# ---- regfile_writeback_ctrl ----
<file path="src/rtl/regfile_writeback_ctrl.sv">
// Register file write-port producer: arbitrates ALU/load results into an
// in-order FIFO, retires one write per cycle and forwards queued values.
module regfile_writeback_ctrl #(
   parameter int ADDR_WIDTH = 5,
   parameter int DATA_WIDTH = 32,
   parameter int DEPTH      = 4
) (
   input  logic                    clk,
   input  logic                    rst,
   input  logic                    a_valid,
   output logic                    a_ready,
   input  logic [ADDR_WIDTH-1:0]   a_addr,
   input  logic [DATA_WIDTH-1:0]   a_data,
   input  logic                    m_valid,
   output logic                    m_ready,
   input  logic [ADDR_WIDTH-1:0]   m_addr,
   input  logic [DATA_WIDTH-1:0]   m_data,
   input  logic                    stall,
   output logic                    wen,
   output logic [ADDR_WIDTH-1:0]   waddr,
   output logic [DATA_WIDTH-1:0]   wdata,
   input  logic [ADDR_WIDTH-1:0]   fwd_addr,
   output logic                    fwd_hit,
   output logic [DATA_WIDTH-1:0]   fwd_data,
   output logic [$clog2(DEPTH):0]  count
);

   localparam int PW = $clog2(DEPTH);
   localparam logic [PW:0] FULL_CNT = (PW+1)'(DEPTH);

   logic [ADDR_WIDTH-1:0] addr_q [DEPTH];
   logic [DATA_WIDTH-1:0] data_q [DEPTH];
   logic [PW-1:0]         rd_ptr;
   logic [PW-1:0]         wr_ptr;
   logic                  full;
   logic                  m_acc;
   logic                  a_acc;
   logic                  push;
   logic                  pop;
   logic [ADDR_WIDTH-1:0] in_addr;
   logic [DATA_WIDTH-1:0] in_data;
   logic [PW-1:0]         idx;

   // Ready does not look at a same-cycle pop; the load unit wins ties.
   assign full    = (count == FULL_CNT);
   assign m_ready = !rst && !full;
   assign a_ready = !rst && !full && !m_valid;

   assign m_acc   = m_valid && m_ready;
   assign a_acc   = a_valid && a_ready;
   assign in_addr = m_acc ? m_addr : a_addr;
   assign in_data = m_acc ? m_data : a_data;

   // Writes to x0 are consumed but never queued.
   assign push    = (m_acc || a_acc) && (in_addr != '0);

   assign wen     = (count != '0) && !stall && !rst;
   assign pop     = wen;
   assign waddr   = addr_q[rd_ptr];
   assign wdata   = data_q[rd_ptr];

   // Pointer and occupancy bookkeeping.
   always_ff @(posedge clk or posedge rst) begin
      if (rst) begin
         rd_ptr <= '0;
         wr_ptr <= '0;
         count  <= '0;
      end else begin
         if (push)
            wr_ptr <= wr_ptr + 1'b1;
         if (pop)
            rd_ptr <= rd_ptr + 1'b1;
         if (push && !pop)
            count <= count + 1'b1;
         else if (!push && pop)
            count <= count - 1'b1;
      end
   end

   // FIFO storage; contents need no reset.
   always_ff @(posedge clk) begin
      if (push) begin
         addr_q[wr_ptr] <= in_addr;
         data_q[wr_ptr] <= in_data;
      end
   end

   // Scan oldest to youngest so the youngest match is kept last.
   always_comb begin
      fwd_hit  = 1'b0;
      fwd_data = '0;
      idx      = '0;
      for (int i = 0; i < DEPTH; i++) begin
         idx = rd_ptr + PW'(i);
         if (!rst && (fwd_addr != '0) && ((PW+1)'(i) < count) &&
             (addr_q[idx] == fwd_addr)) begin
            fwd_hit  = 1'b1;
            fwd_data = data_q[idx];
         end
      end
   end

endmodule
</file>
<file path="config.mk">
export PLATFORM = sky130hd
export DESIGN_NAME = regfile_writeback_ctrl
export DESIGN_NICKNAME = d
export VERILOG_FILES = /design/src/rtl/regfile_writeback_ctrl.sv
export SDC_FILE = /design/constraint.sdc
export NUM_CORES = 1
export LEC_CHECK = 0
export CORE_UTILIZATION = 45
export DETAILED_ROUTE_END_ITERATION = 10
export PLACE_DENSITY_LB_ADDON = 0.05
export SLEW_MARGIN = 40
export SYNTH_ARGS = -nofsm -noshare
export SYNTH_HDL_FRONTEND = slang
export SYNTH_SLANG_ARGS = --single-unit
</file>
<file path="constraint.sdc">
create_clock -name clk -period 5.2 [get_ports clk]
set_input_delay 0.52 -clock clk [delete_from_list [all_inputs] [get_ports clk]]
set_output_delay 0.52 -clock clk [all_outputs]
set_load 0.02 [all_outputs]
</file>
regfile_writeback_ctrl, met4 routing:
The bar under the picture is 50 um long. Cells faint in the background.
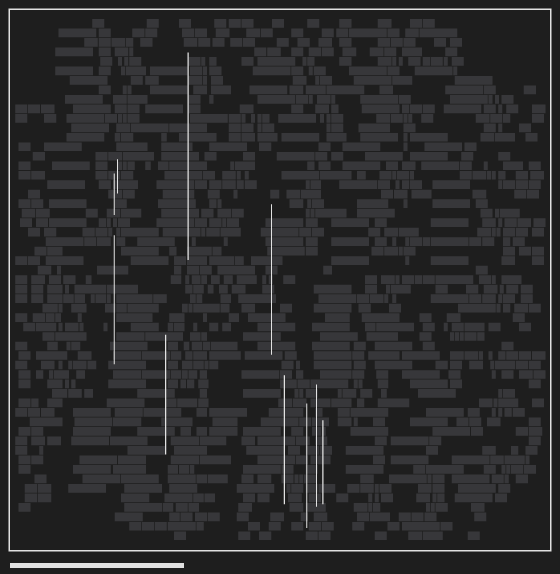
main direction: vertical
wire length on this layer: 324 um
share of all routed wire: 1.3%
nets with wire on the layer: 9
longest straight run: 59.2 um

regfile_writeback_ctrl, the metal 2 layer:
Cells faint in the background.
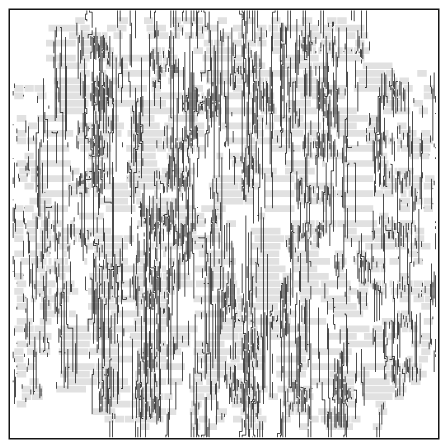
share of all routed wire: 52%
wire length on this layer: 12,900 um
DR vias: 7,470
met2 GRT Util: 0.383
final wirelength: 24.8 mm

regfile_writeback_ctrl, cell sizes after repair:
The bar under the picture is 50 um long.
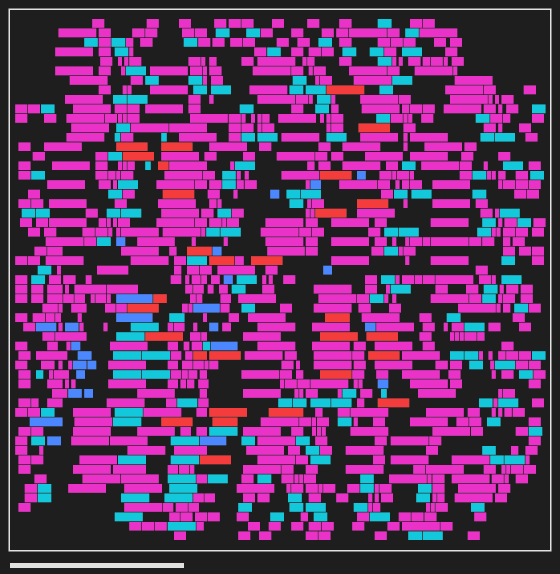
legend:
  red:
    size: drive 6 and up
    cells: 29
    share: 3.0%
  blue:
    size: drive 3 to 4
    cells: 26
    share: 2.7%
  magenta:
    size: drive 1 or less
    cells: 752
    share: 78%
  cyan:
    size: drive 2
    cells: 157
    share: 16%

==> impl_metrics.env <==
# flow metrics
export IMPL_status="completed"
export IMPL_ir_worst_vdd_uv=436
export IMPL_final_nets=1045
export IMPL_core_um2=22800
export IMPL_synth_async_reset_ratio=0.0452
export IMPL_gp_congestion=0.793
export IMPL_cts_root_buf="clkbuf_16"
export IMPL_stdcell_area_um2=13000
export IMPL_ys_seq_share=0.440
export IMPL_grt_usage=0.210
export IMPL_first_global_vias=7598
export IMPL_crit_start="rd_ptr[0]"
export IMPL_path_class="reg2out"
export IMPL_grt_overflow_total=0
export IMPL_post_cts_buffers=0
export IMPL_syn_cell_area_um2=10500
export IMPL_port_buffers=159
export IMPL_setup_viol=0
export IMPL_crit_buf_inv=2
export IMPL_crit_end="fwd_data[4]"
export IMPL_dp_cells=1245
export IMPL_warnings=35
export IMPL_fin_crit_ns=4.66
export IMPL_grt_max_degree=135
export IMPL_instances_no_fill=1277
export IMPL_rows=55
export IMPL_grt_first_pass_wirelength_mm=39.0
==> logic make-up (layout without fill, tap and decap cells) <==
logic type | after synthesis | in the layout
simple gates | 188 | 188
compound gates | 121 | 121
fa+ha+maj | 9 | 9
buf+inv | 83 | 218
flops | 155 | 155
mux | 247 | 247
xor+xnor | 26 | 26
==> area by class of cell <==
class | instances | area share
clock buffers | 17 | 0.0328
clock inverters | 14 | 0.0152
inverters | 14 | 0.00415
multi-input cells | 591 | 0.425
flip-flops and latches | 155 | 0.357
well taps | 313 | 0.0302
repair buffers | 173 | 0.136
==> cell usage after synthesis, types with 11 or more instances <==
master / n / area share
and2_1: 32 / 0.019
buf_2: 21 / 0.010
buf_6: 11 / 0.012
clkbuf_1: 28 / 0.010
edfxtp_1: 148 / 0.42
inv_1: 13 / 0.0046
mux2_2: 37 / 0.040
mux2i_1: 189 / 0.18
mux4_2: 18 / 0.039
nand2_1: 128 / 0.046
o221a_2: 61 / 0.065
o32ai_2: 31 / 0.048
xnor2_1: 23 / 0.019
==> flip-flops by register name, summed over array words and instances (netlist names) <==
| register | flops |
|---|---|
| addr_q | 20 |
| count | 3 |
| data_q | 128 |
| rd_ptr | 2 |
| wr_ptr | 2 |

# ---- irq_vector_ctrl8 ----
irq_vector_ctrl8, metal layers overlaid:
Only two layers are drawn.
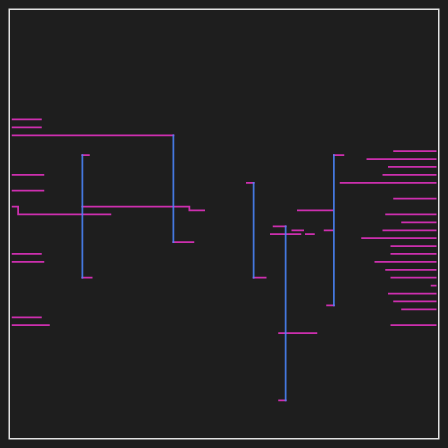
<file path="src/rtl/irq_pkg.sv">
// Shared constants, FSM states and helpers for the
// eight-line interrupt vector controller.
package irq_pkg;

    localparam int N_IRQ = 8;
    localparam int VEC_W = 3;

    typedef enum logic {
        IDLE  = 1'b0,
        OFFER = 1'b1
    } state_t;

    // Index of the most significant set bit; 0 when none are set.
    function automatic logic [VEC_W-1:0] highest_set(
        input logic [N_IRQ-1:0] d
    );
        logic [VEC_W-1:0] r;
        r = '0;
        for (int i = 0; i < N_IRQ; i++) begin
            if (d[i]) r = VEC_W'(i);
        end
        return r;
    endfunction

endpackage

</file>
<file path="src/rtl/prio_encode8.sv">
// Combinational 8-to-3 priority encoder, bit 7 highest,
// with an any-valid flag.
module prio_encode8
    import irq_pkg::*;
(
    input  logic [N_IRQ-1:0] req,
    output logic [VEC_W-1:0] idx,
    output logic             any
);

    assign idx = highest_set(req);
    assign any = |req;

endmodule

</file>
<file path="src/rtl/irq_vector_ctrl8.sv">
// Eight-line interrupt controller: sync, pending latch,
// mask/nesting filter and vector offer over valid/ready.
module irq_vector_ctrl8
    import irq_pkg::*;
#(
    parameter int SYNC_STAGES = 2,
    parameter bit LEVEL_MODE  = 1'b0
)
(
    input  logic             clk,
    input  logic             rst_n,
    input  logic [N_IRQ-1:0] irq_in,
    input  logic [N_IRQ-1:0] mask,
    output logic             vec_valid,
    output logic [VEC_W-1:0] vec,
    input  logic             vec_ready,
    input  logic             eoi,
    input  logic [VEC_W-1:0] eoi_id,
    output logic [N_IRQ-1:0] pending,
    output logic [N_IRQ-1:0] in_service,
    output logic             lost
);

    logic [N_IRQ-1:0] irq_s;
    logic [N_IRQ-1:0] prev;
    logic [N_IRQ-1:0] rise;
    logic [N_IRQ-1:0] xfer_clr;
    logic [N_IRQ-1:0] eoi_clr;
    logic [N_IRQ-1:0] above;
    logic [N_IRQ-1:0] elig;
    logic [N_IRQ-1:0] pend_n;
    logic [N_IRQ-1:0] isr_n;
    logic [VEC_W-1:0] elig_idx;
    logic [VEC_W-1:0] isr_idx;
    logic [VEC_W-1:0] vec_n;
    logic             elig_any;
    logic             isr_any;
    logic             valid_n;
    logic             lost_n;
    logic             xfer;
    state_t           state;
    state_t           state_n;

    genvar s;
    for (s = 0; s < SYNC_STAGES; s++) begin : g_sync
        logic [N_IRQ-1:0] q;
        if (s == 0) begin : g_first
            always_ff @(posedge clk or negedge rst_n) begin
                if (!rst_n) q <= '0;
                else        q <= irq_in;
            end
        end else begin : g_next
            always_ff @(posedge clk or negedge rst_n) begin
                if (!rst_n) q <= '0;
                else        q <= g_sync[s-1].q;
            end
        end
    end

    assign irq_s = g_sync[SYNC_STAGES-1].q;
    assign rise  = irq_s & ~prev;
    assign xfer  = vec_valid & vec_ready;

    prio_encode8 u_elig (
        .req (elig),
        .idx (elig_idx),
        .any (elig_any)
    );

    prio_encode8 u_isr (
        .req (in_service),
        .idx (isr_idx),
        .any (isr_any)
    );

    always_comb begin
        xfer_clr = '0;
        eoi_clr  = '0;
        above    = '0;
        if (xfer) xfer_clr[vec] = 1'b1;
        if (eoi)  eoi_clr[eoi_id] = 1'b1;
        // Nesting: only lines above the highest in-service one.
        for (int i = 0; i < N_IRQ; i++) begin
            above[i] = !isr_any || (i > int'(isr_idx));
        end
    end

    assign elig  = pending & ~mask & ~in_service & above;
    assign isr_n = (in_service & ~eoi_clr) | xfer_clr;

    always_comb begin
        if (LEVEL_MODE) begin
            pend_n = irq_s;
            lost_n = 1'b0;
        end else begin
            pend_n = (pending & ~xfer_clr) | rise;
            lost_n = |(rise & pending & ~xfer_clr);
        end
    end

    always_ff @(posedge clk or negedge rst_n) begin
        if (!rst_n) begin
            prev       <= '0;
            pending    <= '0;
            in_service <= '0;
            lost       <= 1'b0;
        end else begin
            prev       <= irq_s;
            pending    <= pend_n;
            in_service <= isr_n;
            lost       <= lost_n;
        end
    end

    always_comb begin
        state_n = state;
        vec_n   = vec;
        valid_n = vec_valid;
        unique case (state)
            IDLE: begin
                if (elig_any) begin
                    vec_n   = elig_idx;
                    valid_n = 1'b1;
                    state_n = OFFER;
                end
            end
            OFFER: begin
                if (xfer) begin
                    valid_n = 1'b0;
                    state_n = IDLE;
                end
            end
            default: begin
                valid_n = 1'b0;
                state_n = IDLE;
            end
        endcase
    end

    always_ff @(posedge clk or negedge rst_n) begin
        if (!rst_n) begin
            state     <= IDLE;
            vec       <= '0;
            vec_valid <= 1'b0;
        end else begin
            state     <= state_n;
            vec       <= vec_n;
            vec_valid <= valid_n;
        end
    end

endmodule

</file>
<file path="config.mk">
export PLATFORM = sky130hd
export DESIGN_NAME = irq_vector_ctrl8
export DESIGN_NICKNAME = d
export VERILOG_FILES = /design/src/rtl/irq_pkg.sv /design/src/rtl/prio_encode8.sv /design/src/rtl/irq_vector_ctrl8.sv
export SDC_FILE = /design/constraint.sdc
export NUM_CORES = 1
export LEC_CHECK = 0
export CAP_MARGIN = 10
export CORE_MARGIN = 5
export CORE_UTILIZATION = 43
export CTS_CLUSTER_DIAMETER = 30
export DETAILED_ROUTE_END_ITERATION = 8
export PLACE_DENSITY = 0.74
export SLEW_MARGIN = 20
export SYNTH_ARGS = -nofsm -noshare
export SYNTH_HDL_FRONTEND = slang
export SYNTH_SLANG_ARGS = --single-unit
</file>
<file path="constraint.sdc">
create_clock -name clk -period 2.2 [get_ports clk]
set_clock_uncertainty 0.2 [all_clocks]
set_input_delay 0.44 -clock clk [delete_from_list [all_inputs] [get_ports clk]]
set_output_delay 0.44 -clock clk [all_outputs]
set_load 0.05 [all_outputs]
</file>
==> impl_metrics.env <==
# flow metrics
export IMPL_grt_overflow_total=0
export IMPL_top_area_frac=0.663
export IMPL_instances_no_fill=272
export IMPL_first_global_vias=1421
export IMPL_crit_fanout=5
export IMPL_ys_cells=152
export IMPL_insertion_delay_ns=0.29
export IMPL_hpwl_mm=3.08
export IMPL_yosysUniqueCellTypes=30
export IMPL_cp_start_kind="flop"
export IMPL_largest_reg_flops=16
export IMPL_lay_top_count="dfrtp_1"
export IMPL_drv_slew=0
export IMPL_chipWidth_um=73.6
export IMPL_ys_sh_aoi=0.102
export IMPL_fa_ha_area_frac=0
export IMPL_grt_usage=0.158
export IMPL_area_leaders="dfrtp_1 (66%), nand2_1 (7.6%), nand2b_1 (5.4%)"
export IMPL_status="completed"
export IMPL_ys_top_logic_family="simple AND/OR/NAND/NOR gates"
export IMPL_syn_mean_instance_area_um2=11.4
export IMPL_final_core_util=0.621
export IMPL_simple_gate_area_frac=0.224
export IMPL_core_um2=3970
export IMPL_n_antenna_cell=0
export IMPL_top_layer_used="met4"
export IMPL_gr_usage_met2=0.265
export IMPL_fillCellCount=323
export IMPL_ys_flop_type="dfrtp_1"
export IMPL_top_cells_by_count="dfrtp_1 (46), nand2_1 (35), nand2b_1 (15)"
export IMPL_htree_levels=2
export IMPL_drive_above_1_share=0.221
export IMPL_final_nets=244
export IMPL_cts_buffer_depth=2
export IMPL_total_power_mw=2.86
export IMPL_worstHoldPathType="reg2reg"
export IMPL_lay_top_cells="dfrtp_1 (38), nand2_1 (35), clkdlybuf4s50_1 (29), buf_4 (28), nand2b_1 (15)"
export IMPL_stdcell_area_um2=2470
export IMPL_gp_congestion=0.831
export IMPL_edf_count=0
export IMPL_cts_sinks=46
export IMPL_synth_async_reset_ratio=1.00
export IMPL_ioPinCount=44
export IMPL_setup_slack_ns=0.0571
export IMPL_clk_transition_reported_paths_ns=0.08
export IMPL_fmax_mhz=467
export IMPL_areaGrowthSynthToFinish_pct=42.0
export IMPL_most_common_cell="dfrtp_1"
Notes on 'metal layers overlaid' of irq_vector_ctrl8 above:
legend:
  blue:
    layer: met4
    wire_length: 112 um
  magenta:
    layer: met3
    wire_length: 312 um

==> power by group <==
group          switching, mW  internal (mW)  leakage, nW
Clock                  0.253          0.253       0.0482
Sequential             0.161          0.985        0.516
Combinational          0.708          0.496        0.588
Total                   1.12           1.73         1.15
==> cell type report <==
cell class / instances / area (um^2) / share of cell area
Sequential cell: 46 / 1160 / 0.471
Inverter: 2 / 7.51 / 0.00304
Multi-Input combinational cell: 104 / 583 / 0.236
Tap cell: 50 / 62.6 / 0.0254
Clock inverter: 1 / 5.00 / 0.00203
Clock buffer: 7 / 86.3 / 0.0350
Timing Repair Buffer: 62 / 561 / 0.227
==> path summary, 6_finish.rpt <==
| check | start | to | slack, ns | cells after the start |
|---|---|---|---|---|
| hold / removal | g_sync[0].q[5] | g_sync[1].q[5] | 0.15 | 0 |
| setup reg to reg | in_service[4] | vec[0] | 0.07 | 5 |
| setup / recovery | in_service[2] | in_service[2] | 0.06 | 1 |
| hold reg to reg | g_sync[0].q[5] | g_sync[1].q[5] | 0.15 | 0 |
| max in group asynchronous | rst_n | g_sync[1].q[6] | 0.80 | 3 |
| min in group asynchronous | rst_n | in_service[1] | 0.48 | 2 |

# ---- instruction_sequencer ----
instruction_sequencer, the metal 2 layer:
Cells faint in the background.
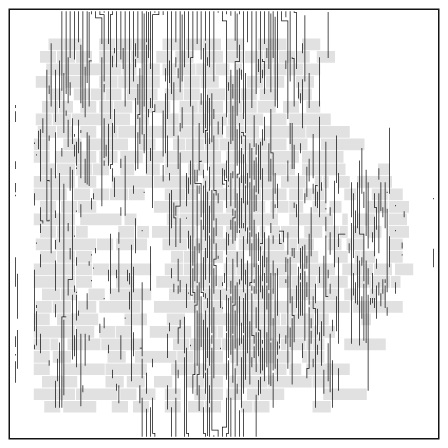
--- src/rtl/instruction_sequencer.sv ---
`default_nettype none
// ============================================================================
// Module      : instruction_sequencer
// Description : Loads a program of up to 32 26-bit words into an external
//               store, then fetches and issues it over a valid/ready port.
// Revision    : 1.0 - initial release
// ============================================================================
module instruction_sequencer (
  input  logic        clk,
  input  logic        ic_rst_n,
  input  logic        ic_load_start,
  input  logic        ic_ld_valid,
  input  logic [25:0] ic_ld_data,
  input  logic        ic_ld_last,
  output logic        ic_ld_ready,
  input  logic        ic_run,
  output logic        ic_mem_we,
  output logic [4:0]  ic_mem_addr,
  output logic [25:0] ic_mem_wdata,
  input  logic [25:0] ic_mem_rdata,
  output logic [25:0] ic_iw,
  output logic        ic_iw_valid,
  input  logic        ic_iw_ready,
  output logic        ic_busy,
  output logic        ic_done,
  output logic [5:0]  ic_prog_len
);

  localparam int unsigned c_IW_W   = 26;
  localparam int unsigned c_AW     = 5;
  localparam logic [c_AW-1:0] c_ADDR_MAX = 5'd31;

  localparam logic [2:0] c_ST_IDLE  = 3'd0;
  localparam logic [2:0] c_ST_LOAD  = 3'd1;
  localparam logic [2:0] c_ST_FETCH = 3'd2;
  localparam logic [2:0] c_ST_ISSUE = 3'd3;
  localparam logic [2:0] c_ST_DONE  = 3'd4;

  logic [2:0]        r_state;
  logic [2:0]        w_state_nxt;
  logic [c_AW-1:0]   r_pc;
  logic [c_AW-1:0]   r_ld_cnt;
  logic [c_AW:0]     r_prog_len;
  logic [c_IW_W-1:0] r_iw;

  logic              w_ld_fire;
  logic              w_ld_final;
  logic              w_last_pc;
  logic [c_AW-1:0]   w_pc_prefetch;

  assign w_ld_fire     = (r_state == c_ST_LOAD) && ic_ld_valid;
  assign w_ld_final    = ic_ld_last || (r_ld_cnt == c_ADDR_MAX);
  assign w_last_pc     = ({1'b0, r_pc} == (r_prog_len - 6'd1));
  assign w_pc_prefetch = (r_pc == c_ADDR_MAX) ? r_pc : (r_pc + 5'd1);

  // State register
  always_ff @(posedge clk or negedge ic_rst_n) begin
    if (!ic_rst_n) begin
      r_state <= c_ST_IDLE;
    end else begin
      r_state <= w_state_nxt;
    end
  end

  // Next-state logic
  always_comb begin
    w_state_nxt = r_state;
    case (r_state)
      c_ST_IDLE: begin
        if (ic_load_start) begin
          w_state_nxt = c_ST_LOAD;
        end else if (ic_run) begin
          w_state_nxt = (r_prog_len != 6'd0) ? c_ST_FETCH : c_ST_DONE;
        end
      end
      c_ST_LOAD: begin
        if (w_ld_fire && w_ld_final) begin
          w_state_nxt = c_ST_IDLE;
        end
      end
      c_ST_FETCH: w_state_nxt = c_ST_ISSUE;
      c_ST_ISSUE: begin
        if (ic_iw_ready) begin
          w_state_nxt = w_last_pc ? c_ST_DONE : c_ST_FETCH;
        end
      end
      c_ST_DONE: w_state_nxt = c_ST_IDLE;
      default:   w_state_nxt = c_ST_IDLE;
    endcase
  end

  // Counters, program length and issued word
  always_ff @(posedge clk or negedge ic_rst_n) begin
    if (!ic_rst_n) begin
      r_pc       <= '0;
      r_ld_cnt   <= '0;
      r_prog_len <= '0;
      r_iw       <= '0;
    end else begin
      case (r_state)
        c_ST_IDLE: begin
          if (ic_load_start) begin
            r_ld_cnt <= '0;
          end else if (ic_run) begin
            r_pc <= '0;
          end
        end
        c_ST_LOAD: begin
          if (w_ld_fire) begin
            if (w_ld_final) begin
              r_prog_len <= {1'b0, r_ld_cnt} + 6'd1;
            end else begin
              r_ld_cnt <= r_ld_cnt + 5'd1;
            end
          end
        end
        c_ST_FETCH: r_iw <= ic_mem_rdata;
        c_ST_ISSUE: begin
          if (ic_iw_ready && !w_last_pc) begin
            r_pc <= r_pc + 5'd1;
          end
        end
        default: ;
      endcase
    end
  end

  // Output decode. The store has one cycle of read latency, so ISSUE already
  // presents the following pc; FETCH re-presents it while the word is captured.
  always_comb begin
    ic_ld_ready  = 1'b0;
    ic_mem_we    = 1'b0;
    ic_mem_addr  = '0;
    ic_mem_wdata = '0;
    ic_iw_valid  = 1'b0;
    ic_done      = 1'b0;
    case (r_state)
      c_ST_LOAD: begin
        ic_ld_ready  = 1'b1;
        ic_mem_we    = ic_ld_valid;
        ic_mem_addr  = r_ld_cnt;
        ic_mem_wdata = ic_ld_data;
      end
      c_ST_FETCH: ic_mem_addr = r_pc;
      c_ST_ISSUE: begin
        ic_iw_valid = 1'b1;
        ic_mem_addr = w_pc_prefetch;
      end
      c_ST_DONE: ic_done = 1'b1;
      default: ;
    endcase
  end

  assign ic_busy     = (r_state != c_ST_IDLE);
  assign ic_iw       = r_iw;
  assign ic_prog_len = r_prog_len;

endmodule
`default_nettype wire

--- config.mk ---
export PLATFORM = sky130hd
export DESIGN_NAME = instruction_sequencer
export DESIGN_NICKNAME = d
export VERILOG_FILES = /design/src/rtl/instruction_sequencer.sv
export SDC_FILE = /design/constraint.sdc
export NUM_CORES = 1
export LEC_CHECK = 0
export CAP_MARGIN = 20
export CORE_MARGIN = 5
export CORE_UTILIZATION = 36
export CTS_BUF_LIST = sky130_fd_sc_hd__clkbuf_8 sky130_fd_sc_hd__clkbuf_16
export DETAILED_ROUTE_END_ITERATION = 7
export GPL_TIMING_DRIVEN = 0
export PLACE_DENSITY = 0.78
export SLEW_MARGIN = 20
export SYNTH_ARGS = -nofsm -noshare
export SYNTH_HDL_FRONTEND = slang
export SYNTH_SLANG_ARGS = --single-unit
--- constraint.sdc ---
create_clock -name clk -period 2 [get_ports clk]
set_clock_uncertainty 0.2 [all_clocks]
set_input_delay 0.4 -clock clk [delete_from_list [all_inputs] [get_ports clk]]
set_output_delay 0.4 -clock clk [all_outputs]
set_load 0.02 [all_outputs]
==> impl_metrics.env <==
# flow metrics
export IMPL_status="finished, violations left"
export IMPL_setup_tns_final_ns=-9.36
export IMPL_stdcell_area_um2=4830
export IMPL_rsz0062_at_grt="true"
export IMPL_drc_errors=0
export IMPL_grt_max_degree=33
export IMPL_drive_above_1_share=0.518
export IMPL_port_buffers=126
export IMPL_htree_levels=2
export IMPL_violations="setup timing"
export IMPL_insertion_delay_ns=0.31
export IMPL_synth_nets=306
export IMPL_die_h_um=93.2
export IMPL_placed_area_um2=4010
export IMPL_setup_slack_ns=-0.523
export IMPL_bufAreaShareNonClock=0.374
export IMPL_p_per_area_nw_per_um2=1490
export IMPL_crit_buf_inv=1
export IMPL_setup_viol=42
## Picture notes: 'the metal 2 layer' of instruction_sequencer
main direction: vertical
share of all routed wire: 52%
nets with wire on the layer: 433

-- routing by layer --
metal	routed length [um]	up-vias	global-route usage
met3	682	18	0.0716
met4	151	0	0.0574
met5	0	-	0
li1	-	1189	-
met2	4540	86	0.315
met1	3350	1224	0.222
-- report_power, final --
| group | switching, mW | internal, mW |
|---|---|---|
| clock | 0.355 | 0.255 |
| sequential | 0.286 | 1.31 |
| combinational | 2.29 | 2.71 |
| total | 2.93 | 4.27 |
-- cells in the final DEF (no fill, tap or decap), types with 5 or more instances in the layout --
| cell type | n |
|---|---|
| clkdlybuf4s50_1 | 84 |
| dfrtp_1 | 33 |
| nor2_1 | 8 |
| ha_4 | 5 |
| and2_4 | 26 |
| buf_4 | 35 |
| buf_6 | 45 |
| nand2_1 | 15 |
| o21ai_0 | 5 |
| nand3_1 | 5 |
| clkbuf_8 | 5 |
| a21oi_1 | 5 |
| mux2_2 | 26 |
| dfrtp_2 | 12 |
| mux2i_1 | 5 |
| inv_2 | 5 |
| buf_8 | 5 |
-- timing repair --
item                       CTS  global route
setup buffers               23            21
setup endpoints to repair   79            71
hold endpoints to repair    13             0
gates resized              281            55
hold buffers                 1             0
pin swaps                   20            26
cloned                       1             1

# ---- cpu_mem_arbiter ----
cpu_mem_arbiter, metal layers overlaid:
Only two layers are drawn.
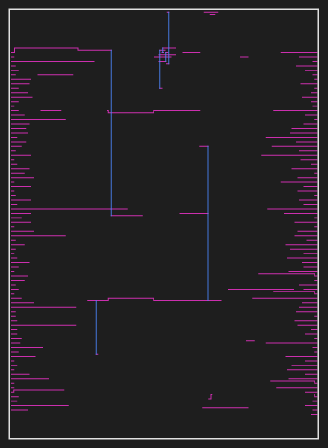
File: src/rtl/cpu_mem_arbiter.sv
`default_nettype none
//------------------------------------------------------------------------------
// cpu_mem_arbiter : shares one memory port between fetch (IF) and load/store (LS),
// LS priority with a bounded LS streak. Optional perf counters: CPU_MEM_ARB_PERF_EN.
// Revision: 1.0
//------------------------------------------------------------------------------
module cpu_mem_arbiter #(
  parameter int AW            = 32,
  parameter int DW            = 32,
  parameter int MAX_LS_STREAK = 2,
  parameter int CNT_W         = 32
) (
  input  logic                clk,
  input  logic                rst_n,
  input  logic                i_if_req,
  input  logic [AW-1:0]       i_if_addr,
  output logic                o_if_gnt,
  output logic                o_if_rvalid,
  output logic [DW-1:0]       o_if_rdata,
  input  logic                i_ls_req,
  input  logic [AW-1:0]       i_ls_addr,
  input  logic                i_ls_we,
  input  logic [DW/8-1:0]     i_ls_be,
  input  logic [DW-1:0]       i_ls_wdata,
  output logic                o_ls_gnt,
  output logic                o_ls_rvalid,
  output logic [DW-1:0]       o_ls_rdata,
  output logic                o_mem_req,
  input  logic                i_mem_gnt,
  output logic [AW-1:0]       o_mem_addr,
  output logic                o_mem_we,
  output logic [DW/8-1:0]     o_mem_be,
  output logic [DW-1:0]       o_mem_wdata,
  input  logic                i_mem_rvalid,
  input  logic [DW-1:0]       i_mem_rdata,
`ifdef CPU_MEM_ARB_PERF_EN
  output logic [CNT_W-1:0]    o_if_grant_cnt,
  output logic [CNT_W-1:0]    o_ls_grant_cnt,
  output logic [CNT_W-1:0]    o_if_stall_cnt,
`endif
  output logic                o_busy
);

  localparam int c_BW = DW / 8;
  localparam int c_SW = (MAX_LS_STREAK > 0) ? $clog2(MAX_LS_STREAK + 1) : 1;
  localparam logic [c_SW-1:0] c_STREAK_MAX = c_SW'(MAX_LS_STREAK);

  typedef enum logic [1:0] {
    S_IDLE     = 2'd0,
    S_REQ      = 2'd1,
    S_WAIT_RSP = 2'd2
  } state_t;

  state_t          r_state;
  state_t          w_state_nxt;
  logic            r_owner_ls;
  logic [c_SW-1:0] r_streak;
  logic            w_if_win;
  logic            w_ls_win;
  logic            w_streak_full;

  assign w_streak_full = (r_streak == c_STREAK_MAX);

  // Grants are gated by rst_n so nothing is granted while reset is held.
  always_comb begin
    w_state_nxt = r_state;
    w_if_win    = 1'b0;
    w_ls_win    = 1'b0;
    o_mem_req   = 1'b0;
    o_if_rvalid = 1'b0;
    o_ls_rvalid = 1'b0;
    case (r_state)
      S_IDLE: begin
        if (rst_n) begin
          if (i_ls_req && !(i_if_req && w_streak_full)) begin
            w_ls_win = 1'b1;
          end else if (i_if_req) begin
            w_if_win = 1'b1;
          end
          if (w_ls_win || w_if_win) begin
            w_state_nxt = S_REQ;
          end
        end
      end
      S_REQ: begin
        o_mem_req = 1'b1;
        if (i_mem_gnt) begin
          w_state_nxt = S_WAIT_RSP;
        end
      end
      S_WAIT_RSP: begin
        if (i_mem_rvalid) begin
          o_ls_rvalid = r_owner_ls;
          o_if_rvalid = !r_owner_ls;
          w_state_nxt = S_IDLE;
        end
      end
      default: w_state_nxt = S_IDLE;
    endcase
  end

  assign o_if_gnt   = w_if_win;
  assign o_ls_gnt   = w_ls_win;
  assign o_busy     = (r_state != S_IDLE);
  assign o_if_rdata = i_mem_rdata;
  assign o_ls_rdata = i_mem_rdata;

  always_ff @(posedge clk or negedge rst_n) begin
    if (!rst_n) begin
      r_state <= S_IDLE;
    end else begin
      r_state <= w_state_nxt;
    end
  end

  always_ff @(posedge clk or negedge rst_n) begin
    if (!rst_n) begin
      r_owner_ls  <= 1'b0;
      o_mem_addr  <= '0;
      o_mem_we    <= 1'b0;
      o_mem_be    <= '0;
      o_mem_wdata <= '0;
    end else if (w_ls_win) begin
      r_owner_ls  <= 1'b1;
      o_mem_addr  <= i_ls_addr;
      o_mem_we    <= i_ls_we;
      o_mem_be    <= i_ls_be;
      o_mem_wdata <= i_ls_wdata;
    end else if (w_if_win) begin
      r_owner_ls  <= 1'b0;
      o_mem_addr  <= i_if_addr;
      o_mem_we    <= 1'b0;
      o_mem_be    <= {c_BW{1'b1}};
      o_mem_wdata <= '0;
    end
  end

  // Streak only grows while IF is actually being passed over.
  always_ff @(posedge clk or negedge rst_n) begin
    if (!rst_n) begin
      r_streak <= '0;
    end else if (w_ls_win) begin
      if (!i_if_req) begin
        r_streak <= '0;
      end else if (!w_streak_full) begin
        r_streak <= r_streak + c_SW'(1);
      end
    end else if (w_if_win) begin
      r_streak <= '0;
    end
  end

`ifdef CPU_MEM_ARB_PERF_EN
  logic [CNT_W-1:0] r_if_grant_cnt;
  logic [CNT_W-1:0] r_ls_grant_cnt;
  logic [CNT_W-1:0] r_if_stall_cnt;

  always_ff @(posedge clk or negedge rst_n) begin
    if (!rst_n) begin
      r_if_grant_cnt <= '0;
      r_ls_grant_cnt <= '0;
      r_if_stall_cnt <= '0;
    end else begin
      if (w_if_win) begin
        r_if_grant_cnt <= r_if_grant_cnt + CNT_W'(1);
      end
      if (w_ls_win) begin
        r_ls_grant_cnt <= r_ls_grant_cnt + CNT_W'(1);
      end
      if (i_if_req && !w_if_win) begin
        r_if_stall_cnt <= r_if_stall_cnt + CNT_W'(1);
      end
    end
  end

  assign o_if_grant_cnt = r_if_grant_cnt;
  assign o_ls_grant_cnt = r_ls_grant_cnt;
  assign o_if_stall_cnt = r_if_stall_cnt;
`endif

endmodule

`default_nettype wire

File: config.mk
export PLATFORM = sky130hd
export DESIGN_NAME = cpu_mem_arbiter
export DESIGN_NICKNAME = d
export VERILOG_FILES = /design/src/rtl/cpu_mem_arbiter.sv
export SDC_FILE = /design/constraint.sdc
export NUM_CORES = 1
export LEC_CHECK = 0
export CAP_MARGIN = 30
export CORE_ASPECT_RATIO = 1.4
export CORE_UTILIZATION = 31
export DETAILED_ROUTE_END_ITERATION = 16
export GPL_TIMING_DRIVEN = 0
export HOLD_SLACK_MARGIN = 0.08
export PLACE_DENSITY = 0.87
export SETUP_SLACK_MARGIN = 0.15
export SLEW_MARGIN = 20
export SYNTH_ARGS = -nofsm -noshare
export SYNTH_HDL_FRONTEND = slang
export SYNTH_SLANG_ARGS = --single-unit
File: constraint.sdc
create_clock -name clk -period 1.9 [get_ports clk]
set_input_delay 0.57 -clock clk [delete_from_list [all_inputs] [get_ports clk]]
set_output_delay 0.57 -clock clk [all_outputs]
set_load 0.1 [all_outputs]
==> impl_metrics.env <==
# flow metrics
export IMPL_status="finished, violations left"
export IMPL_violations="setup timing"
export IMPL_areaGrowthSynthToFinish_pct=79.0
export IMPL_cts_buffer_depth=2
export IMPL_r2r_setup_slack_ns=0.16
export IMPL_post_cts_buffers=11
export IMPL_fa_ha_area_frac=0.00344
export IMPL_crit_end="o_if_gnt"
export IMPL_end_kind="output pin"
export IMPL_rows=46
export IMPL_path_class="reg2out"
export IMPL_dr_pass1_iters=4
export IMPL_antenna_found_initial=0
export IMPL_cts_tree="yes"
export IMPL_final_nets=772
export IMPL_insertion_delay_ns=0.33
export IMPL_setup_tns_final_ns=-0.711
export IMPL_core_um2=11400
export IMPL_bufAreaShareNonClock=0.438
export IMPL_grt_first_pass_wirelength_mm=20.2
export IMPL_num_vias=3822
export IMPL_clock_area_frac=0.0470
export IMPL_nClkBuffers=12
export IMPL_comb_multi_input_count=187
export IMPL_antenna_left=0
export IMPL_most_common_cell="dfrtp_1"
export IMPL_fp_util=0.319
export IMPL_yosys_area_um2=3640
export IMPL_crit_start="r_streak[1]"
export IMPL_lay_top_count="buf_2"
export IMPL_r2r_start="r_state[0]"
export IMPL_setup_slack_ns=-0.344
export IMPL_chipWidth_um=93.6
export IMPL_dp_cells=745
export IMPL_ys_top_logic_family="AND-OR/OR-AND gates"
export IMPL_numCtsBuffers=9
export IMPL_grt_overflow_total=0
export IMPL_drc_errors=0
export IMPL_setup_viol=4
export IMPL_chip_area_um2=12200
export IMPL_ys_sh_aoi=0.259
export IMPL_maxCapViolCount=0
export IMPL_worstMarginPinSlew_ns=0.749
export IMPL_yosysUniqueCellTypes=28
Notes on 'metal layers overlaid' of cpu_mem_arbiter above:
legend:
  blue:
    layer: met4
    wire_length: 145 um
  magenta:
    layer: met3
    wire_length: 1,080 um

## worst max-delay path: stages (launching register included)
cell       delay (ns)
dfrtp_1          0.41
ha_4             0.18
a21bo_2          0.20
buf_6            0.12
clkbuf_16        0.13
and3_4           0.15
buf_12           0.16
## layer usage
layer | GRT usage | routed length [um] | vias to the layer above
met2 | 0.415 | 7210 | 204
met3 | 0.0589 | 1080 | 15
met1 | 0.231 | 4990 | 1841
met4 | 0.0624 | 144 | 0
met5 | 0 | 0 | -
li1 | - | - | 1762
## flip-flops by register name, indices dropped and copies added (netlist names)
signal and flops:
o_mem_be 4, o_mem_wdata 32, o_mem_we 1, o_mem_addr 32, r_owner_ls 1, r_streak 2, r_state 2

# ---- mole_hit_judge_flat ----
mole_hit_judge_flat, metal layers overlaid:
Only two layers are drawn.
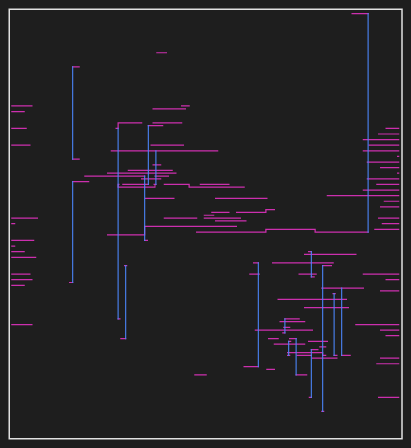
===== config.mk =====
export PLATFORM = sky130hd
export DESIGN_NAME = mole_hit_judge_flat
export DESIGN_NICKNAME = d
export VERILOG_FILES = /design/src/rtl/mole_hit_judge_if.sv /design/src/rtl/mole_hit_judge.sv /design/src/flat_wrapper.sv
export SDC_FILE = /design/constraint.sdc
export NUM_CORES = 1
export LEC_CHECK = 0
export CORE_ASPECT_RATIO = 1.1
export CORE_MARGIN = 3
export CORE_UTILIZATION = 45
export DETAILED_ROUTE_END_ITERATION = 8
export MAX_ROUTING_LAYER = met4
export PLACE_DENSITY = 0.77
export SLEW_MARGIN = 20
export SYNTH_ARGS = -nofsm -noshare
export SYNTH_HDL_FRONTEND = slang
export SYNTH_SLANG_ARGS = --single-unit

===== constraint.sdc =====
create_clock -name clk -period 2.72 [get_ports clk]
set_input_delay 0.272 -clock clk [delete_from_list [all_inputs] [get_ports clk]]
set_output_delay 0.272 -clock clk [all_outputs]
set_load 0.005 [all_outputs]

===== src/rtl/mole_hit_judge_if.sv =====
// Bus between the mole generator, the player buttons, the mole digit of the
// display and the scoreboard logic on one side and the round judge on the other.
interface mole_hit_judge_if;
   logic        tick;
   logic        start;
   logic [3:0]  level;
   logic [6:0]  mole_seg;
   logic [3:0]  mole_anode;
   logic [2:0]  mole_type;
   logic [3:0]  btn;

   logic [6:0]  disp_seg;
   logic [3:0]  disp_anode;
   logic [13:0] score;
   logic [1:0]  lives;
   logic        hit_pulse;
   logic        miss_pulse;
   logic        game_over;

   modport master (
      output tick, start, level, mole_seg, mole_anode, mole_type, btn,
      input  disp_seg, disp_anode, score, lives, hit_pulse, miss_pulse, game_over
   );

   modport slave (
      input  tick, start, level, mole_seg, mole_anode, mole_type, btn,
      output disp_seg, disp_anode, score, lives, hit_pulse, miss_pulse, game_over
   );
endinterface


===== src/rtl/mole_hit_judge.sv =====
// Round controller: latches one mole per round, shows it for a level-dependent
// window, judges button presses against it and keeps score and lives.
module mole_hit_judge #(
   parameter int unsigned BASE_WIN_MS = 1200,
   parameter int unsigned STEP_MS     = 100,
   parameter int unsigned MIN_WIN_MS  = 400,
   parameter int unsigned GAP_MS      = 300,
   parameter int unsigned RESULT_MS   = 200,
   parameter int unsigned START_LIVES = 3
) (
   input logic             clk,
   input logic             restart_n,
   mole_hit_judge_if.slave bus
);

   localparam logic [2:0]  ST_IDLE   = 3'd0;
   localparam logic [2:0]  ST_GAP    = 3'd1;
   localparam logic [2:0]  ST_SHOW   = 3'd2;
   localparam logic [2:0]  ST_RESULT = 3'd3;
   localparam logic [2:0]  ST_OVER   = 3'd4;

   localparam logic [11:0] BASE_W   = 12'(BASE_WIN_MS);
   localparam logic [11:0] STEP_W   = 12'(STEP_MS);
   localparam logic [11:0] MIN_W    = 12'(MIN_WIN_MS);
   localparam logic [11:0] GAP_W    = 12'(GAP_MS);
   localparam logic [11:0] RESULT_W = 12'(RESULT_MS);

   localparam logic [1:0]  LIVES_INIT = 2'(START_LIVES);
   localparam logic [6:0]  SEG_BLANK  = 7'h7F;
   localparam logic [6:0]  SEG_DASH   = 7'b0111111;
   localparam logic [3:0]  AN_OFF     = 4'hF;
   localparam logic [13:0] SCORE_MAX  = 14'd9999;

   logic [2:0]  state;
   logic [11:0] timer;
   logic [3:0]  btn_q;
   logic [3:0]  press_q;
   logic [3:0]  anode_cap;
   logic [2:0]  type_cap;

   logic [6:0]  disp_seg_r;
   logic [3:0]  disp_anode_r;
   logic [13:0] score_r;
   logic [1:0]  lives_r;
   logic        hit_r;
   logic        miss_r;
   logic        over_r;

   logic [11:0] level_dec;
   logic [11:0] win_len;
   logic        timer_done;
   logic        mole_void;
   logic        press_any;
   logic        press_hit;
   logic [13:0] points;
   logic [14:0] score_sum;
   logic [13:0] score_next;
   logic [1:0]  lives_dec;

   assign bus.disp_seg   = disp_seg_r;
   assign bus.disp_anode = disp_anode_r;
   assign bus.score      = score_r;
   assign bus.lives      = lives_r;
   assign bus.hit_pulse  = hit_r;
   assign bus.miss_pulse = miss_r;
   assign bus.game_over  = over_r;

   // The comparison is made first so the subtraction is only used when it
   // cannot wrap below the floor.
   assign level_dec = 12'(bus.level) * STEP_W;

   always_comb begin
      if (level_dec + MIN_W >= BASE_W) begin
         win_len = MIN_W;
      end else begin
         win_len = BASE_W - level_dec;
      end
   end

   assign timer_done = bus.tick && (timer == 12'd1);
   assign mole_void  = (bus.mole_type == 3'd6) || ($countones(~bus.mole_anode) != 1);
   assign press_any  = |press_q;
   assign press_hit  = ($countones(press_q) == 1) && (press_q == ~anode_cap)
                       && (type_cap != 3'd0);

   always_comb begin
      case (type_cap)
         3'd1:    points = 14'd1;
         3'd2:    points = 14'd3;
         3'd3:    points = 14'd10;
         default: points = 14'd0;
      endcase
   end

   assign score_sum  = {1'b0, score_r} + {1'b0, points};
   assign score_next = (score_sum > {1'b0, SCORE_MAX}) ? SCORE_MAX : score_sum[13:0];
   assign lives_dec  = (lives_r == 2'd0) ? 2'd0 : lives_r - 2'd1;

   // The edge register runs in every state so a button already held when the
   // mole appears never counts as a fresh press.
   always_ff @(posedge clk or negedge restart_n) begin
      if (!restart_n) begin
         state        <= ST_IDLE;
         timer        <= 12'd0;
         btn_q        <= 4'd0;
         press_q      <= 4'd0;
         anode_cap    <= AN_OFF;
         type_cap     <= 3'd0;
         disp_seg_r   <= SEG_BLANK;
         disp_anode_r <= AN_OFF;
         score_r      <= 14'd0;
         lives_r      <= LIVES_INIT;
         hit_r        <= 1'b0;
         miss_r       <= 1'b0;
         over_r       <= 1'b0;
      end else begin
         btn_q   <= bus.btn;
         press_q <= bus.btn & ~btn_q;
         hit_r   <= 1'b0;
         miss_r  <= 1'b0;

         case (state)
            ST_IDLE, ST_OVER: begin
               if (bus.start) begin
                  state        <= ST_GAP;
                  timer        <= GAP_W;
                  score_r      <= 14'd0;
                  lives_r      <= LIVES_INIT;
                  over_r       <= 1'b0;
                  disp_seg_r   <= SEG_BLANK;
                  disp_anode_r <= AN_OFF;
               end
            end

            ST_GAP: begin
               if (timer_done) begin
                  if (mole_void) begin
                     timer <= GAP_W;
                  end else begin
                     state        <= ST_SHOW;
                     timer        <= win_len;
                     anode_cap    <= bus.mole_anode;
                     type_cap     <= bus.mole_type;
                     disp_seg_r   <= bus.mole_seg;
                     disp_anode_r <= bus.mole_anode;
                  end
               end else if (bus.tick) begin
                  timer <= timer - 12'd1;
               end
            end

            // A press seen on the same edge as the last window tick takes priority.
            ST_SHOW: begin
               if (press_any) begin
                  if (press_hit) begin
                     score_r <= score_next;
                     hit_r   <= 1'b1;
                  end else begin
                     lives_r <= lives_dec;
                     miss_r  <= 1'b1;
                  end
                  state      <= ST_RESULT;
                  timer      <= RESULT_W;
                  disp_seg_r <= SEG_DASH;
               end else if (timer_done) begin
                  if (type_cap != 3'd0) begin
                     lives_r <= lives_dec;
                     miss_r  <= 1'b1;
                  end
                  state      <= ST_RESULT;
                  timer      <= RESULT_W;
                  disp_seg_r <= SEG_DASH;
               end else if (bus.tick) begin
                  timer <= timer - 12'd1;
               end
            end

            ST_RESULT: begin
               if (timer_done) begin
                  disp_seg_r   <= SEG_BLANK;
                  disp_anode_r <= AN_OFF;
                  if (lives_r == 2'd0) begin
                     state  <= ST_OVER;
                     over_r <= 1'b1;
                  end else begin
                     state <= ST_GAP;
                     timer <= GAP_W;
                  end
               end else if (bus.tick) begin
                  timer <= timer - 12'd1;
               end
            end

            default: begin
               state        <= ST_IDLE;
               disp_seg_r   <= SEG_BLANK;
               disp_anode_r <= AN_OFF;
            end
         endcase
      end
   end

endmodule


===== src/flat_wrapper.sv =====
// flat-port wrapper written by rule: the top's interface ports become plain ports
module mole_hit_judge_flat 
#(
   parameter int unsigned BASE_WIN_MS = 1200,
   parameter int unsigned STEP_MS     = 100,
   parameter int unsigned MIN_WIN_MS  = 400,
   parameter int unsigned GAP_MS      = 300,
   parameter int unsigned RESULT_MS   = 200,
   parameter int unsigned START_LIVES = 3
)
  (clk, restart_n, bus_tick, bus_start, bus_level, bus_mole_seg, bus_mole_anode, bus_mole_type, bus_btn, bus_disp_seg, bus_disp_anode, bus_score, bus_lives, bus_hit_pulse, bus_miss_pulse, bus_game_over);
  mole_hit_judge_if bus_i ();
  input logic clk;
  input logic restart_n;
  input wire logic [$bits(bus_i.tick)-1:0] bus_tick;
  input wire logic [$bits(bus_i.start)-1:0] bus_start;
  input wire logic [$bits(bus_i.level)-1:0] bus_level;
  input wire logic [$bits(bus_i.mole_seg)-1:0] bus_mole_seg;
  input wire logic [$bits(bus_i.mole_anode)-1:0] bus_mole_anode;
  input wire logic [$bits(bus_i.mole_type)-1:0] bus_mole_type;
  input wire logic [$bits(bus_i.btn)-1:0] bus_btn;
  output wire logic [$bits(bus_i.disp_seg)-1:0] bus_disp_seg;
  output wire logic [$bits(bus_i.disp_anode)-1:0] bus_disp_anode;
  output wire logic [$bits(bus_i.score)-1:0] bus_score;
  output wire logic [$bits(bus_i.lives)-1:0] bus_lives;
  output wire logic [$bits(bus_i.hit_pulse)-1:0] bus_hit_pulse;
  output wire logic [$bits(bus_i.miss_pulse)-1:0] bus_miss_pulse;
  output wire logic [$bits(bus_i.game_over)-1:0] bus_game_over;
  assign bus_i.tick = bus_tick;
  assign bus_i.start = bus_start;
  assign bus_i.level = bus_level;
  assign bus_i.mole_seg = bus_mole_seg;
  assign bus_i.mole_anode = bus_mole_anode;
  assign bus_i.mole_type = bus_mole_type;
  assign bus_i.btn = bus_btn;
  assign bus_disp_seg = bus_i.disp_seg;
  assign bus_disp_anode = bus_i.disp_anode;
  assign bus_score = bus_i.score;
  assign bus_lives = bus_i.lives;
  assign bus_hit_pulse = bus_i.hit_pulse;
  assign bus_miss_pulse = bus_i.miss_pulse;
  assign bus_game_over = bus_i.game_over;
  mole_hit_judge #(.BASE_WIN_MS(BASE_WIN_MS), .STEP_MS(STEP_MS), .MIN_WIN_MS(MIN_WIN_MS), .GAP_MS(GAP_MS), .RESULT_MS(RESULT_MS), .START_LIVES(START_LIVES)) u_core (.clk(clk), .restart_n(restart_n), .bus(bus_i));
endmodule

==> impl_metrics.env <==
# flow metrics
export IMPL_setup_slack_ns=-0.0977
export IMPL_worstMarginPinSlew_ns=0.759
export IMPL_path_cells="xnor2_1 -> nor2_1 -> ha_2 -> fa_2 -> a31oi_4 -> nor3_4 -> xnor2_2 -> nor4_4 -> o21ai_2 -> buf_6 -> a41oi_2 -> a31oi_1"
export IMPL_path_delay_family="AND-OR/OR-AND gates"
export IMPL_top_area_cell="dfrtp_1"
export IMPL_lay_top_count="buf_4"
export IMPL_warnings=35
export IMPL_instances_no_fill=656
export IMPL_synth_nets=476
export IMPL_dr_pass1_iters=5
export IMPL_cts_tree="yes"
export IMPL_use_met1=0.280
export IMPL_antenna_left=0
export IMPL_cp_start_kind="flop"
export IMPL_violations="setup timing"
export IMPL_chipWidth_um=95.0
export IMPL_yosys_warnings=0
export IMPL_critical_path_max_stage_delay_ns=0.42
export IMPL_power_leader="combinational logic"
export IMPL_place_ws_ns=-0.342
export IMPL_crit_fanout=6
export IMPL_grt_first_pass_wirelength_mm=17.4
export IMPL_lay_top_cells="buf_4 (57), clkdlybuf4s50_1 (50), dfrtp_1 (43), nand2_1 (42), nor2_1 (29)"
export IMPL_top_area_frac=0.275
export IMPL_crit_start="u_core.type_cap[1]"
export IMPL_drive_above_1_share=0.327
export IMPL_crit_buf_inv=1
export IMPL_post_cts_buffers=6
export IMPL_setup_viol=12
export IMPL_status="finished, violations left"
export IMPL_drc_errors=0
export IMPL_slew_headroom=0.494
export IMPL_ys_flop_type="dfrtp_1"
About 'metal layers overlaid' of mole_hit_judge_flat:
legend:
  magenta:
    layer: met3
    wire_length: 669 um
  blue:
    layer: met4
    wire_length: 327 um
final wirelength: 10.7 mm
drt wl/cell: 16.3 um

cell type report:
| type | count | share of cell area |
|---|---|---|
| Multi-Input combinational cell | 322 | 0.453 |
| Sequential cell | 60 | 0.269 |
| Timing Repair Buffer | 123 | 0.197 |
| Tap cell | 111 | 0.0245 |
| Clock buffer | 9 | 0.0219 |
| Clock inverter | 7 | 0.0179 |
| Inverter | 24 | 0.0159 |
logic make-up after synthesis:
kind of cell	after synthesis	share of synthesized area
AOI/OAI and AO/OA	96	0.163
xor gates and xnor gates	18	0.0402
adders and majority gates	28	0.0971
buffers and inverters	40	0.0482
DFF	60	0.389
muxes	18	0.0514
and+or+nand+nor	162	0.211
path summary, 6_finish.rpt:
| kind | slack (ns) | endpoint | cells past startpoint |
|---|---|---|---|
| max | -0.1 | u_core.bus.score[7] | 12 |
| min | 0.06 | u_core.bus.score[7] | 2 |
| max reg2reg | -0.1 | u_core.bus.score[7] | 12 |
| min reg2reg | 0.40 | u_core.press_q[1] | 1 |
| max in group asynchronous | 2.14 | u_core.bus.score[9] | 2 |
| min in group clk | 0.22 | u_core.anode_cap[1] | 2 |

# ---- toy_bus_ack_arb4_locked ----
toy_bus_ack_arb4_locked, metal layers overlaid:
Only two layers are drawn.
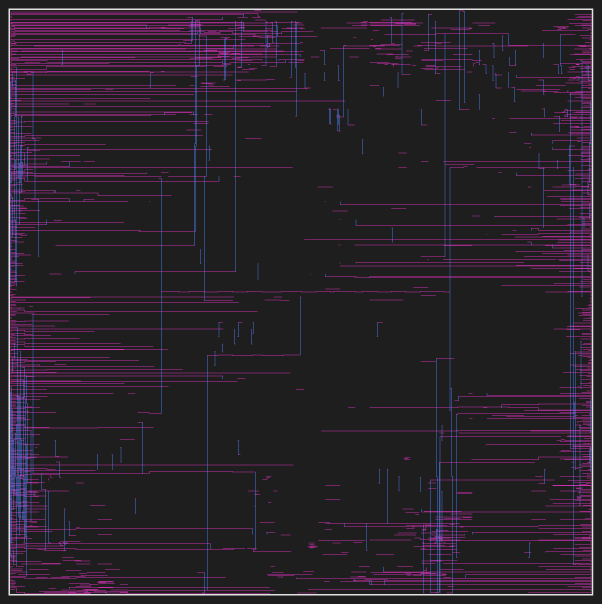
toy_bus_ack_arb4_locked, the clock network:
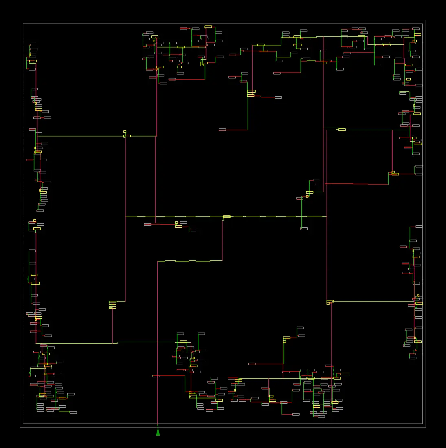
toy_bus_ack_arb4_locked, the metal 2 layer:
Cells faint in the background.
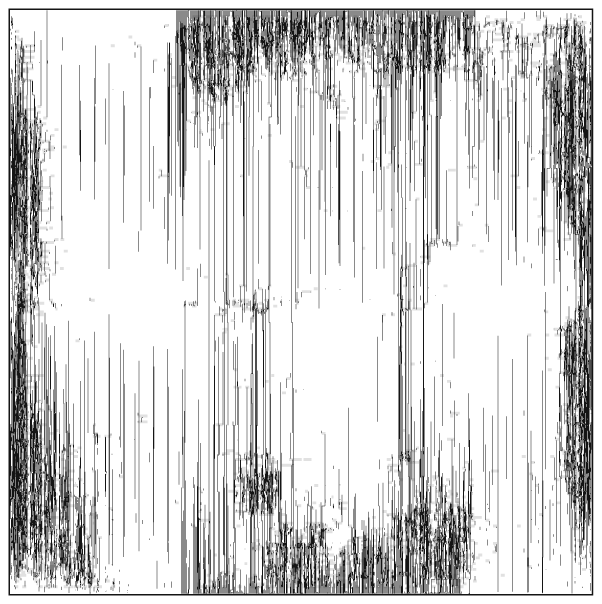
### src/rtl/toy_bus_ack_arb4_locked.sv
// Four-requester arbiter with age-matrix fairness and packet locking: once a
// multi-beat packet starts, only its owner is granted until its last beat.
module toy_bus_ack_arb4_locked #(
  parameter int N_IN   = 4,
  parameter int DATA_W = 256
) (
  input  logic              clk,
  input  logic              rst_n,
  input  logic              in0_vld,
  output logic              in0_rdy,
  input  logic              in0_opcode,
  input  logic [DATA_W-1:0] in0_data,
  input  logic [9:0]        in0_sideband,
  input  logic [3:0]        in0_src_id,
  input  logic [3:0]        in0_tgt_id,
  input  logic              in1_vld,
  output logic              in1_rdy,
  input  logic              in1_opcode,
  input  logic [DATA_W-1:0] in1_data,
  input  logic [9:0]        in1_sideband,
  input  logic [3:0]        in1_src_id,
  input  logic [3:0]        in1_tgt_id,
  input  logic              in2_vld,
  output logic              in2_rdy,
  input  logic              in2_opcode,
  input  logic [DATA_W-1:0] in2_data,
  input  logic [9:0]        in2_sideband,
  input  logic [3:0]        in2_src_id,
  input  logic [3:0]        in2_tgt_id,
  input  logic              in3_vld,
  output logic              in3_rdy,
  input  logic              in3_opcode,
  input  logic [DATA_W-1:0] in3_data,
  input  logic [9:0]        in3_sideband,
  input  logic [3:0]        in3_src_id,
  input  logic [3:0]        in3_tgt_id,
  output logic              out_vld,
  input  logic              out_rdy,
  output logic              out_opcode,
  output logic [DATA_W-1:0] out_data,
  output logic [9:0]        out_sideband,
  output logic [3:0]        out_src_id,
  output logic [3:0]        out_tgt_id,
  output logic [1:0]        out_grant_id
);

  localparam logic [0:0] IDLE   = 1'b0;
  localparam logic [0:0] LOCKED = 1'b1;

  logic [N_IN-1:0]   vld;
  logic [N_IN-1:0]   opc;
  logic [N_IN-1:0]   sel;
  logic [N_IN-1:0]   lock_mask;
  logic [N_IN-1:0]   grant;
  logic [N_IN-1:0]   rdy;
  logic [DATA_W-1:0] data  [N_IN];
  logic [9:0]        sband [N_IN];
  logic [3:0]        src   [N_IN];
  logic [3:0]        tgt   [N_IN];
  logic [N_IN-1:0]   age   [N_IN];
  logic [0:0]        state;
  logic [1:0]        lock_id;
  logic [1:0]        acc_idx;
  logic              stg_rdy;
  logic              accepted;
  logic              acc_opc;

  assign vld = {in3_vld, in2_vld, in1_vld, in0_vld};
  assign opc = {in3_opcode, in2_opcode, in1_opcode, in0_opcode};
  assign data[0]  = in0_data;
  assign data[1]  = in1_data;
  assign data[2]  = in2_data;
  assign data[3]  = in3_data;
  assign sband[0] = in0_sideband;
  assign sband[1] = in1_sideband;
  assign sband[2] = in2_sideband;
  assign sband[3] = in3_sideband;
  assign src[0]   = in0_src_id;
  assign src[1]   = in1_src_id;
  assign src[2]   = in2_src_id;
  assign src[3]   = in3_src_id;
  assign tgt[0]   = in0_tgt_id;
  assign tgt[1]   = in1_tgt_id;
  assign tgt[2]   = in2_tgt_id;
  assign tgt[3]   = in3_tgt_id;

  // A requester is free when no valid requester is older than it.
  always_comb begin
    sel = '0;
    for (int i = 0; i < N_IN; i++) begin
      sel[i] = vld[i];
      for (int j = 0; j < N_IN; j++) begin
        if (j != i && age[i][j] && vld[j]) sel[i] = 1'b0;
      end
    end
  end

  always_comb begin
    lock_mask = '0;
    lock_mask[lock_id] = 1'b1;
  end

  assign grant    = (state == LOCKED) ? (vld & lock_mask) : sel;
  assign stg_rdy  = ~out_vld | out_rdy;
  assign rdy      = grant & {N_IN{stg_rdy}};
  assign accepted = |rdy;
  assign {in3_rdy, in2_rdy, in1_rdy, in0_rdy} = rdy;

  always_comb begin
    acc_idx = '0;
    for (int i = 0; i < N_IN; i++) begin
      if (rdy[i]) acc_idx = 2'(i);
    end
  end

  assign acc_opc = opc[acc_idx];

  // Lock is taken on any accepted non-final beat and released by the final one.
  always_ff @(posedge clk or negedge rst_n) begin
    if (!rst_n) begin
      state   <= IDLE;
      lock_id <= '0;
    end else if (accepted) begin
      if (acc_opc) begin
        state   <= LOCKED;
        lock_id <= acc_idx;
      end else begin
        state   <= IDLE;
      end
    end
  end

  // Completing a packet makes its requester the youngest.
  always_ff @(posedge clk or negedge rst_n) begin
    if (!rst_n) begin
      for (int i = 0; i < N_IN; i++)
        for (int j = 0; j < N_IN; j++)
          age[i][j] <= (j < i);
    end else if (accepted && !acc_opc) begin
      for (int i = 0; i < N_IN; i++)
        for (int j = 0; j < N_IN; j++)
          if (i == int'(acc_idx)) age[i][j] <= (j != i);
          else if (j == int'(acc_idx)) age[i][j] <= 1'b0;
    end
  end

  always_ff @(posedge clk or negedge rst_n) begin
    if (!rst_n) begin
      out_vld      <= 1'b0;
      out_opcode   <= 1'b0;
      out_data     <= '0;
      out_sideband <= '0;
      out_src_id   <= '0;
      out_tgt_id   <= '0;
      out_grant_id <= '0;
    end else if (accepted) begin
      out_vld      <= 1'b1;
      out_opcode   <= acc_opc;
      out_data     <= data[acc_idx];
      out_sideband <= sband[acc_idx];
      out_src_id   <= src[acc_idx];
      out_tgt_id   <= tgt[acc_idx];
      out_grant_id <= acc_idx;
    end else if (out_rdy) begin
      out_vld      <= 1'b0;
    end
  end

endmodule

### config.mk
export PLATFORM = sky130hd
export DESIGN_NAME = toy_bus_ack_arb4_locked
export DESIGN_NICKNAME = d
export VERILOG_FILES = /design/src/rtl/toy_bus_ack_arb4_locked.sv
export SDC_FILE = /design/constraint.sdc
export NUM_CORES = 1
export LEC_CHECK = 0
export ABC_CLOCK_PERIOD_IN_PS = 4600
export CORE_AREA = 4 4 543 545
export DETAILED_ROUTE_END_ITERATION = 8
export DIE_AREA = 0 0 547 549
export SLEW_MARGIN = 20
export SYNTH_ARGS = -nofsm -noshare
export SYNTH_HDL_FRONTEND = slang
export SYNTH_SLANG_ARGS = --single-unit
### constraint.sdc
create_clock -name clk -period 4.6 [get_ports clk]
set_input_delay 0.92 -clock clk [delete_from_list [all_inputs] [get_ports clk]]
set_output_delay 0.92 -clock clk [all_outputs]
set_load 0.05 [all_outputs]
==> impl_metrics.env <==
# flow metrics
export IMPL_chipWidth_um=547
export IMPL_insertion_delay_ns=0.70
export IMPL_grt_max_degree=112
export IMPL_slowest_stage="clkdlybuf4s50_1"
export IMPL_wl_per_cell_um=34.9
export IMPL_synth_async_reset_ratio=1.00
export IMPL_grtUsageMet3=0.102
export IMPL_pwr_share_seq=0.177
export IMPL_logic_area_um2=9670
export IMPL_setup_viol=0
export IMPL_fin_crit_ns=3.82
export IMPL_cts_resized=0
export IMPL_slew_headroom=0.244
export IMPL_grt_usage=0.163
export IMPL_ys_cells=2095
export IMPL_crit_buf_inv=3
export IMPL_drv_slew=0
export IMPL_grt_first_pass_wirelength_mm=314
export IMPL_cts_tree="yes"
export IMPL_yosysUniqueCellTypes=51
export IMPL_design_seq_count=292
export IMPL_htree_levels=2
export IMPL_sh_seq_area=0.189
export IMPL_clk_transition_reported_paths_ns=0.06
export IMPL_status="completed"
export IMPL_comb_multi_input_count=1550
export IMPL_numCtsBuffers=48
export IMPL_dr_pass1_iters=6
export IMPL_gp_congestion=1.00
export IMPL_top_layer_used="met5"
export IMPL_numSynthFlops=292
export IMPL_clkPwrFrac=0.135
export IMPL_bufAreaShareNonClock=0.389
export IMPL_syn_cell_area_um2=18100
export IMPL_stdcell_area_um2=38800
export IMPL_wl_met3_mm=38.4
export IMPL_cp_start_kind="input pin"
export IMPL_clock_area_frac=0.0415
## Picture notes: 'metal layers overlaid' of toy_bus_ack_arb4_locked
legend:
  magenta:
    layer: met3
    wire_length: 38.4 mm
  blue:
    layer: met4
    wire_length: 9,780 um

## Picture notes: 'the clock network' of toy_bus_ack_arb4_locked
Clock Skews: 0.0414 ns
CTS Sinks: 292
Clock Power: 4.01 mW

## Picture notes: 'the metal 2 layer' of toy_bus_ack_arb4_locked
nets with wire on the layer: 3,934
longest straight run: 407 um
main direction: vertical
share of all routed wire: 43%
final wirelength: 258 mm
met2 GRT Util: 0.250
DR vias: 26,100

cells in the mapped netlist, drive strengths merged, types with 2 or more instances:
cell	n	area share
a2bb2oi	2	0.0017
buf	146	0.045
or2	3	0.0012
a22oi	4	0.0017
o22ai	110	0.039
o21ai	115	0.032
a221o	121	0.067
and2	3	0.0010
ha	3	0.0021
nor4	3	0.0021
nor3	3	0.0017
inv	9	0.0020
o221ai	44	0.021
clkbuf	98	0.020
a311oi	121	0.058
dfstp	6	0.0087
a31oi	2	0.0015
a21oi	158	0.044
dfrtp	286	0.39
a211oi	109	0.045
nand2	298	0.062
or3	2	0.00097
nor2	278	0.058
a221oi	109	0.053
mux2	52	0.032
flip-flops by register name (all words and copies together), names as in the netlist:
| name | cells |
|---|---|
| out_grant_id | 2 |
| lock_id | 2 |
| out_vld | 1 |
| out_data | 256 |
| state | 1 |
| out_tgt_id | 4 |
| out_src_id | 4 |
| age | 12 |
| out_sideband | 10 |
cell families (layout without fill, tap and decap cells):
logic type	after synthesis	after routing	synth area share
simple gates	594	594	0.128
other cells	0	55	0
compound gates	900	900	0.366
fa+ha+maj	3	3	0.00207
flops	292	292	0.403
buf+inv	253	1593	0.0676
mux	53	53	0.0328

# ---- serial_add_ctrl ----
<file path="src/rtl/serial_add_ctrl.sv">
`timescale 1ns/1ps
`default_nettype none
// +--------------------------------------------------------------------------+
// | serial_add_ctrl : bit-serial add controller, one full-adder slice, LSB    |
// | first, valid/ready on both sides. Optional macro SERIAL_ADD_SUB_EN adds   |
// | a subtract mode (port sub).                                               |
// | Revision: 1.0                                                             |
// +--------------------------------------------------------------------------+

module half_adder (
    input  logic a,
    input  logic b,
    output logic s,
    output logic c
);
    assign s = a ^ b;
    assign c = a & b;
endmodule

module serial_add_ctrl #(
    parameter int WIDTH = 8
) (
    input  logic             clk,
    input  logic             rst_n,
`ifdef SERIAL_ADD_SUB_EN
    input  logic             sub,
`endif
    input  logic             in_valid,
    output logic             in_ready,
    input  logic [WIDTH-1:0] a,
    input  logic [WIDTH-1:0] b,
    output logic             out_valid,
    input  logic             out_ready,
    output logic [WIDTH-1:0] sum,
    output logic             c_out,
    output logic             busy
);

    localparam int               CNT_W    = (WIDTH > 1) ? $clog2(WIDTH) : 1;
    localparam logic [CNT_W-1:0] CNT_LAST = CNT_W'(WIDTH - 1);

    typedef enum logic [1:0] {
        ST_IDLE = 2'd0,
        ST_RUN  = 2'd1,
        ST_DONE = 2'd2
    } state_t;

    state_t           r_state;
    state_t           w_state_next;
    logic [WIDTH-1:0] r_a_sh;
    logic [WIDTH-1:0] r_b_sh;
    logic [WIDTH-1:0] r_sum;
    logic             r_carry;
    logic             r_c_out;
    logic [CNT_W-1:0] r_cnt;

    logic             w_accept;
    logic             w_last;
    logic             w_b_bit;
    logic             w_carry_init;
    logic             w_s0;
    logic             w_c0;
    logic             w_s;
    logic             w_c1;
    logic             w_carry_next;
    logic [WIDTH:0]   w_sum_cat;
    logic [WIDTH-1:0] w_sum_next;

`ifdef SERIAL_ADD_SUB_EN
    logic r_sub;

    always_ff @(posedge clk or negedge rst_n) begin
        if (!rst_n) begin
            r_sub <= 1'b0;
        end else if (w_accept) begin
            r_sub <= sub;
        end
    end

    // Subtract is a + ~b + 1: invert b as it is shifted, seed carry with 1.
    assign w_b_bit      = r_b_sh[0] ^ r_sub;
    assign w_carry_init = sub;
`else
    assign w_b_bit      = r_b_sh[0];
    assign w_carry_init = 1'b0;
`endif

    half_adder u_ha0 (
        .a (r_a_sh[0]),
        .b (w_b_bit),
        .s (w_s0),
        .c (w_c0)
    );

    half_adder u_ha1 (
        .a (w_s0),
        .b (r_carry),
        .s (w_s),
        .c (w_c1)
    );

    assign w_carry_next = w_c0 | w_c1;
    assign w_sum_cat    = {w_s, r_sum};
    assign w_sum_next   = w_sum_cat[WIDTH:1];
    assign w_accept     = in_valid && (r_state == ST_IDLE);
    assign w_last       = (r_cnt == CNT_LAST);

    always_ff @(posedge clk or negedge rst_n) begin
        if (!rst_n) begin
            r_state <= ST_IDLE;
        end else begin
            r_state <= w_state_next;
        end
    end

    always_comb begin
        w_state_next = r_state;
        in_ready     = 1'b0;
        out_valid    = 1'b0;
        busy         = 1'b0;
        case (r_state)
            ST_IDLE: begin
                in_ready = 1'b1;
                if (in_valid) begin
                    w_state_next = ST_RUN;
                end
            end
            ST_RUN: begin
                busy = 1'b1;
                if (w_last) begin
                    w_state_next = ST_DONE;
                end
            end
            ST_DONE: begin
                busy      = 1'b1;
                out_valid = 1'b1;
                if (out_ready) begin
                    w_state_next = ST_IDLE;
                end
            end
            default: begin
                w_state_next = ST_IDLE;
            end
        endcase
    end

    always_ff @(posedge clk or negedge rst_n) begin
        if (!rst_n) begin
            r_a_sh  <= '0;
            r_b_sh  <= '0;
            r_sum   <= '0;
            r_carry <= 1'b0;
            r_c_out <= 1'b0;
            r_cnt   <= '0;
        end else if (w_accept) begin
            r_a_sh  <= a;
            r_b_sh  <= b;
            r_carry <= w_carry_init;
            r_cnt   <= '0;
        end else if (r_state == ST_RUN) begin
            r_a_sh  <= r_a_sh >> 1;
            r_b_sh  <= r_b_sh >> 1;
            r_carry <= w_carry_next;
            r_sum   <= w_sum_next;
            // The counter stops at its last value rather than wrapping.
            if (w_last) begin
                r_c_out <= w_carry_next;
            end else begin
                r_cnt <= r_cnt + CNT_W'(1);
            end
        end
    end

    assign sum   = r_sum;
    assign c_out = r_c_out;

endmodule
`default_nettype wire

</file>
<file path="config.mk">
export PLATFORM = sky130hd
export DESIGN_NAME = serial_add_ctrl
export DESIGN_NICKNAME = d
export VERILOG_FILES = /design/src/rtl/serial_add_ctrl.sv
export SDC_FILE = /design/constraint.sdc
export NUM_CORES = 1
export LEC_CHECK = 0
export ABC_AREA = 1
export CAP_MARGIN = 25
export CORE_ASPECT_RATIO = 1.1
export CORE_MARGIN = 2
export CORE_UTILIZATION = 47
export CTS_BUF_LIST = sky130_fd_sc_hd__clkbuf_2
export DETAILED_ROUTE_END_ITERATION = 10
export MAX_ROUTING_LAYER = met4
export PLACE_DENSITY = 0.87
export SYNTH_ARGS = -nofsm -noshare
export SYNTH_HDL_FRONTEND = slang
export SYNTH_HIERARCHICAL = 1
export SYNTH_SLANG_ARGS = --single-unit
</file>
<file path="constraint.sdc">
create_clock -name clk -period 1.1 [get_ports clk]
set_input_delay 0.22 -clock clk [delete_from_list [all_inputs] [get_ports clk]]
set_output_delay 0.22 -clock clk [all_outputs]
set_load 0.005 [all_outputs]
</file>
serial_add_ctrl, met4 routing:
The bar under the picture is 20 um long. Cells faint in the background.
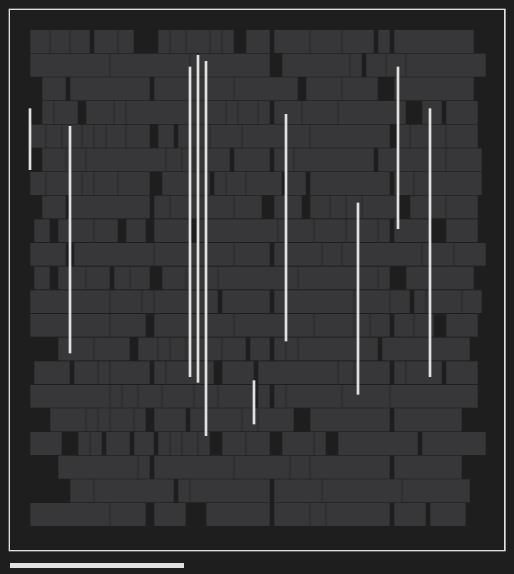
wire length on this layer: 250 um
share of all routed wire: 4.5%

serial_add_ctrl, the clock network:
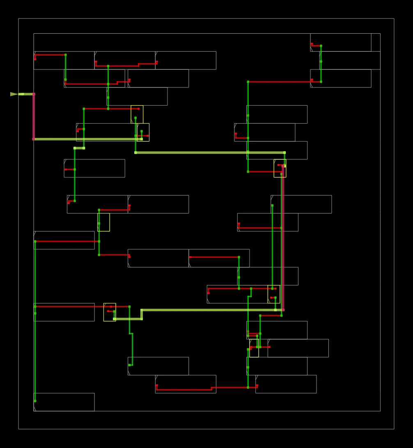
Clock Skews: 0.0120 ns
flop count: 31
Clock Buffer Count: 5
CTS Buf Count: 5
Clock Power: 0.544 mW

serial_add_ctrl, the metal 2 layer:
Cells faint in the background.
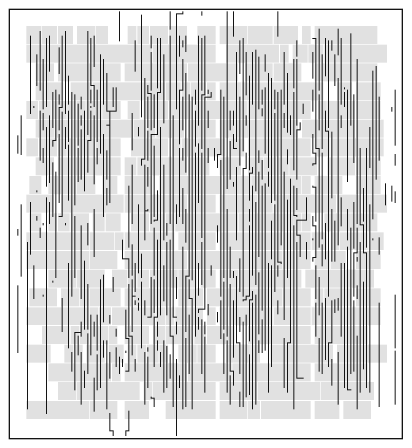
main direction: vertical
wire length on this layer: 3,070 um
share of all routed wire: 55%
nets with wire on the layer: 252
longest straight run: 31.3 um
DR vias: 1,541
met2 GRT Util: 0.442
final wirelength: 5.61 mm

==> impl_metrics.env <==
# flow metrics
export IMPL_status="finished, violations left"
export IMPL_violations="setup timing"
export IMPL_p_leak_nw=1.25
export IMPL_grt_overflow_total=0
export IMPL_routed_via_density=5.62
export IMPL_dr_wl_met2_mm=3.07
export IMPL_ioPinCount=32
export IMPL_synth_nets=195
export IMPL_fmax_mhz=694
export IMPL_crit_required_ns=1.38
export IMPL_syn_cell_area_um2=1440
export IMPL_final_nets=268
export IMPL_ys_top_logic_family="simple AND/OR/NAND/NOR gates"
export IMPL_hpwl_mm=2.22
export IMPL_fp_util=0.482
export IMPL_cts_tree="yes"
export IMPL_cp_start_kind="flop"
export IMPL_antenna_left=0
export IMPL_p_per_area_nw_per_um2=2820
export IMPL_numSynthFlops=31
export IMPL_top_layer_used="met4"
export IMPL_synth_async_reset_ratio=1.00
export IMPL_finalHoldViolCount=0
export IMPL_r2r_setup_slack_ns=-0.34
export IMPL_crit_fanout=7
export IMPL_drive_above_1_share=0.575
export IMPL_final_core_util=0.914
export IMPL_drt_iter0_drc=92
export IMPL_setup_viol=43
export IMPL_cp_arrival_ns=1.72
export IMPL_instances_no_fill=274
export IMPL_top_cells_by_count="nand2_1 (65), dfrtp_1 (31), nor2_1 (13)"
export IMPL_top_area_cell="dfrtp_1"
export IMPL_end_kind="flop"
export IMPL_cts_resized=114
export IMPL_simple_gate_area_frac=0.259
export IMPL_yosysUniqueCellTypes=16
export IMPL_drv_slew=0
export IMPL_clk_transition_reported_paths_ns=0.17
export IMPL_htree_levels=2
export IMPL_chip_area_um2=3530
export IMPL_r2r_end="r_cnt[1]"
export IMPL_antenna_found_initial=0
export IMPL_gp_congestion=0.738
export IMPL_maxCapViolCount=0
export IMPL_ys_seq_share=0.538
export IMPL_post_cts_buffers=14
export IMPL_drt_met1_wl_mm=2.07
export IMPL_yosys_area_um2=1440
export IMPL_areaGrowthSynthToFinish_pct=89.7
export IMPL_drc_errors=0
export IMPL_setup_slack_ns=-0.341
export IMPL_top_area_frac=0.538
export IMPL_syn_mean_instance_area_um2=8.64
export IMPL_synthCells=167
export IMPL_grtUsageMet3=0.0625
export IMPL_finalClockPeriodUsage=1.31
export IMPL_rows=21
export IMPL_path_delay_family="buffers and inverters"
export IMPL_most_common_cell="nand2_1"
power by group:
part,internal (mW),switching (mW)
clock network,0.134,0.410
registers,1.65,0.449
logic,2.58,2.50
total,4.36,3.36
cell usage in the layout (no fill, tap or decap), types with 5 or more instances in the layout:
master	synthesis	final
nand2_2	2	25
buf_6	1	12
buf_4	3	21
clkbuf_2	0	5
nand2_1	65	35
buf_2	4	9
dfrtp_1	31	31
nand2_4	0	7
buf_12	0	5
ha_4	0	5
a31oi_4	0	9
nor2_4	0	13
clkdlybuf4s50_1	0	19
area by class of cell:
| type | instances | area (um^2) | share of cell area |
|---|---|---|---|
| Clock inverter | 2 | 8.76 | 0.00320 |
| Sequential cell | 31 | 776 | 0.283 |
| Tap cell | 34 | 42.5 | 0.0155 |
| Inverter | 9 | 46.3 | 0.0169 |
| Clock buffer | 5 | 25.0 | 0.00914 |
| Timing Repair Buffer | 73 | 768 | 0.281 |
| Multi-Input combinational cell | 120 | 1070 | 0.391 |
registers in the layout, indices dropped and copies added, names as in the netlist:
| name | cells |
|---|---|
| c_out | 1 |
| sum | 8 |
| r_carry | 1 |
| r_b_sh | 8 |
| r_state | 2 |
| r_a_sh | 8 |
| r_cnt | 3 |

# ---- frame_feedback_dma ----
<file path="config.mk">
export PLATFORM = sky130hd
export DESIGN_NAME = frame_feedback_dma
export DESIGN_NICKNAME = d
export VERILOG_FILES = /design/src/rtl/frame_feedback_dma.sv
export SDC_FILE = /design/constraint.sdc
export NUM_CORES = 1
export LEC_CHECK = 0
export CAP_MARGIN = 20
export CORE_MARGIN = 1
export CORE_UTILIZATION = 52
export DETAILED_ROUTE_END_ITERATION = 10
export GPL_TIMING_DRIVEN = 0
export HOLD_SLACK_MARGIN = 0.15
export PLACE_DENSITY = 0.76
export SYNTH_ARGS = -nofsm -noshare
export SYNTH_HDL_FRONTEND = slang
export SYNTH_SLANG_ARGS = --single-unit
</file>
<file path="constraint.sdc">
create_clock -name HCLK -period 3.35 [get_ports HCLK]
set_input_delay 0.335 -clock HCLK [delete_from_list [all_inputs] [get_ports HCLK]]
set_output_delay 0.335 -clock HCLK [all_outputs]
set_load 0.05 [all_outputs]
</file>
<file path="src/rtl/frame_feedback_dma.sv">
// frame_feedback_dma: copies an interleaved BGR byte buffer into planar R/G/B pixel memory,
// one pixel per write, under a start/busy/done handshake.
// Optional build macro FEEDBACK_GRAY_EN: writes a luma-like gray value (R + 2G + B) >> 2
// to all three components instead of copying them unchanged.
module frame_feedback_dma #(
  parameter int unsigned IMG_W   = 768,
  parameter int unsigned IMG_H   = 512,
  parameter int unsigned PIX_AW  = 19,
  parameter int unsigned BYTE_AW = 21
) (
  input  logic               HCLK,
  input  logic               HRESET,
  input  logic               START,
  output logic               BUSY,
  output logic               DONE,
  output logic               SRC_RD,
  output logic [BYTE_AW-1:0] SRC_ADDR,
  input  logic [7:0]         SRC_DATA,
  output logic               DST_WE,
  input  logic               DST_READY,
  output logic [PIX_AW-1:0]  DST_ADDR,
  output logic [7:0]         DST_R,
  output logic [7:0]         DST_G,
  output logic [7:0]         DST_B
);

  localparam int unsigned NPIX = IMG_W * IMG_H;
  localparam logic [PIX_AW-1:0] LAST_K = PIX_AW'(NPIX - 1);

  typedef enum logic [2:0] {
    IDLE,
    RD0,
    RD1,
    RD2,
    LAT,
    WR,
    FIN
  } state_t;

  state_t             state;
  logic [PIX_AW-1:0]  k;
  logic [7:0]         b_byte;
  logic [7:0]         g_byte;

  logic [PIX_AW-1:0]  k_inc;
  logic [BYTE_AW-1:0] k_ext;
  logic [BYTE_AW-1:0] k_inc_ext;
  logic [BYTE_AW-1:0] addr_3k;
  logic [BYTE_AW-1:0] addr_3k_next;
  logic [7:0]         pix_r;
  logic [7:0]         pix_g;
  logic [7:0]         pix_b;

  // Byte addresses for the current and the following pixel; 3k as (k<<1)+k at byte width
  always_comb begin
    k_inc        = k + PIX_AW'(1);
    k_ext        = BYTE_AW'(k);
    k_inc_ext    = BYTE_AW'(k_inc);
    addr_3k      = (k_ext << 1) + k_ext;
    addr_3k_next = (k_inc_ext << 1) + k_inc_ext;
  end

`ifdef FEEDBACK_GRAY_EN
  logic [9:0] gray_sum;
  logic       gray_unused;

  // Gray value from the two captured bytes and the R byte arriving this cycle
  always_comb begin
    gray_sum    = {2'b00, SRC_DATA} + {1'b0, g_byte, 1'b0} + {2'b00, b_byte};
    pix_r       = gray_sum[9:2];
    pix_g       = gray_sum[9:2];
    pix_b       = gray_sum[9:2];
    gray_unused = ^gray_sum[1:0];
  end
`else
  // Straight copy; R is taken directly off the read bus as it arrives in LAT
  always_comb begin
    pix_r = SRC_DATA;
    pix_g = g_byte;
    pix_b = b_byte;
  end
`endif

  // Copy sequencer: every output is registered and loaded on the transition into its state
  always_ff @(posedge HCLK or posedge HRESET) begin
    if (HRESET) begin
      state    <= IDLE;
      k        <= '0;
      b_byte   <= '0;
      g_byte   <= '0;
      BUSY     <= 1'b0;
      DONE     <= 1'b0;
      SRC_RD   <= 1'b0;
      SRC_ADDR <= '0;
      DST_WE   <= 1'b0;
      DST_ADDR <= '0;
      DST_R    <= '0;
      DST_G    <= '0;
      DST_B    <= '0;
    end else begin
      DONE <= 1'b0;
      unique case (state)
        IDLE: begin
          if (START) begin
            state    <= RD0;
            k        <= '0;
            BUSY     <= 1'b1;
            SRC_RD   <= 1'b1;
            SRC_ADDR <= '0;
            DST_ADDR <= '0;
          end
        end
        RD0: begin
          state    <= RD1;
          SRC_ADDR <= addr_3k + BYTE_AW'(1);
        end
        RD1: begin
          // Data for the RD0 address (B) is on the bus now
          b_byte   <= SRC_DATA;
          state    <= RD2;
          SRC_ADDR <= addr_3k + BYTE_AW'(2);
        end
        RD2: begin
          g_byte <= SRC_DATA;
          SRC_RD <= 1'b0;
          state  <= LAT;
        end
        LAT: begin
          DST_WE <= 1'b1;
          DST_R  <= pix_r;
          DST_G  <= pix_g;
          DST_B  <= pix_b;
          state  <= WR;
        end
        WR: begin
          // Hold the write request and data until the destination accepts it
          if (DST_READY) begin
            DST_WE <= 1'b0;
            if (k == LAST_K) begin
              state <= FIN;
              DONE  <= 1'b1;
              BUSY  <= 1'b0;
            end else begin
              k        <= k_inc;
              DST_ADDR <= k_inc;
              SRC_RD   <= 1'b1;
              SRC_ADDR <= addr_3k_next;
              state    <= RD0;
            end
          end
        end
        FIN: begin
          state <= IDLE;
        end
        default: begin
          state <= IDLE;
        end
      endcase
    end
  end

endmodule

</file>
frame_feedback_dma, metal layers overlaid:
Only two layers are drawn.
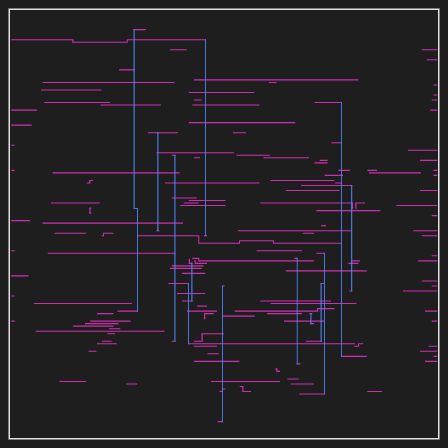
legend:
  magenta:
    layer: met3
    wire_length: 1,330 um
  blue:
    layer: met4
    wire_length: 452 um
Total GRT Usage: 0.325
DR vias: 6,673
drt wl/cell: 20.4 um

==> impl_metrics.env <==
# flow metrics
export IMPL_instances_no_fill=1079
export IMPL_first_global_vias=6191
export IMPL_crit_required_ns=3.59
export IMPL_lay_top_count="nand2_1"
export IMPL_setup_slack_ns=-0.0752
export IMPL_top_area_frac=0.323
export IMPL_cts_sinks=87
export IMPL_gr_usage_met2=0.537
export IMPL_yosysUniqueCellTypes=78
export IMPL_gp_congestion=0.926
export IMPL_cts_resized=47
export IMPL_worstHoldPathType="in2async"
export IMPL_placed_area_um2=7890
export IMPL_clock_skew_ns=0.0121
export IMPL_setup_viol=2
export IMPL_ys_flop_type="dfrtp_1"
export IMPL_fp_util=0.534
export IMPL_grt_first_pass_wirelength_mm=33.0
export IMPL_antenna_found_initial=0
export IMPL_sh_seq_area=0.238
export IMPL_yosys_area_um2=6740
export IMPL_violations="setup timing"
export IMPL_areaGrowthSynthToFinish_pct=36.3
export IMPL_cts_buffer_depth=2
export IMPL_rows=41
export IMPL_ioPinCount=80
export IMPL_end_kind="flop"
export IMPL_syn_mean_instance_area_um2=8.77
export IMPL_finalHoldViolCount=0
export IMPL_clk_transition_reported_paths_ns=0.07
export IMPL_tap_cells=172
export IMPL_synth_nets=823
export IMPL_dr_pass1_iters=5
export IMPL_fillCellCount=975
export IMPL_crit_end="SRC_ADDR[14]"
export IMPL_r2r_start="k[1]"
export IMPL_r2r_setup_slack_ns=-0.08
export IMPL_fin_crit_ns=3.43
export IMPL_place_ws_ns=-0.589
export IMPL_cts_hold_buf=0
export IMPL_numSynthFlops=87
export IMPL_maxCapViolCount=0
export IMPL_chip_area_um2=13400
export IMPL_fmax_mhz=292
export IMPL_status="finished, violations left"
export IMPL_logic_area_um2=4990
export IMPL_final_nets=957
export IMPL_dp_cells=1020
export IMPL_design_seq_count=87
export IMPL_setup_tns_final_ns=-0.145
export IMPL_bufAreaShareNonClock=0.153
export IMPL_path_class="reg2reg"
export IMPL_insertion_delay_ns=0.36
export IMPL_use_met1=0.447
export IMPL_grtUsageMet3=0.0356
export IMPL_most_common_cell="nand2_1"
export IMPL_total_power_mw=4.81
export IMPL_lay_top_cells="nand2_1 (90), clkdlybuf4s50_1 (79), dfrtp_1 (77), o21ai_0 (57), buf_4 (50)"
export IMPL_clock_area_frac=0.0316
export IMPL_syn_cell_area_um2=6740
frame_feedback_dma, met4 routing:
The bar under the picture is 20 um long. Cells faint in the background.
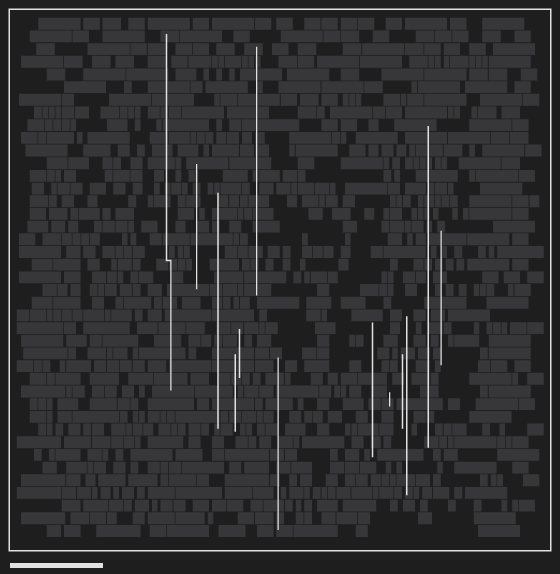
wire length on this layer: 452 um
main direction: vertical
share of all routed wire: 2.1%
final wirelength: 22.0 mm

## logic make-up (layout without fill, tap and decap cells)
| logic type | Yosys count | after routing | share of synthesized area |
|---|---|---|---|
| fa+ha+maj | 43 | 43 | 0.0821 |
| mux | 37 | 37 | 0.0613 |
| compound gates | 227 | 227 | 0.229 |
| xor+xnor | 56 | 56 | 0.0728 |
| buf+inv | 62 | 201 | 0.0459 |
| simple gates | 256 | 256 | 0.185 |
| flops | 87 | 87 | 0.323 |
## registers in the layout, summed over array words and instances (netlist names)
name,count
k,19
DST_G,8
SRC_ADDR,21
DST_WE,1
g_byte,8
BUSY,1
b_byte,8
DONE,1
state,3
SRC_RD,1
DST_R,8
DST_B,8
## power breakdown
group	leakage [nW]	total, mW	internal, mW	switching, mW
clock	0.134	1.02	0.534	0.481
combinational	2.70	2.30	0.780	1.52
sequential	1.11	1.50	1.34	0.152
total	3.94	4.81	2.66	2.16
## worst max-delay path, cell delays in order, from the launching register on
cell	delay (ns)
dfrtp_2	0.46
ha_4	0.18
fa_2	0.39
a211oi_4	0.29
o21ai_2	0.13
o211a_4	0.29
o31ai_4	0.21
a32oi_4	0.17
buf_6	0.16
or4_4	0.53
o21ai_1	0.14
a21oi_1	0.08
a211o_1	0.27

# ---- seg_scan_ctrl ----
seg_scan_ctrl, the metal 2 layer:
Cells faint in the background.
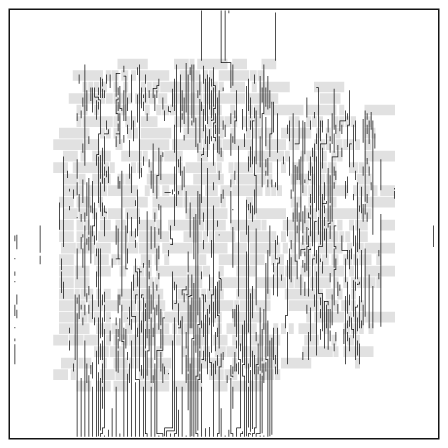
seg_scan_ctrl, cell sizes after repair:
The bar under the picture is 20 um long.
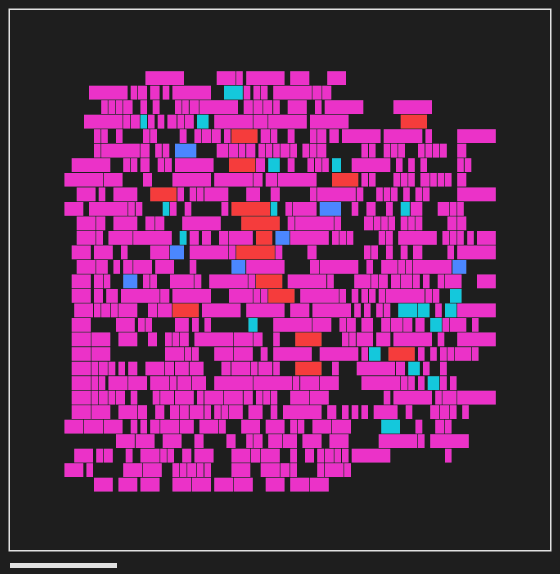
seg_scan_ctrl, the clock network:
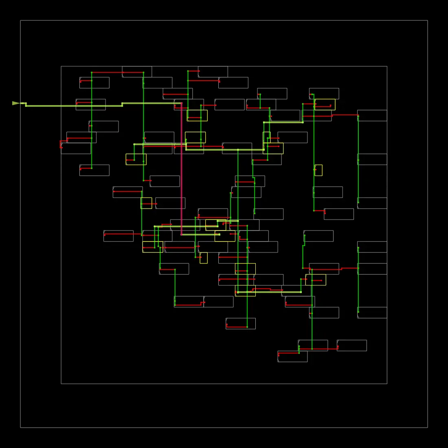
==> src/rtl/seg_scan_ctrl_pkg.sv <==
// Shared display constants and scan-state encoding for the seven-segment scan path.
package seg_scan_ctrl_pkg;

    localparam logic [7:0] SEG_BLANK  = 8'hFF;
    localparam logic [7:0] AN_OFF     = 8'hFF;
    localparam int         NUM_DIGITS = 8;
    localparam int         IDX_W      = $clog2(NUM_DIGITS);

    typedef enum logic {
        SHOW  = 1'b0,
        BLANK = 1'b1
    } scan_state_t;

    // Active-low anode pattern selecting a single digit.
    function automatic logic [7:0] an_onehot(input logic [IDX_W-1:0] idx);
        return ~(8'b1 << idx);
    endfunction

endpackage

==> src/rtl/seg_scan_ctrl_clk_prescaler.sv <==
// Free-running counter with synchronous clear, count enable, terminal-count pulse and MSB tap.
// Latency: tc is combinational from the count register; msb is a register bit.
// Backpressure: none; cnt_en simply stalls the count.
module seg_scan_ctrl_clk_prescaler #(
    parameter int WIDTH = 17
) (
    input  logic clk,
    input  logic rst,
    input  logic clr,
    input  logic cnt_en,
    output logic tc,
    output logic msb
);

    logic [WIDTH-1:0] cnt;

    always_ff @(posedge clk) begin
        if (rst || clr) begin
            cnt <= '0;
        end else if (cnt_en) begin
            cnt <= cnt + WIDTH'(1);
        end
    end

    assign tc  = cnt_en && (&cnt);
    assign msb = cnt[WIDTH-1];

endmodule

==> src/rtl/seg_scan_ctrl.sv <==
// Eight-digit seven-segment scan controller with flash generator; DISP_BLANK_EN adds inter-digit dead time.
// Latency: one cycle from scan_idx or seg_txt change to an/segment.
// Backpressure: none; en=0 blanks the display and parks the scan at digit 0.
module seg_scan_ctrl
    import seg_scan_ctrl_pkg::*;
#(
    parameter int SCAN_DIV  = 17,
    parameter int FLASH_DIV = 25,
    parameter int BLANK_CYC = 16
) (
    input  logic        clk,
    input  logic        rst,
    input  logic [63:0] seg_txt,
    input  logic        en,
    output logic        flash,
    output logic [7:0]  an,
    output logic [7:0]  segment,
    output logic [2:0]  scan_idx,
    output logic        frame_done
);

    scan_state_t      state_q, state_d;
    logic [IDX_W-1:0] idx_q;
    logic             scan_run;
    logic             scan_tc;
    logic             scan_msb_unused;
    logic             flash_wrap_unused;
    logic [7:0]       an_d, seg_d;
    logic             fd_d;

    assign scan_run = en && (state_q == SHOW);

    seg_scan_ctrl_clk_prescaler #(.WIDTH(SCAN_DIV)) u_scan_presc (
        .clk    (clk),
        .rst    (rst),
        .clr    (~en),
        .cnt_en (scan_run),
        .tc     (scan_tc),
        .msb    (scan_msb_unused)
    );

    seg_scan_ctrl_clk_prescaler #(.WIDTH(FLASH_DIV)) u_flash_presc (
        .clk    (clk),
        .rst    (rst),
        .clr    (1'b0),
        .cnt_en (1'b1),
        .tc     (flash_wrap_unused),
        .msb    (flash)
    );

`ifdef DISP_BLANK_EN
    localparam int BW = (BLANK_CYC > 1) ? $clog2(BLANK_CYC) : 1;
    logic [BW-1:0] blank_cnt;
    logic          blank_done;

    // Dead-time counter only runs while parked in BLANK.
    always_ff @(posedge clk) begin
        if (rst || !en || (state_q != BLANK)) begin
            blank_cnt <= '0;
        end else begin
            blank_cnt <= blank_cnt + BW'(1);
        end
    end

    assign blank_done = (blank_cnt == BW'(BLANK_CYC - 1));
`endif

    always_ff @(posedge clk) begin
        if (rst) begin
            state_q <= SHOW;
        end else begin
            state_q <= state_d;
        end
    end

    always_comb begin
        state_d = state_q;
`ifdef DISP_BLANK_EN
        if (!en) begin
            state_d = SHOW;
        end else begin
            case (state_q)
                SHOW:    if (scan_tc)    state_d = BLANK;
                BLANK:   if (blank_done) state_d = SHOW;
                default: state_d = SHOW;
            endcase
        end
`else
        state_d = SHOW;
`endif
    end

    always_ff @(posedge clk) begin
        if (rst || !en) begin
            idx_q <= '0;
        end else if (scan_tc) begin
            idx_q <= idx_q + IDX_W'(1);
        end
    end

    // In BLANK the segment bus already carries the next digit so it settles before the anode turns on.
    always_comb begin
        an_d  = AN_OFF;
        seg_d = SEG_BLANK;
        fd_d  = 1'b0;
        if (en) begin
            seg_d = seg_txt[{idx_q, 3'b000} +: 8];
            an_d  = (state_q == SHOW) ? an_onehot(idx_q) : AN_OFF;
            fd_d  = scan_tc && (idx_q == IDX_W'(NUM_DIGITS - 1));
        end
    end

    always_ff @(posedge clk) begin
        if (rst) begin
            an         <= AN_OFF;
            segment    <= SEG_BLANK;
            frame_done <= 1'b0;
        end else begin
            an         <= an_d;
            segment    <= seg_d;
            frame_done <= fd_d;
        end
    end

    assign scan_idx = idx_q;

endmodule

==> config.mk <==
export PLATFORM = sky130hd
export DESIGN_NAME = seg_scan_ctrl
export DESIGN_NICKNAME = d
export VERILOG_FILES = /design/src/rtl/seg_scan_ctrl_pkg.sv /design/src/rtl/seg_scan_ctrl_clk_prescaler.sv /design/src/rtl/seg_scan_ctrl.sv
export SDC_FILE = /design/constraint.sdc
export NUM_CORES = 1
export LEC_CHECK = 0
export ABC_AREA = 1
export CAP_MARGIN = 10
export CORE_MARGIN = 10
export CORE_UTILIZATION = 48
export CTS_CLUSTER_DIAMETER = 120
export DETAILED_ROUTE_END_ITERATION = 7
export PLACE_DENSITY = 0.8
export SLEW_MARGIN = 40
export SYNTH_ARGS = -nofsm -noshare
export SYNTH_HDL_FRONTEND = slang
export SYNTH_SLANG_ARGS = --single-unit
==> constraint.sdc <==
create_clock -name clk -period 2.2 [get_ports clk]
set_clock_uncertainty 0.15 [all_clocks]
set_input_delay 0.33 -clock clk [delete_from_list [all_inputs] [get_ports clk]]
set_output_delay 0.33 -clock clk [all_outputs]
set_load 0.01 [all_outputs]
==> impl_metrics.env <==
# flow metrics
export IMPL_grt_max_degree=37
export IMPL_cp_arrival_ns=1.49
export IMPL_ioPinCount=88
export IMPL_maxCapViolCount=0
export IMPL_worstMarginPinSlew_ns=0.505
export IMPL_post_cts_buffers=0
export IMPL_r2r_start="u_scan_presc.cnt[0]"
export IMPL_status="completed"
export IMPL_cts_buffer_depth=2
export IMPL_top_area_cell="dfxtp_1"
export IMPL_nonClockInverterCount=38
export IMPL_top_layer_used="met4"
export IMPL_cp_start_kind="flop"
export IMPL_pwr_share_seq=0.513
export IMPL_yosys_warnings=0
export IMPL_numCtsBuffers=9
export IMPL_final_core_util=0.668
export IMPL_p_switching_mw=0.497
export IMPL_power_leader="registers"
export IMPL_slew_headroom=0.663
export IMPL_xor_share=0.0166
export IMPL_fmax_mhz=507
export IMPL_fp_util=0.495
export IMPL_p_seq_mw=1.14
export IMPL_sh_seq_area=0.291
export IMPL_drc_errors=0
export IMPL_simple_gate_area_frac=0.342
export IMPL_slowest_stage="clkdlybuf4s50_1"
Notes on 'the metal 2 layer' of seg_scan_ctrl above:
share of all routed wire: 52%
nets with wire on the layer: 488
longest straight run: 43.5 um
wire length on this layer: 4,410 um
met2 GRT Util: 0.293
DR vias: 3,158
final wirelength: 8.45 mm

Notes on 'cell sizes after repair' of seg_scan_ctrl above:
legend:
  magenta:
    size: drive 1 or less
    cells: 511
    share: 93%
  red:
    size: drive 6 and up
    cells: 15
    share: 2.7%
  blue:
    size: drive 3 to 4
    cells: 7
    share: 1.3%
  cyan:
    size: drive 2
    cells: 19
    share: 3.4%

Notes on 'the clock network' of seg_scan_ctrl above:
CTS Sinks: 62
flop count: 62
Clock Buffer Count: 11

[state kept, by name, indices dropped and copies added (netlist names)]
signal and cells:
an 8, frame_done 1, scan_idx 3, segment 8
u_flash_presc.cnt 25, u_scan_presc.cnt 17
[Yosys cell counts]
cell      number
nor4_1         1
xor2_1         4
ha_1           9
inv_6          1
buf_2          9
nor2_8         3
nor3b_1        1
xnor2_1        2
a21oi_1       20
a31oi_1        1
o21ai_1        7
and3_1         1
inv_2          4
nand4_1        2
nor2_2         9
nand3_2        3
o21ai_0       38
and2_1         2
o21a_1         2
nand3_1       17
nand2_1       89
nand3b_1       1
o211ai_1      14
nor2_4         2
dfxtp_1       62
nor2_1       113
clkbuf_1       3
o22ai_1        2
inv_1         33
buf_4          1
nor3_1         3
[cell usage in the layout, fill, tap and decap left out, types with 7 or more instances in the layout]
cell type,count
dfxtp_1,62
a21oi_1,20
nand3_1,17
nand2_1,89
clkbuf_8,11
nor2_1,113
ha_1,9
o211ai_1,14
o21ai_1,7
inv_1,33
clkdlybuf4s50_1,87
o21ai_0,38
nor2_2,9

# ---- alu_md_controller ----
alu_md_controller, cell sizes after repair:
The bar under the picture is 50 um long.
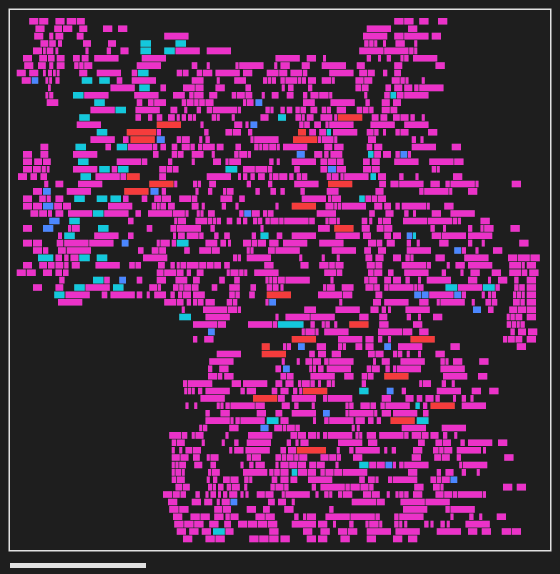
`config.mk`:
```
export PLATFORM = sky130hd
export DESIGN_NAME = alu_md_controller
export DESIGN_NICKNAME = d
export VERILOG_FILES = /design/src/rtl/alu_ctrl_pkg.sv /design/src/rtl/md_iter_unit.sv /design/src/rtl/alu_md_controller.sv
export SDC_FILE = /design/constraint.sdc
export NUM_CORES = 1
export LEC_CHECK = 0
export CORE_MARGIN = 2
export CORE_UTILIZATION = 30
export CTS_CLUSTER_SIZE = 12
export DETAILED_ROUTE_END_ITERATION = 7
export PLACE_DENSITY_LB_ADDON = 0.3
export SYNTH_ARGS = -nofsm -noshare
export SYNTH_HDL_FRONTEND = slang
export SYNTH_HIERARCHICAL = 1
export SYNTH_SLANG_ARGS = --single-unit
```
`constraint.sdc`:
```
create_clock -name clk -period 4.08 [get_ports clk]
set_clock_uncertainty 0.05 [all_clocks]
set_input_delay 0.816 -clock clk [delete_from_list [all_inputs] [get_ports clk]]
set_output_delay 0.816 -clock clk [all_outputs]
set_load 0.01 [all_outputs]
```
`src/rtl/alu_ctrl_pkg.sv`:
```
// Shared codes for the ALU controller: ALU op codes, R-type Func codes and the
// multiply/divide FSM state encoding. ALU_MD_DIV_EN enables the divide path elsewhere.
package alu_ctrl_pkg;

  localparam logic [3:0] ALU_ADD     = 4'b0000;
  localparam logic [3:0] ALU_SUB     = 4'b0001;
  localparam logic [3:0] ALU_AND     = 4'b0010;
  localparam logic [3:0] ALU_OR      = 4'b0011;
  localparam logic [3:0] ALU_XOR     = 4'b0100;
  localparam logic [3:0] ALU_NOR     = 4'b0101;
  localparam logic [3:0] ALU_SLT     = 4'b0111;
  localparam logic [3:0] ALU_PASS_HI = 4'b1000;
  localparam logic [3:0] ALU_PASS_LO = 4'b1001;

  localparam logic [5:0] FN_ADD  = 6'b000001;
  localparam logic [5:0] FN_SUB  = 6'b000010;
  localparam logic [5:0] FN_AND  = 6'b000100;
  localparam logic [5:0] FN_OR   = 6'b001000;
  localparam logic [5:0] FN_SLT  = 6'b010000;
  localparam logic [5:0] FN_XOR  = 6'b010001;
  localparam logic [5:0] FN_NOR  = 6'b010010;
  localparam logic [5:0] FN_MULT = 6'b100000;
  localparam logic [5:0] FN_DIV  = 6'b100001;
  localparam logic [5:0] FN_MFHI = 6'b100010;
  localparam logic [5:0] FN_MFLO = 6'b100011;

  typedef enum logic [2:0] {
    ST_IDLE = 3'd0,
    ST_MUL  = 3'd1,
    ST_DIV  = 3'd2,
    ST_FIX  = 3'd3,
    ST_DONE = 3'd4
  } md_state_t;

endpackage

```
`src/rtl/md_iter_unit.sv`:
```
// Magnitude-only multiply (radix-2 shift-add) / restoring divide, one bit per step.
// The divider datapath exists only when ALU_MD_DIV_EN is defined.
module md_iter_unit #(
  parameter int WIDTH = 32
) (
  input  logic             clk,
  input  logic             rst,
  input  logic             start,
  input  logic             step,
`ifdef ALU_MD_DIV_EN
  input  logic             mode_div,
`endif
  input  logic [WIDTH-1:0] a_mag,
  input  logic [WIDTH-1:0] b_mag,
  output logic             last,
  output logic [WIDTH-1:0] hi_raw,
  output logic [WIDTH-1:0] lo_raw
);

  localparam int CW = $clog2(WIDTH);

  // p holds {partial product, multiplier} for MUL and {remainder, quotient} for DIV
  logic [2*WIDTH-1:0] p;
  logic [2*WIDTH-1:0] p_nx;
  logic [WIDTH-1:0]   d;
  logic [CW-1:0]      cnt;
  logic [WIDTH:0]     mul_sum;
`ifdef ALU_MD_DIV_EN
  logic [WIDTH:0]     rem_sh;
  logic [WIDTH:0]     diff;
`endif

  always_comb begin
    mul_sum = {1'b0, p[2*WIDTH-1:WIDTH]} + (p[0] ? {1'b0, d} : '0);
    p_nx    = {mul_sum, p[WIDTH-1:1]};
`ifdef ALU_MD_DIV_EN
    rem_sh = {p[2*WIDTH-1:WIDTH], p[WIDTH-1]};
    diff   = rem_sh - {1'b0, d};
    if (mode_div) begin
      // a borrow out of the trial subtraction means restore (keep the shifted remainder)
      if (diff[WIDTH]) p_nx = {rem_sh[WIDTH-1:0], p[WIDTH-2:0], 1'b0};
      else             p_nx = {diff[WIDTH-1:0], p[WIDTH-2:0], 1'b1};
    end
`endif
  end

  always_ff @(posedge clk or posedge rst) begin
    if (rst) begin
      p   <= '0;
      d   <= '0;
      cnt <= '0;
    end else if (start) begin
      p   <= {{WIDTH{1'b0}}, a_mag};
      d   <= b_mag;
      cnt <= '0;
    end else if (step) begin
      p   <= p_nx;
      cnt <= cnt + CW'(1);
    end
  end

  assign last   = (cnt == CW'(WIDTH - 1));
  assign hi_raw = p[2*WIDTH-1:WIDTH];
  assign lo_raw = p[WIDTH-1:0];

endmodule

```
`src/rtl/alu_md_controller.sv`:
```
// ALU operation decode plus iterative signed MULT/DIV owning HI/LO, stalling the
// datapath while busy. Define ALU_MD_DIV_EN to build in DIV support.
module alu_md_controller
  import alu_ctrl_pkg::*;
#(
  parameter int WIDTH = 32,
  parameter int OPW   = 4
) (
  input  logic             clk,
  input  logic             rst,
  input  logic [1:0]       AluOp,
  input  logic [5:0]       Func,
  input  logic             Issue,
  input  logic [WIDTH-1:0] A,
  input  logic [WIDTH-1:0] B,
  output logic [OPW-1:0]   AluOperation,
  output logic             Stall,
  output logic             Busy,
  output logic [WIDTH-1:0] Hi,
  output logic [WIDTH-1:0] Lo
);

  md_state_t        state;
  md_state_t        state_nx;
  logic [3:0]       op;
  logic             is_mult;
  logic             is_div;
  logic             is_mf;
  logic             start;
  logic             step;
  logic             last;
  logic             res_neg;
  logic [WIDTH-1:0] a_mag;
  logic [WIDTH-1:0] b_mag;
  logic [WIDTH-1:0] hi_raw;
  logic [WIDTH-1:0] lo_raw;
  logic [2*WIDTH-1:0] prod_fix;
  logic [WIDTH-1:0] fix_hi;
  logic [WIDTH-1:0] fix_lo;
`ifdef ALU_MD_DIV_EN
  logic             md_div;
  logic             rem_neg;
  logic             b_zero;
`endif

  always_comb begin
    op = ALU_ADD;
    case (AluOp)
      2'b00: op = ALU_ADD;
      2'b01: op = ALU_SUB;
      2'b10: op = ALU_SLT;
      default: begin
        case (Func)
          FN_ADD:  op = ALU_ADD;
          FN_SUB:  op = ALU_SUB;
          FN_AND:  op = ALU_AND;
          FN_OR:   op = ALU_OR;
          FN_SLT:  op = ALU_SLT;
          FN_XOR:  op = ALU_XOR;
          FN_NOR:  op = ALU_NOR;
          FN_MFHI: op = ALU_PASS_HI;
          FN_MFLO: op = ALU_PASS_LO;
          default: op = ALU_ADD;
        endcase
      end
    endcase
  end

  assign AluOperation = OPW'(op);
  assign is_mult = (AluOp == 2'b11) && (Func == FN_MULT);
`ifdef ALU_MD_DIV_EN
  assign is_div  = (AluOp == 2'b11) && (Func == FN_DIV);
`else
  assign is_div  = 1'b0;
`endif
  assign is_mf   = (AluOp == 2'b11) && ((Func == FN_MFHI) || (Func == FN_MFLO));

  // Issue/Stall: an issued instruction is held in execute while Stall is high and
  // retires in the first cycle Stall is low; a MULT/DIV retires in DONE.
  assign Busy  = (state == ST_MUL) || (state == ST_DIV) || (state == ST_FIX);
  assign Stall = Issue && (((is_mult || is_div) && (state != ST_DONE)) || (is_mf && Busy));

  always_ff @(posedge clk or posedge rst) begin
    if (rst) state <= ST_IDLE;
    else     state <= state_nx;
  end

  always_comb begin
    state_nx = state;
    start    = 1'b0;
    step     = 1'b0;
    case (state)
      ST_IDLE: begin
        if (Issue && is_mult) begin
          start    = 1'b1;
          state_nx = ST_MUL;
        end
`ifdef ALU_MD_DIV_EN
        else if (Issue && is_div) begin
          start    = 1'b1;
          state_nx = ST_DIV;
        end
`endif
      end
      ST_MUL: begin
        step = 1'b1;
        if (last) state_nx = ST_FIX;
      end
`ifdef ALU_MD_DIV_EN
      ST_DIV: begin
        step = 1'b1;
        if (last) state_nx = ST_FIX;
      end
`endif
      ST_FIX:  state_nx = ST_DONE;
      ST_DONE: state_nx = ST_IDLE;
      default: state_nx = ST_IDLE;
    endcase
  end

  assign a_mag = A[WIDTH-1] ? -A : A;
  assign b_mag = B[WIDTH-1] ? -B : B;

  always_ff @(posedge clk or posedge rst) begin
    if (rst) begin
      res_neg <= 1'b0;
`ifdef ALU_MD_DIV_EN
      md_div  <= 1'b0;
      rem_neg <= 1'b0;
      b_zero  <= 1'b0;
`endif
    end else if (start) begin
      res_neg <= A[WIDTH-1] ^ B[WIDTH-1];
`ifdef ALU_MD_DIV_EN
      md_div  <= is_div;
      rem_neg <= A[WIDTH-1];
      b_zero  <= (B == '0);
`endif
    end
  end

  md_iter_unit #(.WIDTH(WIDTH)) u_iter (
    .clk    (clk),
    .rst    (rst),
    .start  (start),
    .step   (step),
`ifdef ALU_MD_DIV_EN
    .mode_div (md_div),
`endif
    .a_mag  (a_mag),
    .b_mag  (b_mag),
    .last   (last),
    .hi_raw (hi_raw),
    .lo_raw (lo_raw)
  );

  always_comb begin
    prod_fix = res_neg ? -{hi_raw, lo_raw} : {hi_raw, lo_raw};
    fix_hi   = prod_fix[2*WIDTH-1:WIDTH];
    fix_lo   = prod_fix[WIDTH-1:0];
`ifdef ALU_MD_DIV_EN
    if (md_div) begin
      // divide by zero leaves quotient all ones; the remainder path already yields A
      fix_lo = b_zero ? '1 : (res_neg ? -lo_raw : lo_raw);
      fix_hi = rem_neg ? -hi_raw : hi_raw;
    end
`endif
  end

  always_ff @(posedge clk or posedge rst) begin
    if (rst) begin
      Hi <= '0;
      Lo <= '0;
    end else if (state == ST_FIX) begin
      Hi <= fix_hi;
      Lo <= fix_lo;
    end
  end

endmodule

```
==> impl_metrics.env <==
# flow metrics
export IMPL_antenna_left=0
export IMPL_n_antenna_cell=1
export IMPL_worstMarginPinSlew_ns=1.07
export IMPL_cts_tree="yes"
export IMPL_fin_hold_ws_ns=0.426
export IMPL_placed_area_um2=13400
export IMPL_reg2reg_depth=11
export IMPL_lay_top_cells="dfrtp_1 (168), nand2_1 (164), o21ai_0 (158), clkdlybuf4s50_1 (144), xor2_1 (71)"
export IMPL_syn_mean_instance_area_um2=8.96
export IMPL_fp_util=0.303
export IMPL_p_per_area_nw_per_um2=441
export IMPL_crit_required_ns=3.21
export IMPL_cp_arrival_ns=2.63
export IMPL_numSynthFlops=169
export IMPL_setup_tns_final_ns=0
export IMPL_antenna_found_initial=0
export IMPL_top_layer_used="met4"
export IMPL_critical_path_max_stage_delay_ns=0.57
export IMPL_fmax_mhz=286
export IMPL_clock_area_frac=0.0419
export IMPL_setup_slack_ns=0.582
export IMPL_drv_slew=0
export IMPL_status="completed"
export IMPL_maxCapViolCount=0
## Picture notes: 'cell sizes after repair' of alu_md_controller
legend:
  red:
    size: drive 6 and up
    cells: 24
    share: 1.7%
  cyan:
    size: drive 2
    cells: 54
    share: 3.9%
  magenta:
    size: drive 1 or less
    cells: 1,287
    share: 92%
  blue:
    size: drive 3 to 4
    cells: 32
    share: 2.3%
bufs w/o clock: 165
fin area: 14,000 um^2
synth-to-layout area growth: 23.0%

==> cells by family after synthesis <==
family | after synthesis | synth area share
xor+xnor | 139 | 0.107
buf+inv | 89 | 0.0297
mux | 78 | 0.0722
flops | 169 | 0.372
fa+ha+maj | 41 | 0.0458
simple gates | 420 | 0.190
compound gates | 333 | 0.183
==> cell usage after synthesis (5+ instances only) <==
cell      number  area share
or4_1         16       0.011
ha_1          40       0.044
a21oi_1       37       0.016
nor3b_1        5      0.0033
nor3_1        14      0.0062
nand3b_1       8      0.0053
buf_1          7      0.0023
nor4_1        10      0.0055
mux2i_1       46       0.041
nor2b_1        5      0.0028
and3_1         9      0.0050
or3_1         26       0.014
nor2_1        49       0.016
nand2_1      164       0.054
o41ai_1       22       0.017
nand2b_1      13      0.0072
mux2_2        32       0.032
a31oi_1        6      0.0033
or2_2          6      0.0033
xor2_1        71       0.055
clkbuf_1      58       0.019
xnor2_1       68       0.052
a211oi_1       6      0.0040
and2_1        36       0.020
inv_1         21      0.0069
o21ai_0      158       0.070
nand4_1       18      0.0099
dfrtp_1      169        0.37
a21o_1        12      0.0079
o31ai_1       47       0.031
nand3_1       21      0.0092
o21a_1         6      0.0040

# ---- udp_pixel_decoder ----
udp_pixel_decoder, the metal 2 layer:
Cells faint in the background.
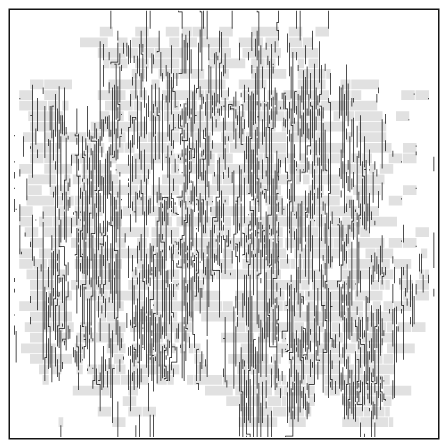
udp_pixel_decoder, the clock network:
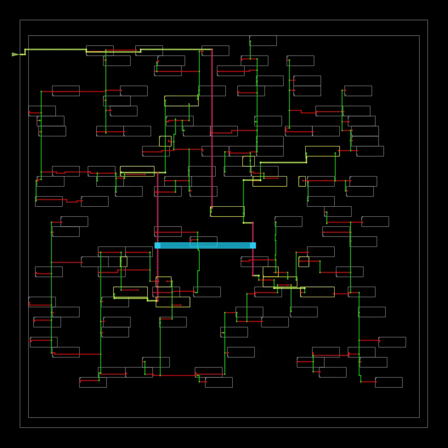
udp_pixel_decoder, met4 routing:
The bar under the picture is 20 um long. Cells faint in the background.
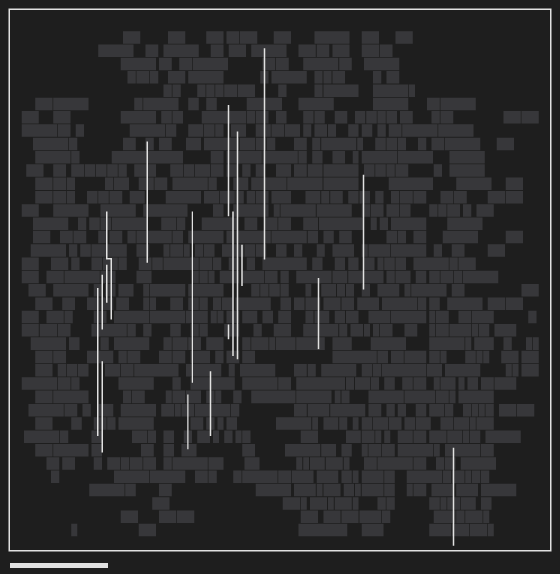
<file path="config.mk">
export PLATFORM = sky130hd
export DESIGN_NAME = udp_pixel_decoder
export DESIGN_NICKNAME = d
export VERILOG_FILES = /design/src/rtl/pixel_proto_pkg.sv /design/src/rtl/byte_word_packer.sv /design/src/rtl/udp_pixel_decoder.sv
export SDC_FILE = /design/constraint.sdc
export NUM_CORES = 1
export LEC_CHECK = 0
export CORE_MARGIN = 2
export CORE_UTILIZATION = 50
export CTS_CLUSTER_SIZE = 20
export DETAILED_ROUTE_END_ITERATION = 12
export PLACE_DENSITY = 0.79
export SYNTH_ARGS = -nofsm -noshare
export SYNTH_HDL_FRONTEND = slang
export SYNTH_SLANG_ARGS = --single-unit
</file>
<file path="constraint.sdc">
create_clock -name clk_125 -period 3.2 [get_ports clk_125]
set_input_delay 0.96 -clock clk_125 [delete_from_list [all_inputs] [get_ports clk_125]]
set_output_delay 0.96 -clock clk_125 [all_outputs]
set_load 0.02 [all_outputs]
</file>
<file path="src/rtl/pixel_proto_pkg.sv">
// Shared pixel-stream protocol definitions: opcodes, decoder states,
// word field positions and pixel payload width.
package pixel_proto_pkg;

    typedef enum logic [1:0] {
        OP_SET_ADDR = 2'b00,
        OP_COMMIT   = 2'b01,
        OP_ILLEGAL  = 2'b10,
        OP_PIXEL    = 2'b11
    } opcode_t;

    typedef enum logic [1:0] {
        ST_IDLE,
        ST_RECV,
        ST_DROP
    } state_t;

    localparam int OP_MSB    = 31;
    localparam int OP_LSB    = 30;
    localparam int CH_MSB    = 29;
    localparam int CH_LSB    = 24;
    localparam int ADDR_MSB  = 23;
    localparam int ADDR_LSB  = 0;
    localparam int PAYLOAD_W = 30;

endpackage

</file>
<file path="src/rtl/byte_word_packer.sv">
// Packs payload bytes MSB-first into 32-bit words. Bytes at or beyond
// s_length are padding and are skipped; the byte index and any partial
// word are discarded at s_last. word_valid is combinational with the
// completing byte.
module byte_word_packer (
    input  logic        clk,
    input  logic        reset,
    input  logic        s_valid,
    input  logic        s_last,
    input  logic [7:0]  s_data,
    input  logic [15:0] s_length,
    input  logic        drop,
    output logic        word_valid,
    output logic [31:0] word
);

    logic [15:0] idx;
    logic [23:0] shift;
    logic        accept;

    // A byte is taken only inside the declared payload length and outside DROP
    always_comb begin
        accept     = s_valid && !drop && (idx < s_length);
        word_valid = accept && (idx[1:0] == 2'b11);
        word       = {shift, s_data};
    end

    // Byte index and partial-word shift register, both restarted at s_last
    always_ff @(posedge clk) begin
        if (reset) begin
            idx   <= '0;
            shift <= '0;
        end else if (s_valid) begin
            if (s_last) begin
                idx   <= '0;
                shift <= '0;
            end else begin
                if (idx != '1) idx <= idx + 1'b1;
                if (accept) shift <= {shift[15:0], s_data};
            end
        end
    end

endmodule

</file>
<file path="src/rtl/udp_pixel_decoder.sv">
// UDP pixel-stream decoder: turns SET_ADDR / PIXEL / COMMIT words into
// per-channel pixel write strobes and frame-commit pulses.
// Optional statistics counters: define UDP_PIXEL_DECODER_STATS_EN.
module udp_pixel_decoder
    import pixel_proto_pkg::*;
#(
    parameter int ADDR_W = 13,
    parameter int CH_NUM = 1
) (
    input  logic                 clk_125,
    input  logic                 reset,
    input  logic                 s_valid,
    input  logic                 s_last,
    input  logic [7:0]           s_data,
    input  logic [15:0]          s_length,
    output logic                 s_ready,
    output logic [CH_NUM-1:0]    wr_en,
    output logic [ADDR_W-1:0]    wr_addr,
    output logic [PAYLOAD_W-1:0] wr_data,
    output logic [CH_NUM-1:0]    commit,
    output logic                 err
`ifdef UDP_PIXEL_DECODER_STATS_EN
    ,
    output logic [31:0]          stat_pkts,
    output logic [31:0]          stat_pix,
    output logic [15:0]          stat_err
`endif
);

    state_t      state, state_next;
    logic        drop;
    logic        word_valid;
    logic [31:0] word;
    opcode_t     op;
    logic [5:0]  word_ch;
    logic        ch_ok;
    logic        addr_fits;

    logic [5:0]        chan;
    logic [ADDR_W-1:0] addr;
    logic              target_valid;

    assign s_ready = 1'b1;

    byte_word_packer u_packer (
        .clk        (clk_125),
        .reset      (reset),
        .s_valid    (s_valid),
        .s_last     (s_last),
        .s_data     (s_data),
        .s_length   (s_length),
        .drop       (drop),
        .word_valid (word_valid),
        .word       (word)
    );

    // Field extraction and range checks on the word being completed
    always_comb begin
        op        = opcode_t'(word[OP_MSB:OP_LSB]);
        word_ch   = word[CH_MSB:CH_LSB];
        ch_ok     = int'(word_ch) < CH_NUM;
        addr_fits = (word[ADDR_MSB:ADDR_LSB] >> ADDR_W) == 24'd0;
    end

    // State register
    always_ff @(posedge clk_125) begin
        if (reset) state <= ST_IDLE;
        else       state <= state_next;
    end

    // Next-state: s_last always returns to IDLE, even on an illegal word
    always_comb begin
        state_next = state;
        unique case (state)
            ST_IDLE: if (s_valid && !s_last) state_next = ST_RECV;
            ST_RECV: begin
                if (s_valid && s_last)
                    state_next = ST_IDLE;
                else if (word_valid && op == OP_ILLEGAL)
                    state_next = ST_DROP;
            end
            ST_DROP: if (s_valid && s_last) state_next = ST_IDLE;
            default: state_next = ST_IDLE;
        endcase
    end

    // State outputs
    always_comb begin
        drop = (state == ST_DROP);
    end

    // Word decode; strobes are registered one cycle after the completing byte
    always_ff @(posedge clk_125) begin
        if (reset) begin
            wr_en        <= '0;
            wr_addr      <= '0;
            wr_data      <= '0;
            commit       <= '0;
            err          <= 1'b0;
            chan         <= '0;
            addr         <= '0;
            target_valid <= 1'b0;
        end else begin
            wr_en  <= '0;
            commit <= '0;
            err    <= 1'b0;
            if (word_valid) begin
                unique case (op)
                    OP_SET_ADDR: begin
                        chan <= word_ch;
                        addr <= word[ADDR_W-1:0];
                        if (ch_ok && addr_fits) begin
                            target_valid <= 1'b1;
                        end else begin
                            target_valid <= 1'b0;
                            err          <= 1'b1;
                        end
                    end
                    OP_PIXEL: begin
                        if (target_valid) begin
                            wr_en   <= CH_NUM'(1) << chan;
                            wr_addr <= addr;
                            wr_data <= word[PAYLOAD_W-1:0];
                            addr    <= addr + 1'b1;
                            if (addr == '1) target_valid <= 1'b0;
                        end
                    end
                    OP_COMMIT: begin
                        if (ch_ok) commit <= CH_NUM'(1) << word_ch;
                        else       err    <= 1'b1;
                    end
                    default: err <= 1'b1;
                endcase
            end
        end
    end

`ifdef UDP_PIXEL_DECODER_STATS_EN
    // Saturating statistics counters
    always_ff @(posedge clk_125) begin
        if (reset) begin
            stat_pkts <= '0;
            stat_pix  <= '0;
            stat_err  <= '0;
        end else begin
            if (s_valid && s_last && stat_pkts != '1) stat_pkts <= stat_pkts + 1'b1;
            if (|wr_en && stat_pix != '1)             stat_pix  <= stat_pix + 1'b1;
            if (err && stat_err != '1)                stat_err  <= stat_err + 1'b1;
        end
    end
`endif

endmodule

</file>
==> impl_metrics.env <==
# flow metrics
export IMPL_seq_area_um2=2160
export IMPL_insertion_delay_ns=0.35
export IMPL_p_switching_mw=0.669
export IMPL_wl_per_cell_um=19.1
export IMPL_ys_seq_share=0.383
export IMPL_n_antenna_cell=0
export IMPL_setup_tns_final_ns=0
export IMPL_rows=38
export IMPL_grt_usage=0.275
export IMPL_simple_gate_area_frac=0.211
export IMPL_placed_area_um2=6610
export IMPL_routed_via_density=6.62
export IMPL_p_int_mw=1.98
export IMPL_yosys_warnings=0
export IMPL_dr_wl_met2_mm=7.83
export IMPL_busiest_layer="met2"
export IMPL_lay_top_count="dfxtp_1"
export IMPL_hpwl_mm=11.0
export IMPL_critical_path_max_stage_delay_ns=0.66
export IMPL_stdcell_area_um2=6930
export IMPL_grt_max_degree=62
export IMPL_top_area_frac=0.383
export IMPL_cts_tree="yes"
export IMPL_cts_buffer_depth=2
export IMPL_cts_sinks=108
export IMPL_whs_path_depth=2
export IMPL_clock_area_frac=0.0408
export IMPL_wl_met3_mm=1.17
export IMPL_p_leak_nw=2.28
export IMPL_worstHoldPathType="reg2reg"
export IMPL_status="completed"
export IMPL_crit_start="s_length[9]"
export IMPL_place_ws_ns=-0.272
export IMPL_ioPinCount=75
export IMPL_p_per_area_nw_per_um2=382
export IMPL_use_met1=0.366
export IMPL_logic_area_um2=3130
export IMPL_r2r_start="u_packer.shift[23]"
export IMPL_drc_errors=0
export IMPL_top_area_cell="dfxtp_1"
export IMPL_syn_cell_area_um2=5650
export IMPL_top_layer_used="met5"
export IMPL_areaGrowthSynthToFinish_pct=22.6
export IMPL_chip_area_um2=12200
export IMPL_ys_cells=670
export IMPL_path_delay_family="buffers and inverters"
export IMPL_yosysUniqueCellTypes=54
export IMPL_dp_cells=843
export IMPL_reg2reg_depth=6
export IMPL_yosys_area_um2=5650
export IMPL_design_seq_count=108
export IMPL_fin_hold_ws_ns=0.473
export IMPL_ir_worst_vdd_uv=306
About 'the metal 2 layer' of udp_pixel_decoder:
nets with wire on the layer: 663
longest straight run: 35.4 um
share of all routed wire: 48%
main direction: vertical
met2 GRT Util: 0.443
DR vias: 5,696

About 'the clock network' of udp_pixel_decoder:
Clock Skews: 0.00949 ns
CTS Buf Count: 9

About 'met4 routing' of udp_pixel_decoder:
share of all routed wire: 2.3%
main direction: vertical
wire length on this layer: 381 um
nets with wire on the layer: 17
longest straight run: 46.2 um

-- worst reg2reg max path, stage by stage, from the launching register on --
cell	delay [ns]
dfxtp_1	0.43
ha_1	0.51
and2_1	0.35
o21a_1	0.51
o21ai_0	0.21
o311ai_0	0.37
o31ai_1	0.13
-- path summary, 6_finish.rpt --
kind            endpoint  slack [ns]
max           wr_data[3]        0.07
min          wr_data[26]        0.47
max reg2reg     addr[11]        0.58
min reg2reg  wr_data[26]        0.47
-- what timing repair did --
action                                  in CTS  in global routing
endpoints found under the setup margin       0                 44
resized                                      0                  4
hold buffers                                 0                  0
setup buffers                                0                  1
-- registers in the layout (all words and copies together) (netlist names), 2 cells and up --
name            count
u_packer.idx       16
state               2
chan                6
wr_data            30
addr               13
u_packer.shift     24
wr_addr            13
-- power by group through the flow --
stage               logic, mW  clock network [mW]  registers (mW)
finish                  0.207                1.08            1.36
global route            0.221                1.16            1.36
CTS                     0.197                1.09            1.36
detailed placement      0.196                   0            1.39
global placement        0.190                   0            1.39
floorplan               0.117                   0            1.39


==> layout pictures side by side <==
Met4 routing.
picture 1
The bar under the picture is 20 um long. Cells faint in the background.
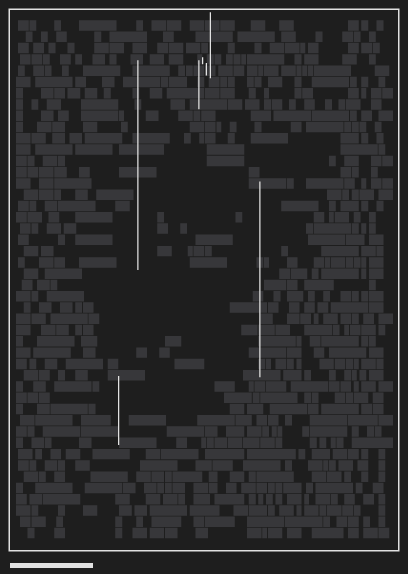
picture 2
The bar under the picture is 20 um long. Cells faint in the background.
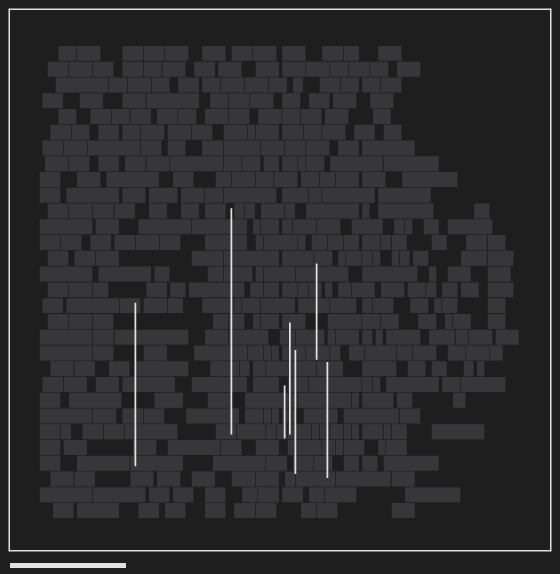
picture 3
The bar under the picture is 200 um long. Cells faint in the background.
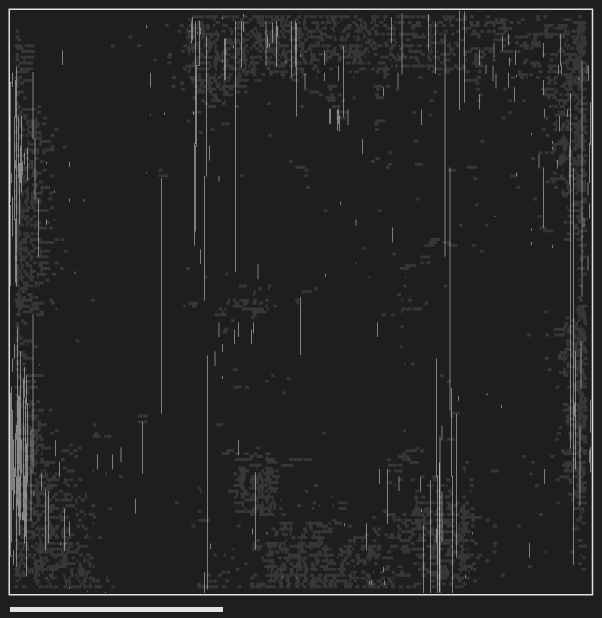
picture 4
The bar under the picture is 20 um long. Cells faint in the background.
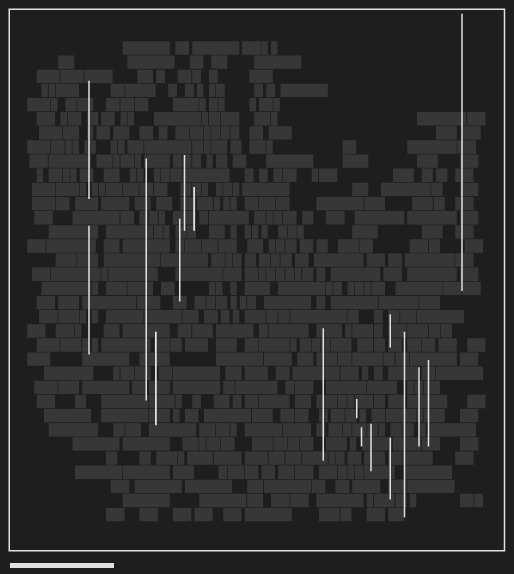
picture 5
The bar under the picture is 50 um long. Cells faint in the background.
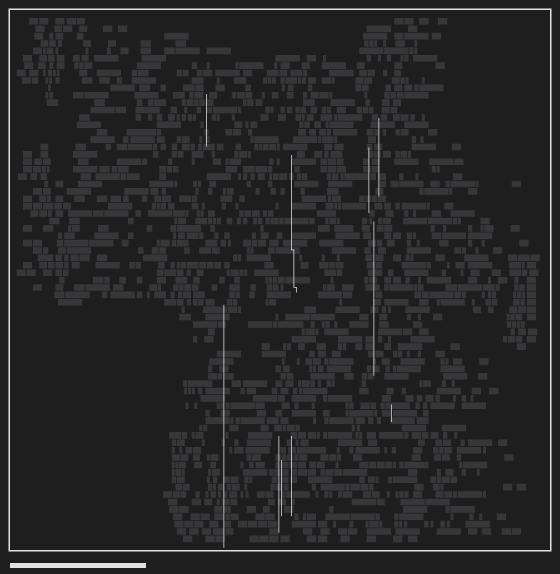
| from | picture |
|---|---|
| mole_hit_judge_flat | picture 4 |
| instruction_sequencer | picture 2 |
| cpu_mem_arbiter | picture 1 |
| alu_md_controller | picture 5 |
| toy_bus_ack_arb4_locked | picture 3 |


==> layout pictures side by side <==
Cell sizes after repair.
The bar under the picture is 20 um long.
image #1
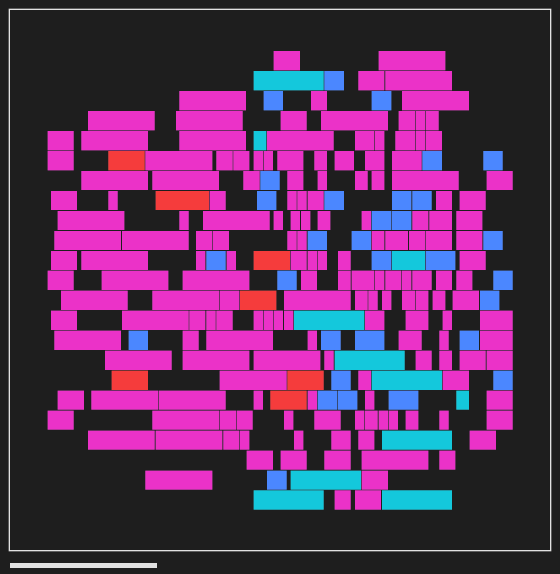
image #2
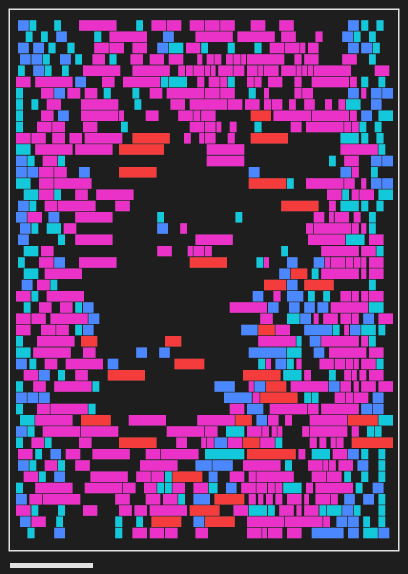
image #3
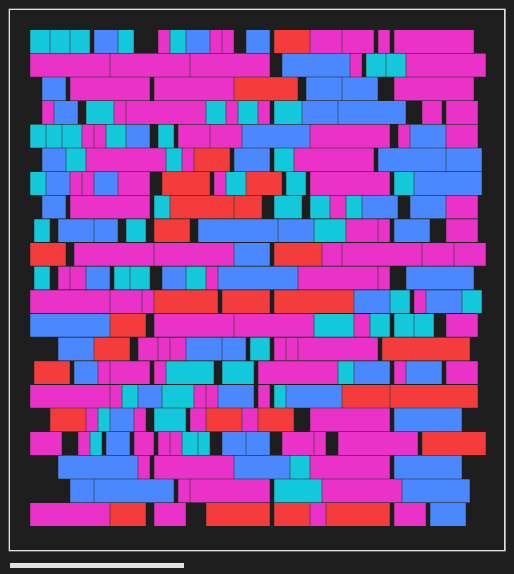
image #4
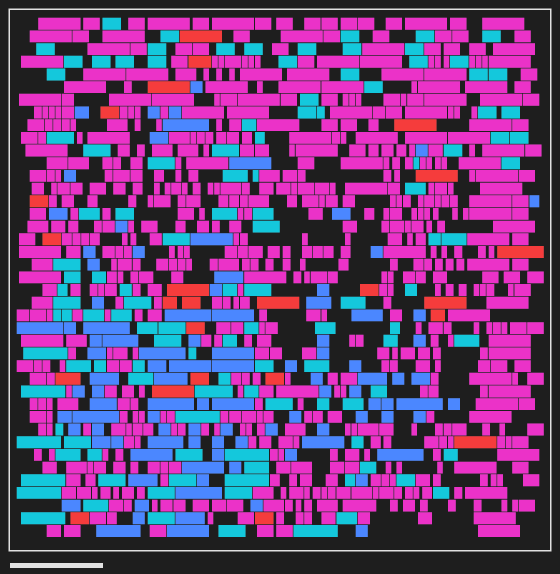
image #5
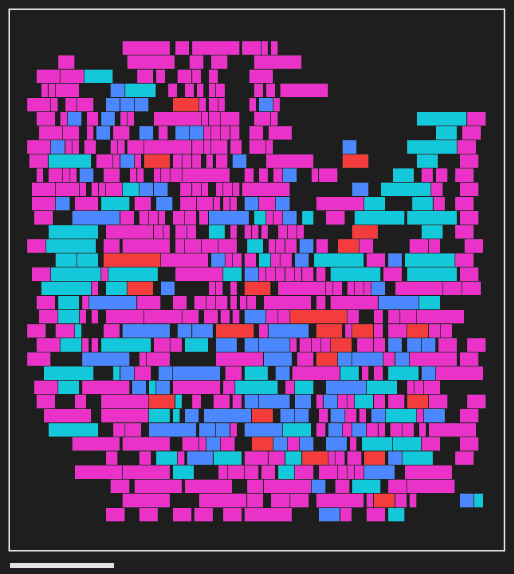
image #6
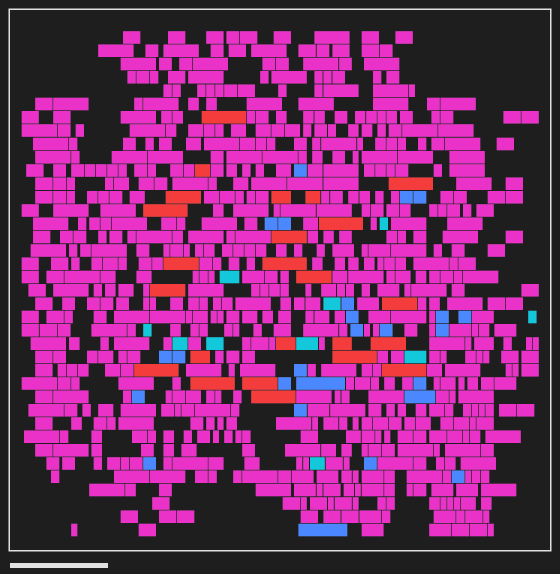
- serial_add_ctrl = image #3
- frame_feedback_dma = image #4
- udp_pixel_decoder = image #6
- irq_vector_ctrl8 = image #1
- mole_hit_judge_flat = image #5
- cpu_mem_arbiter = image #2
Of these, smallest die: image #3

Power figures rest on the tool's default switching activity, not on a simulated workload.
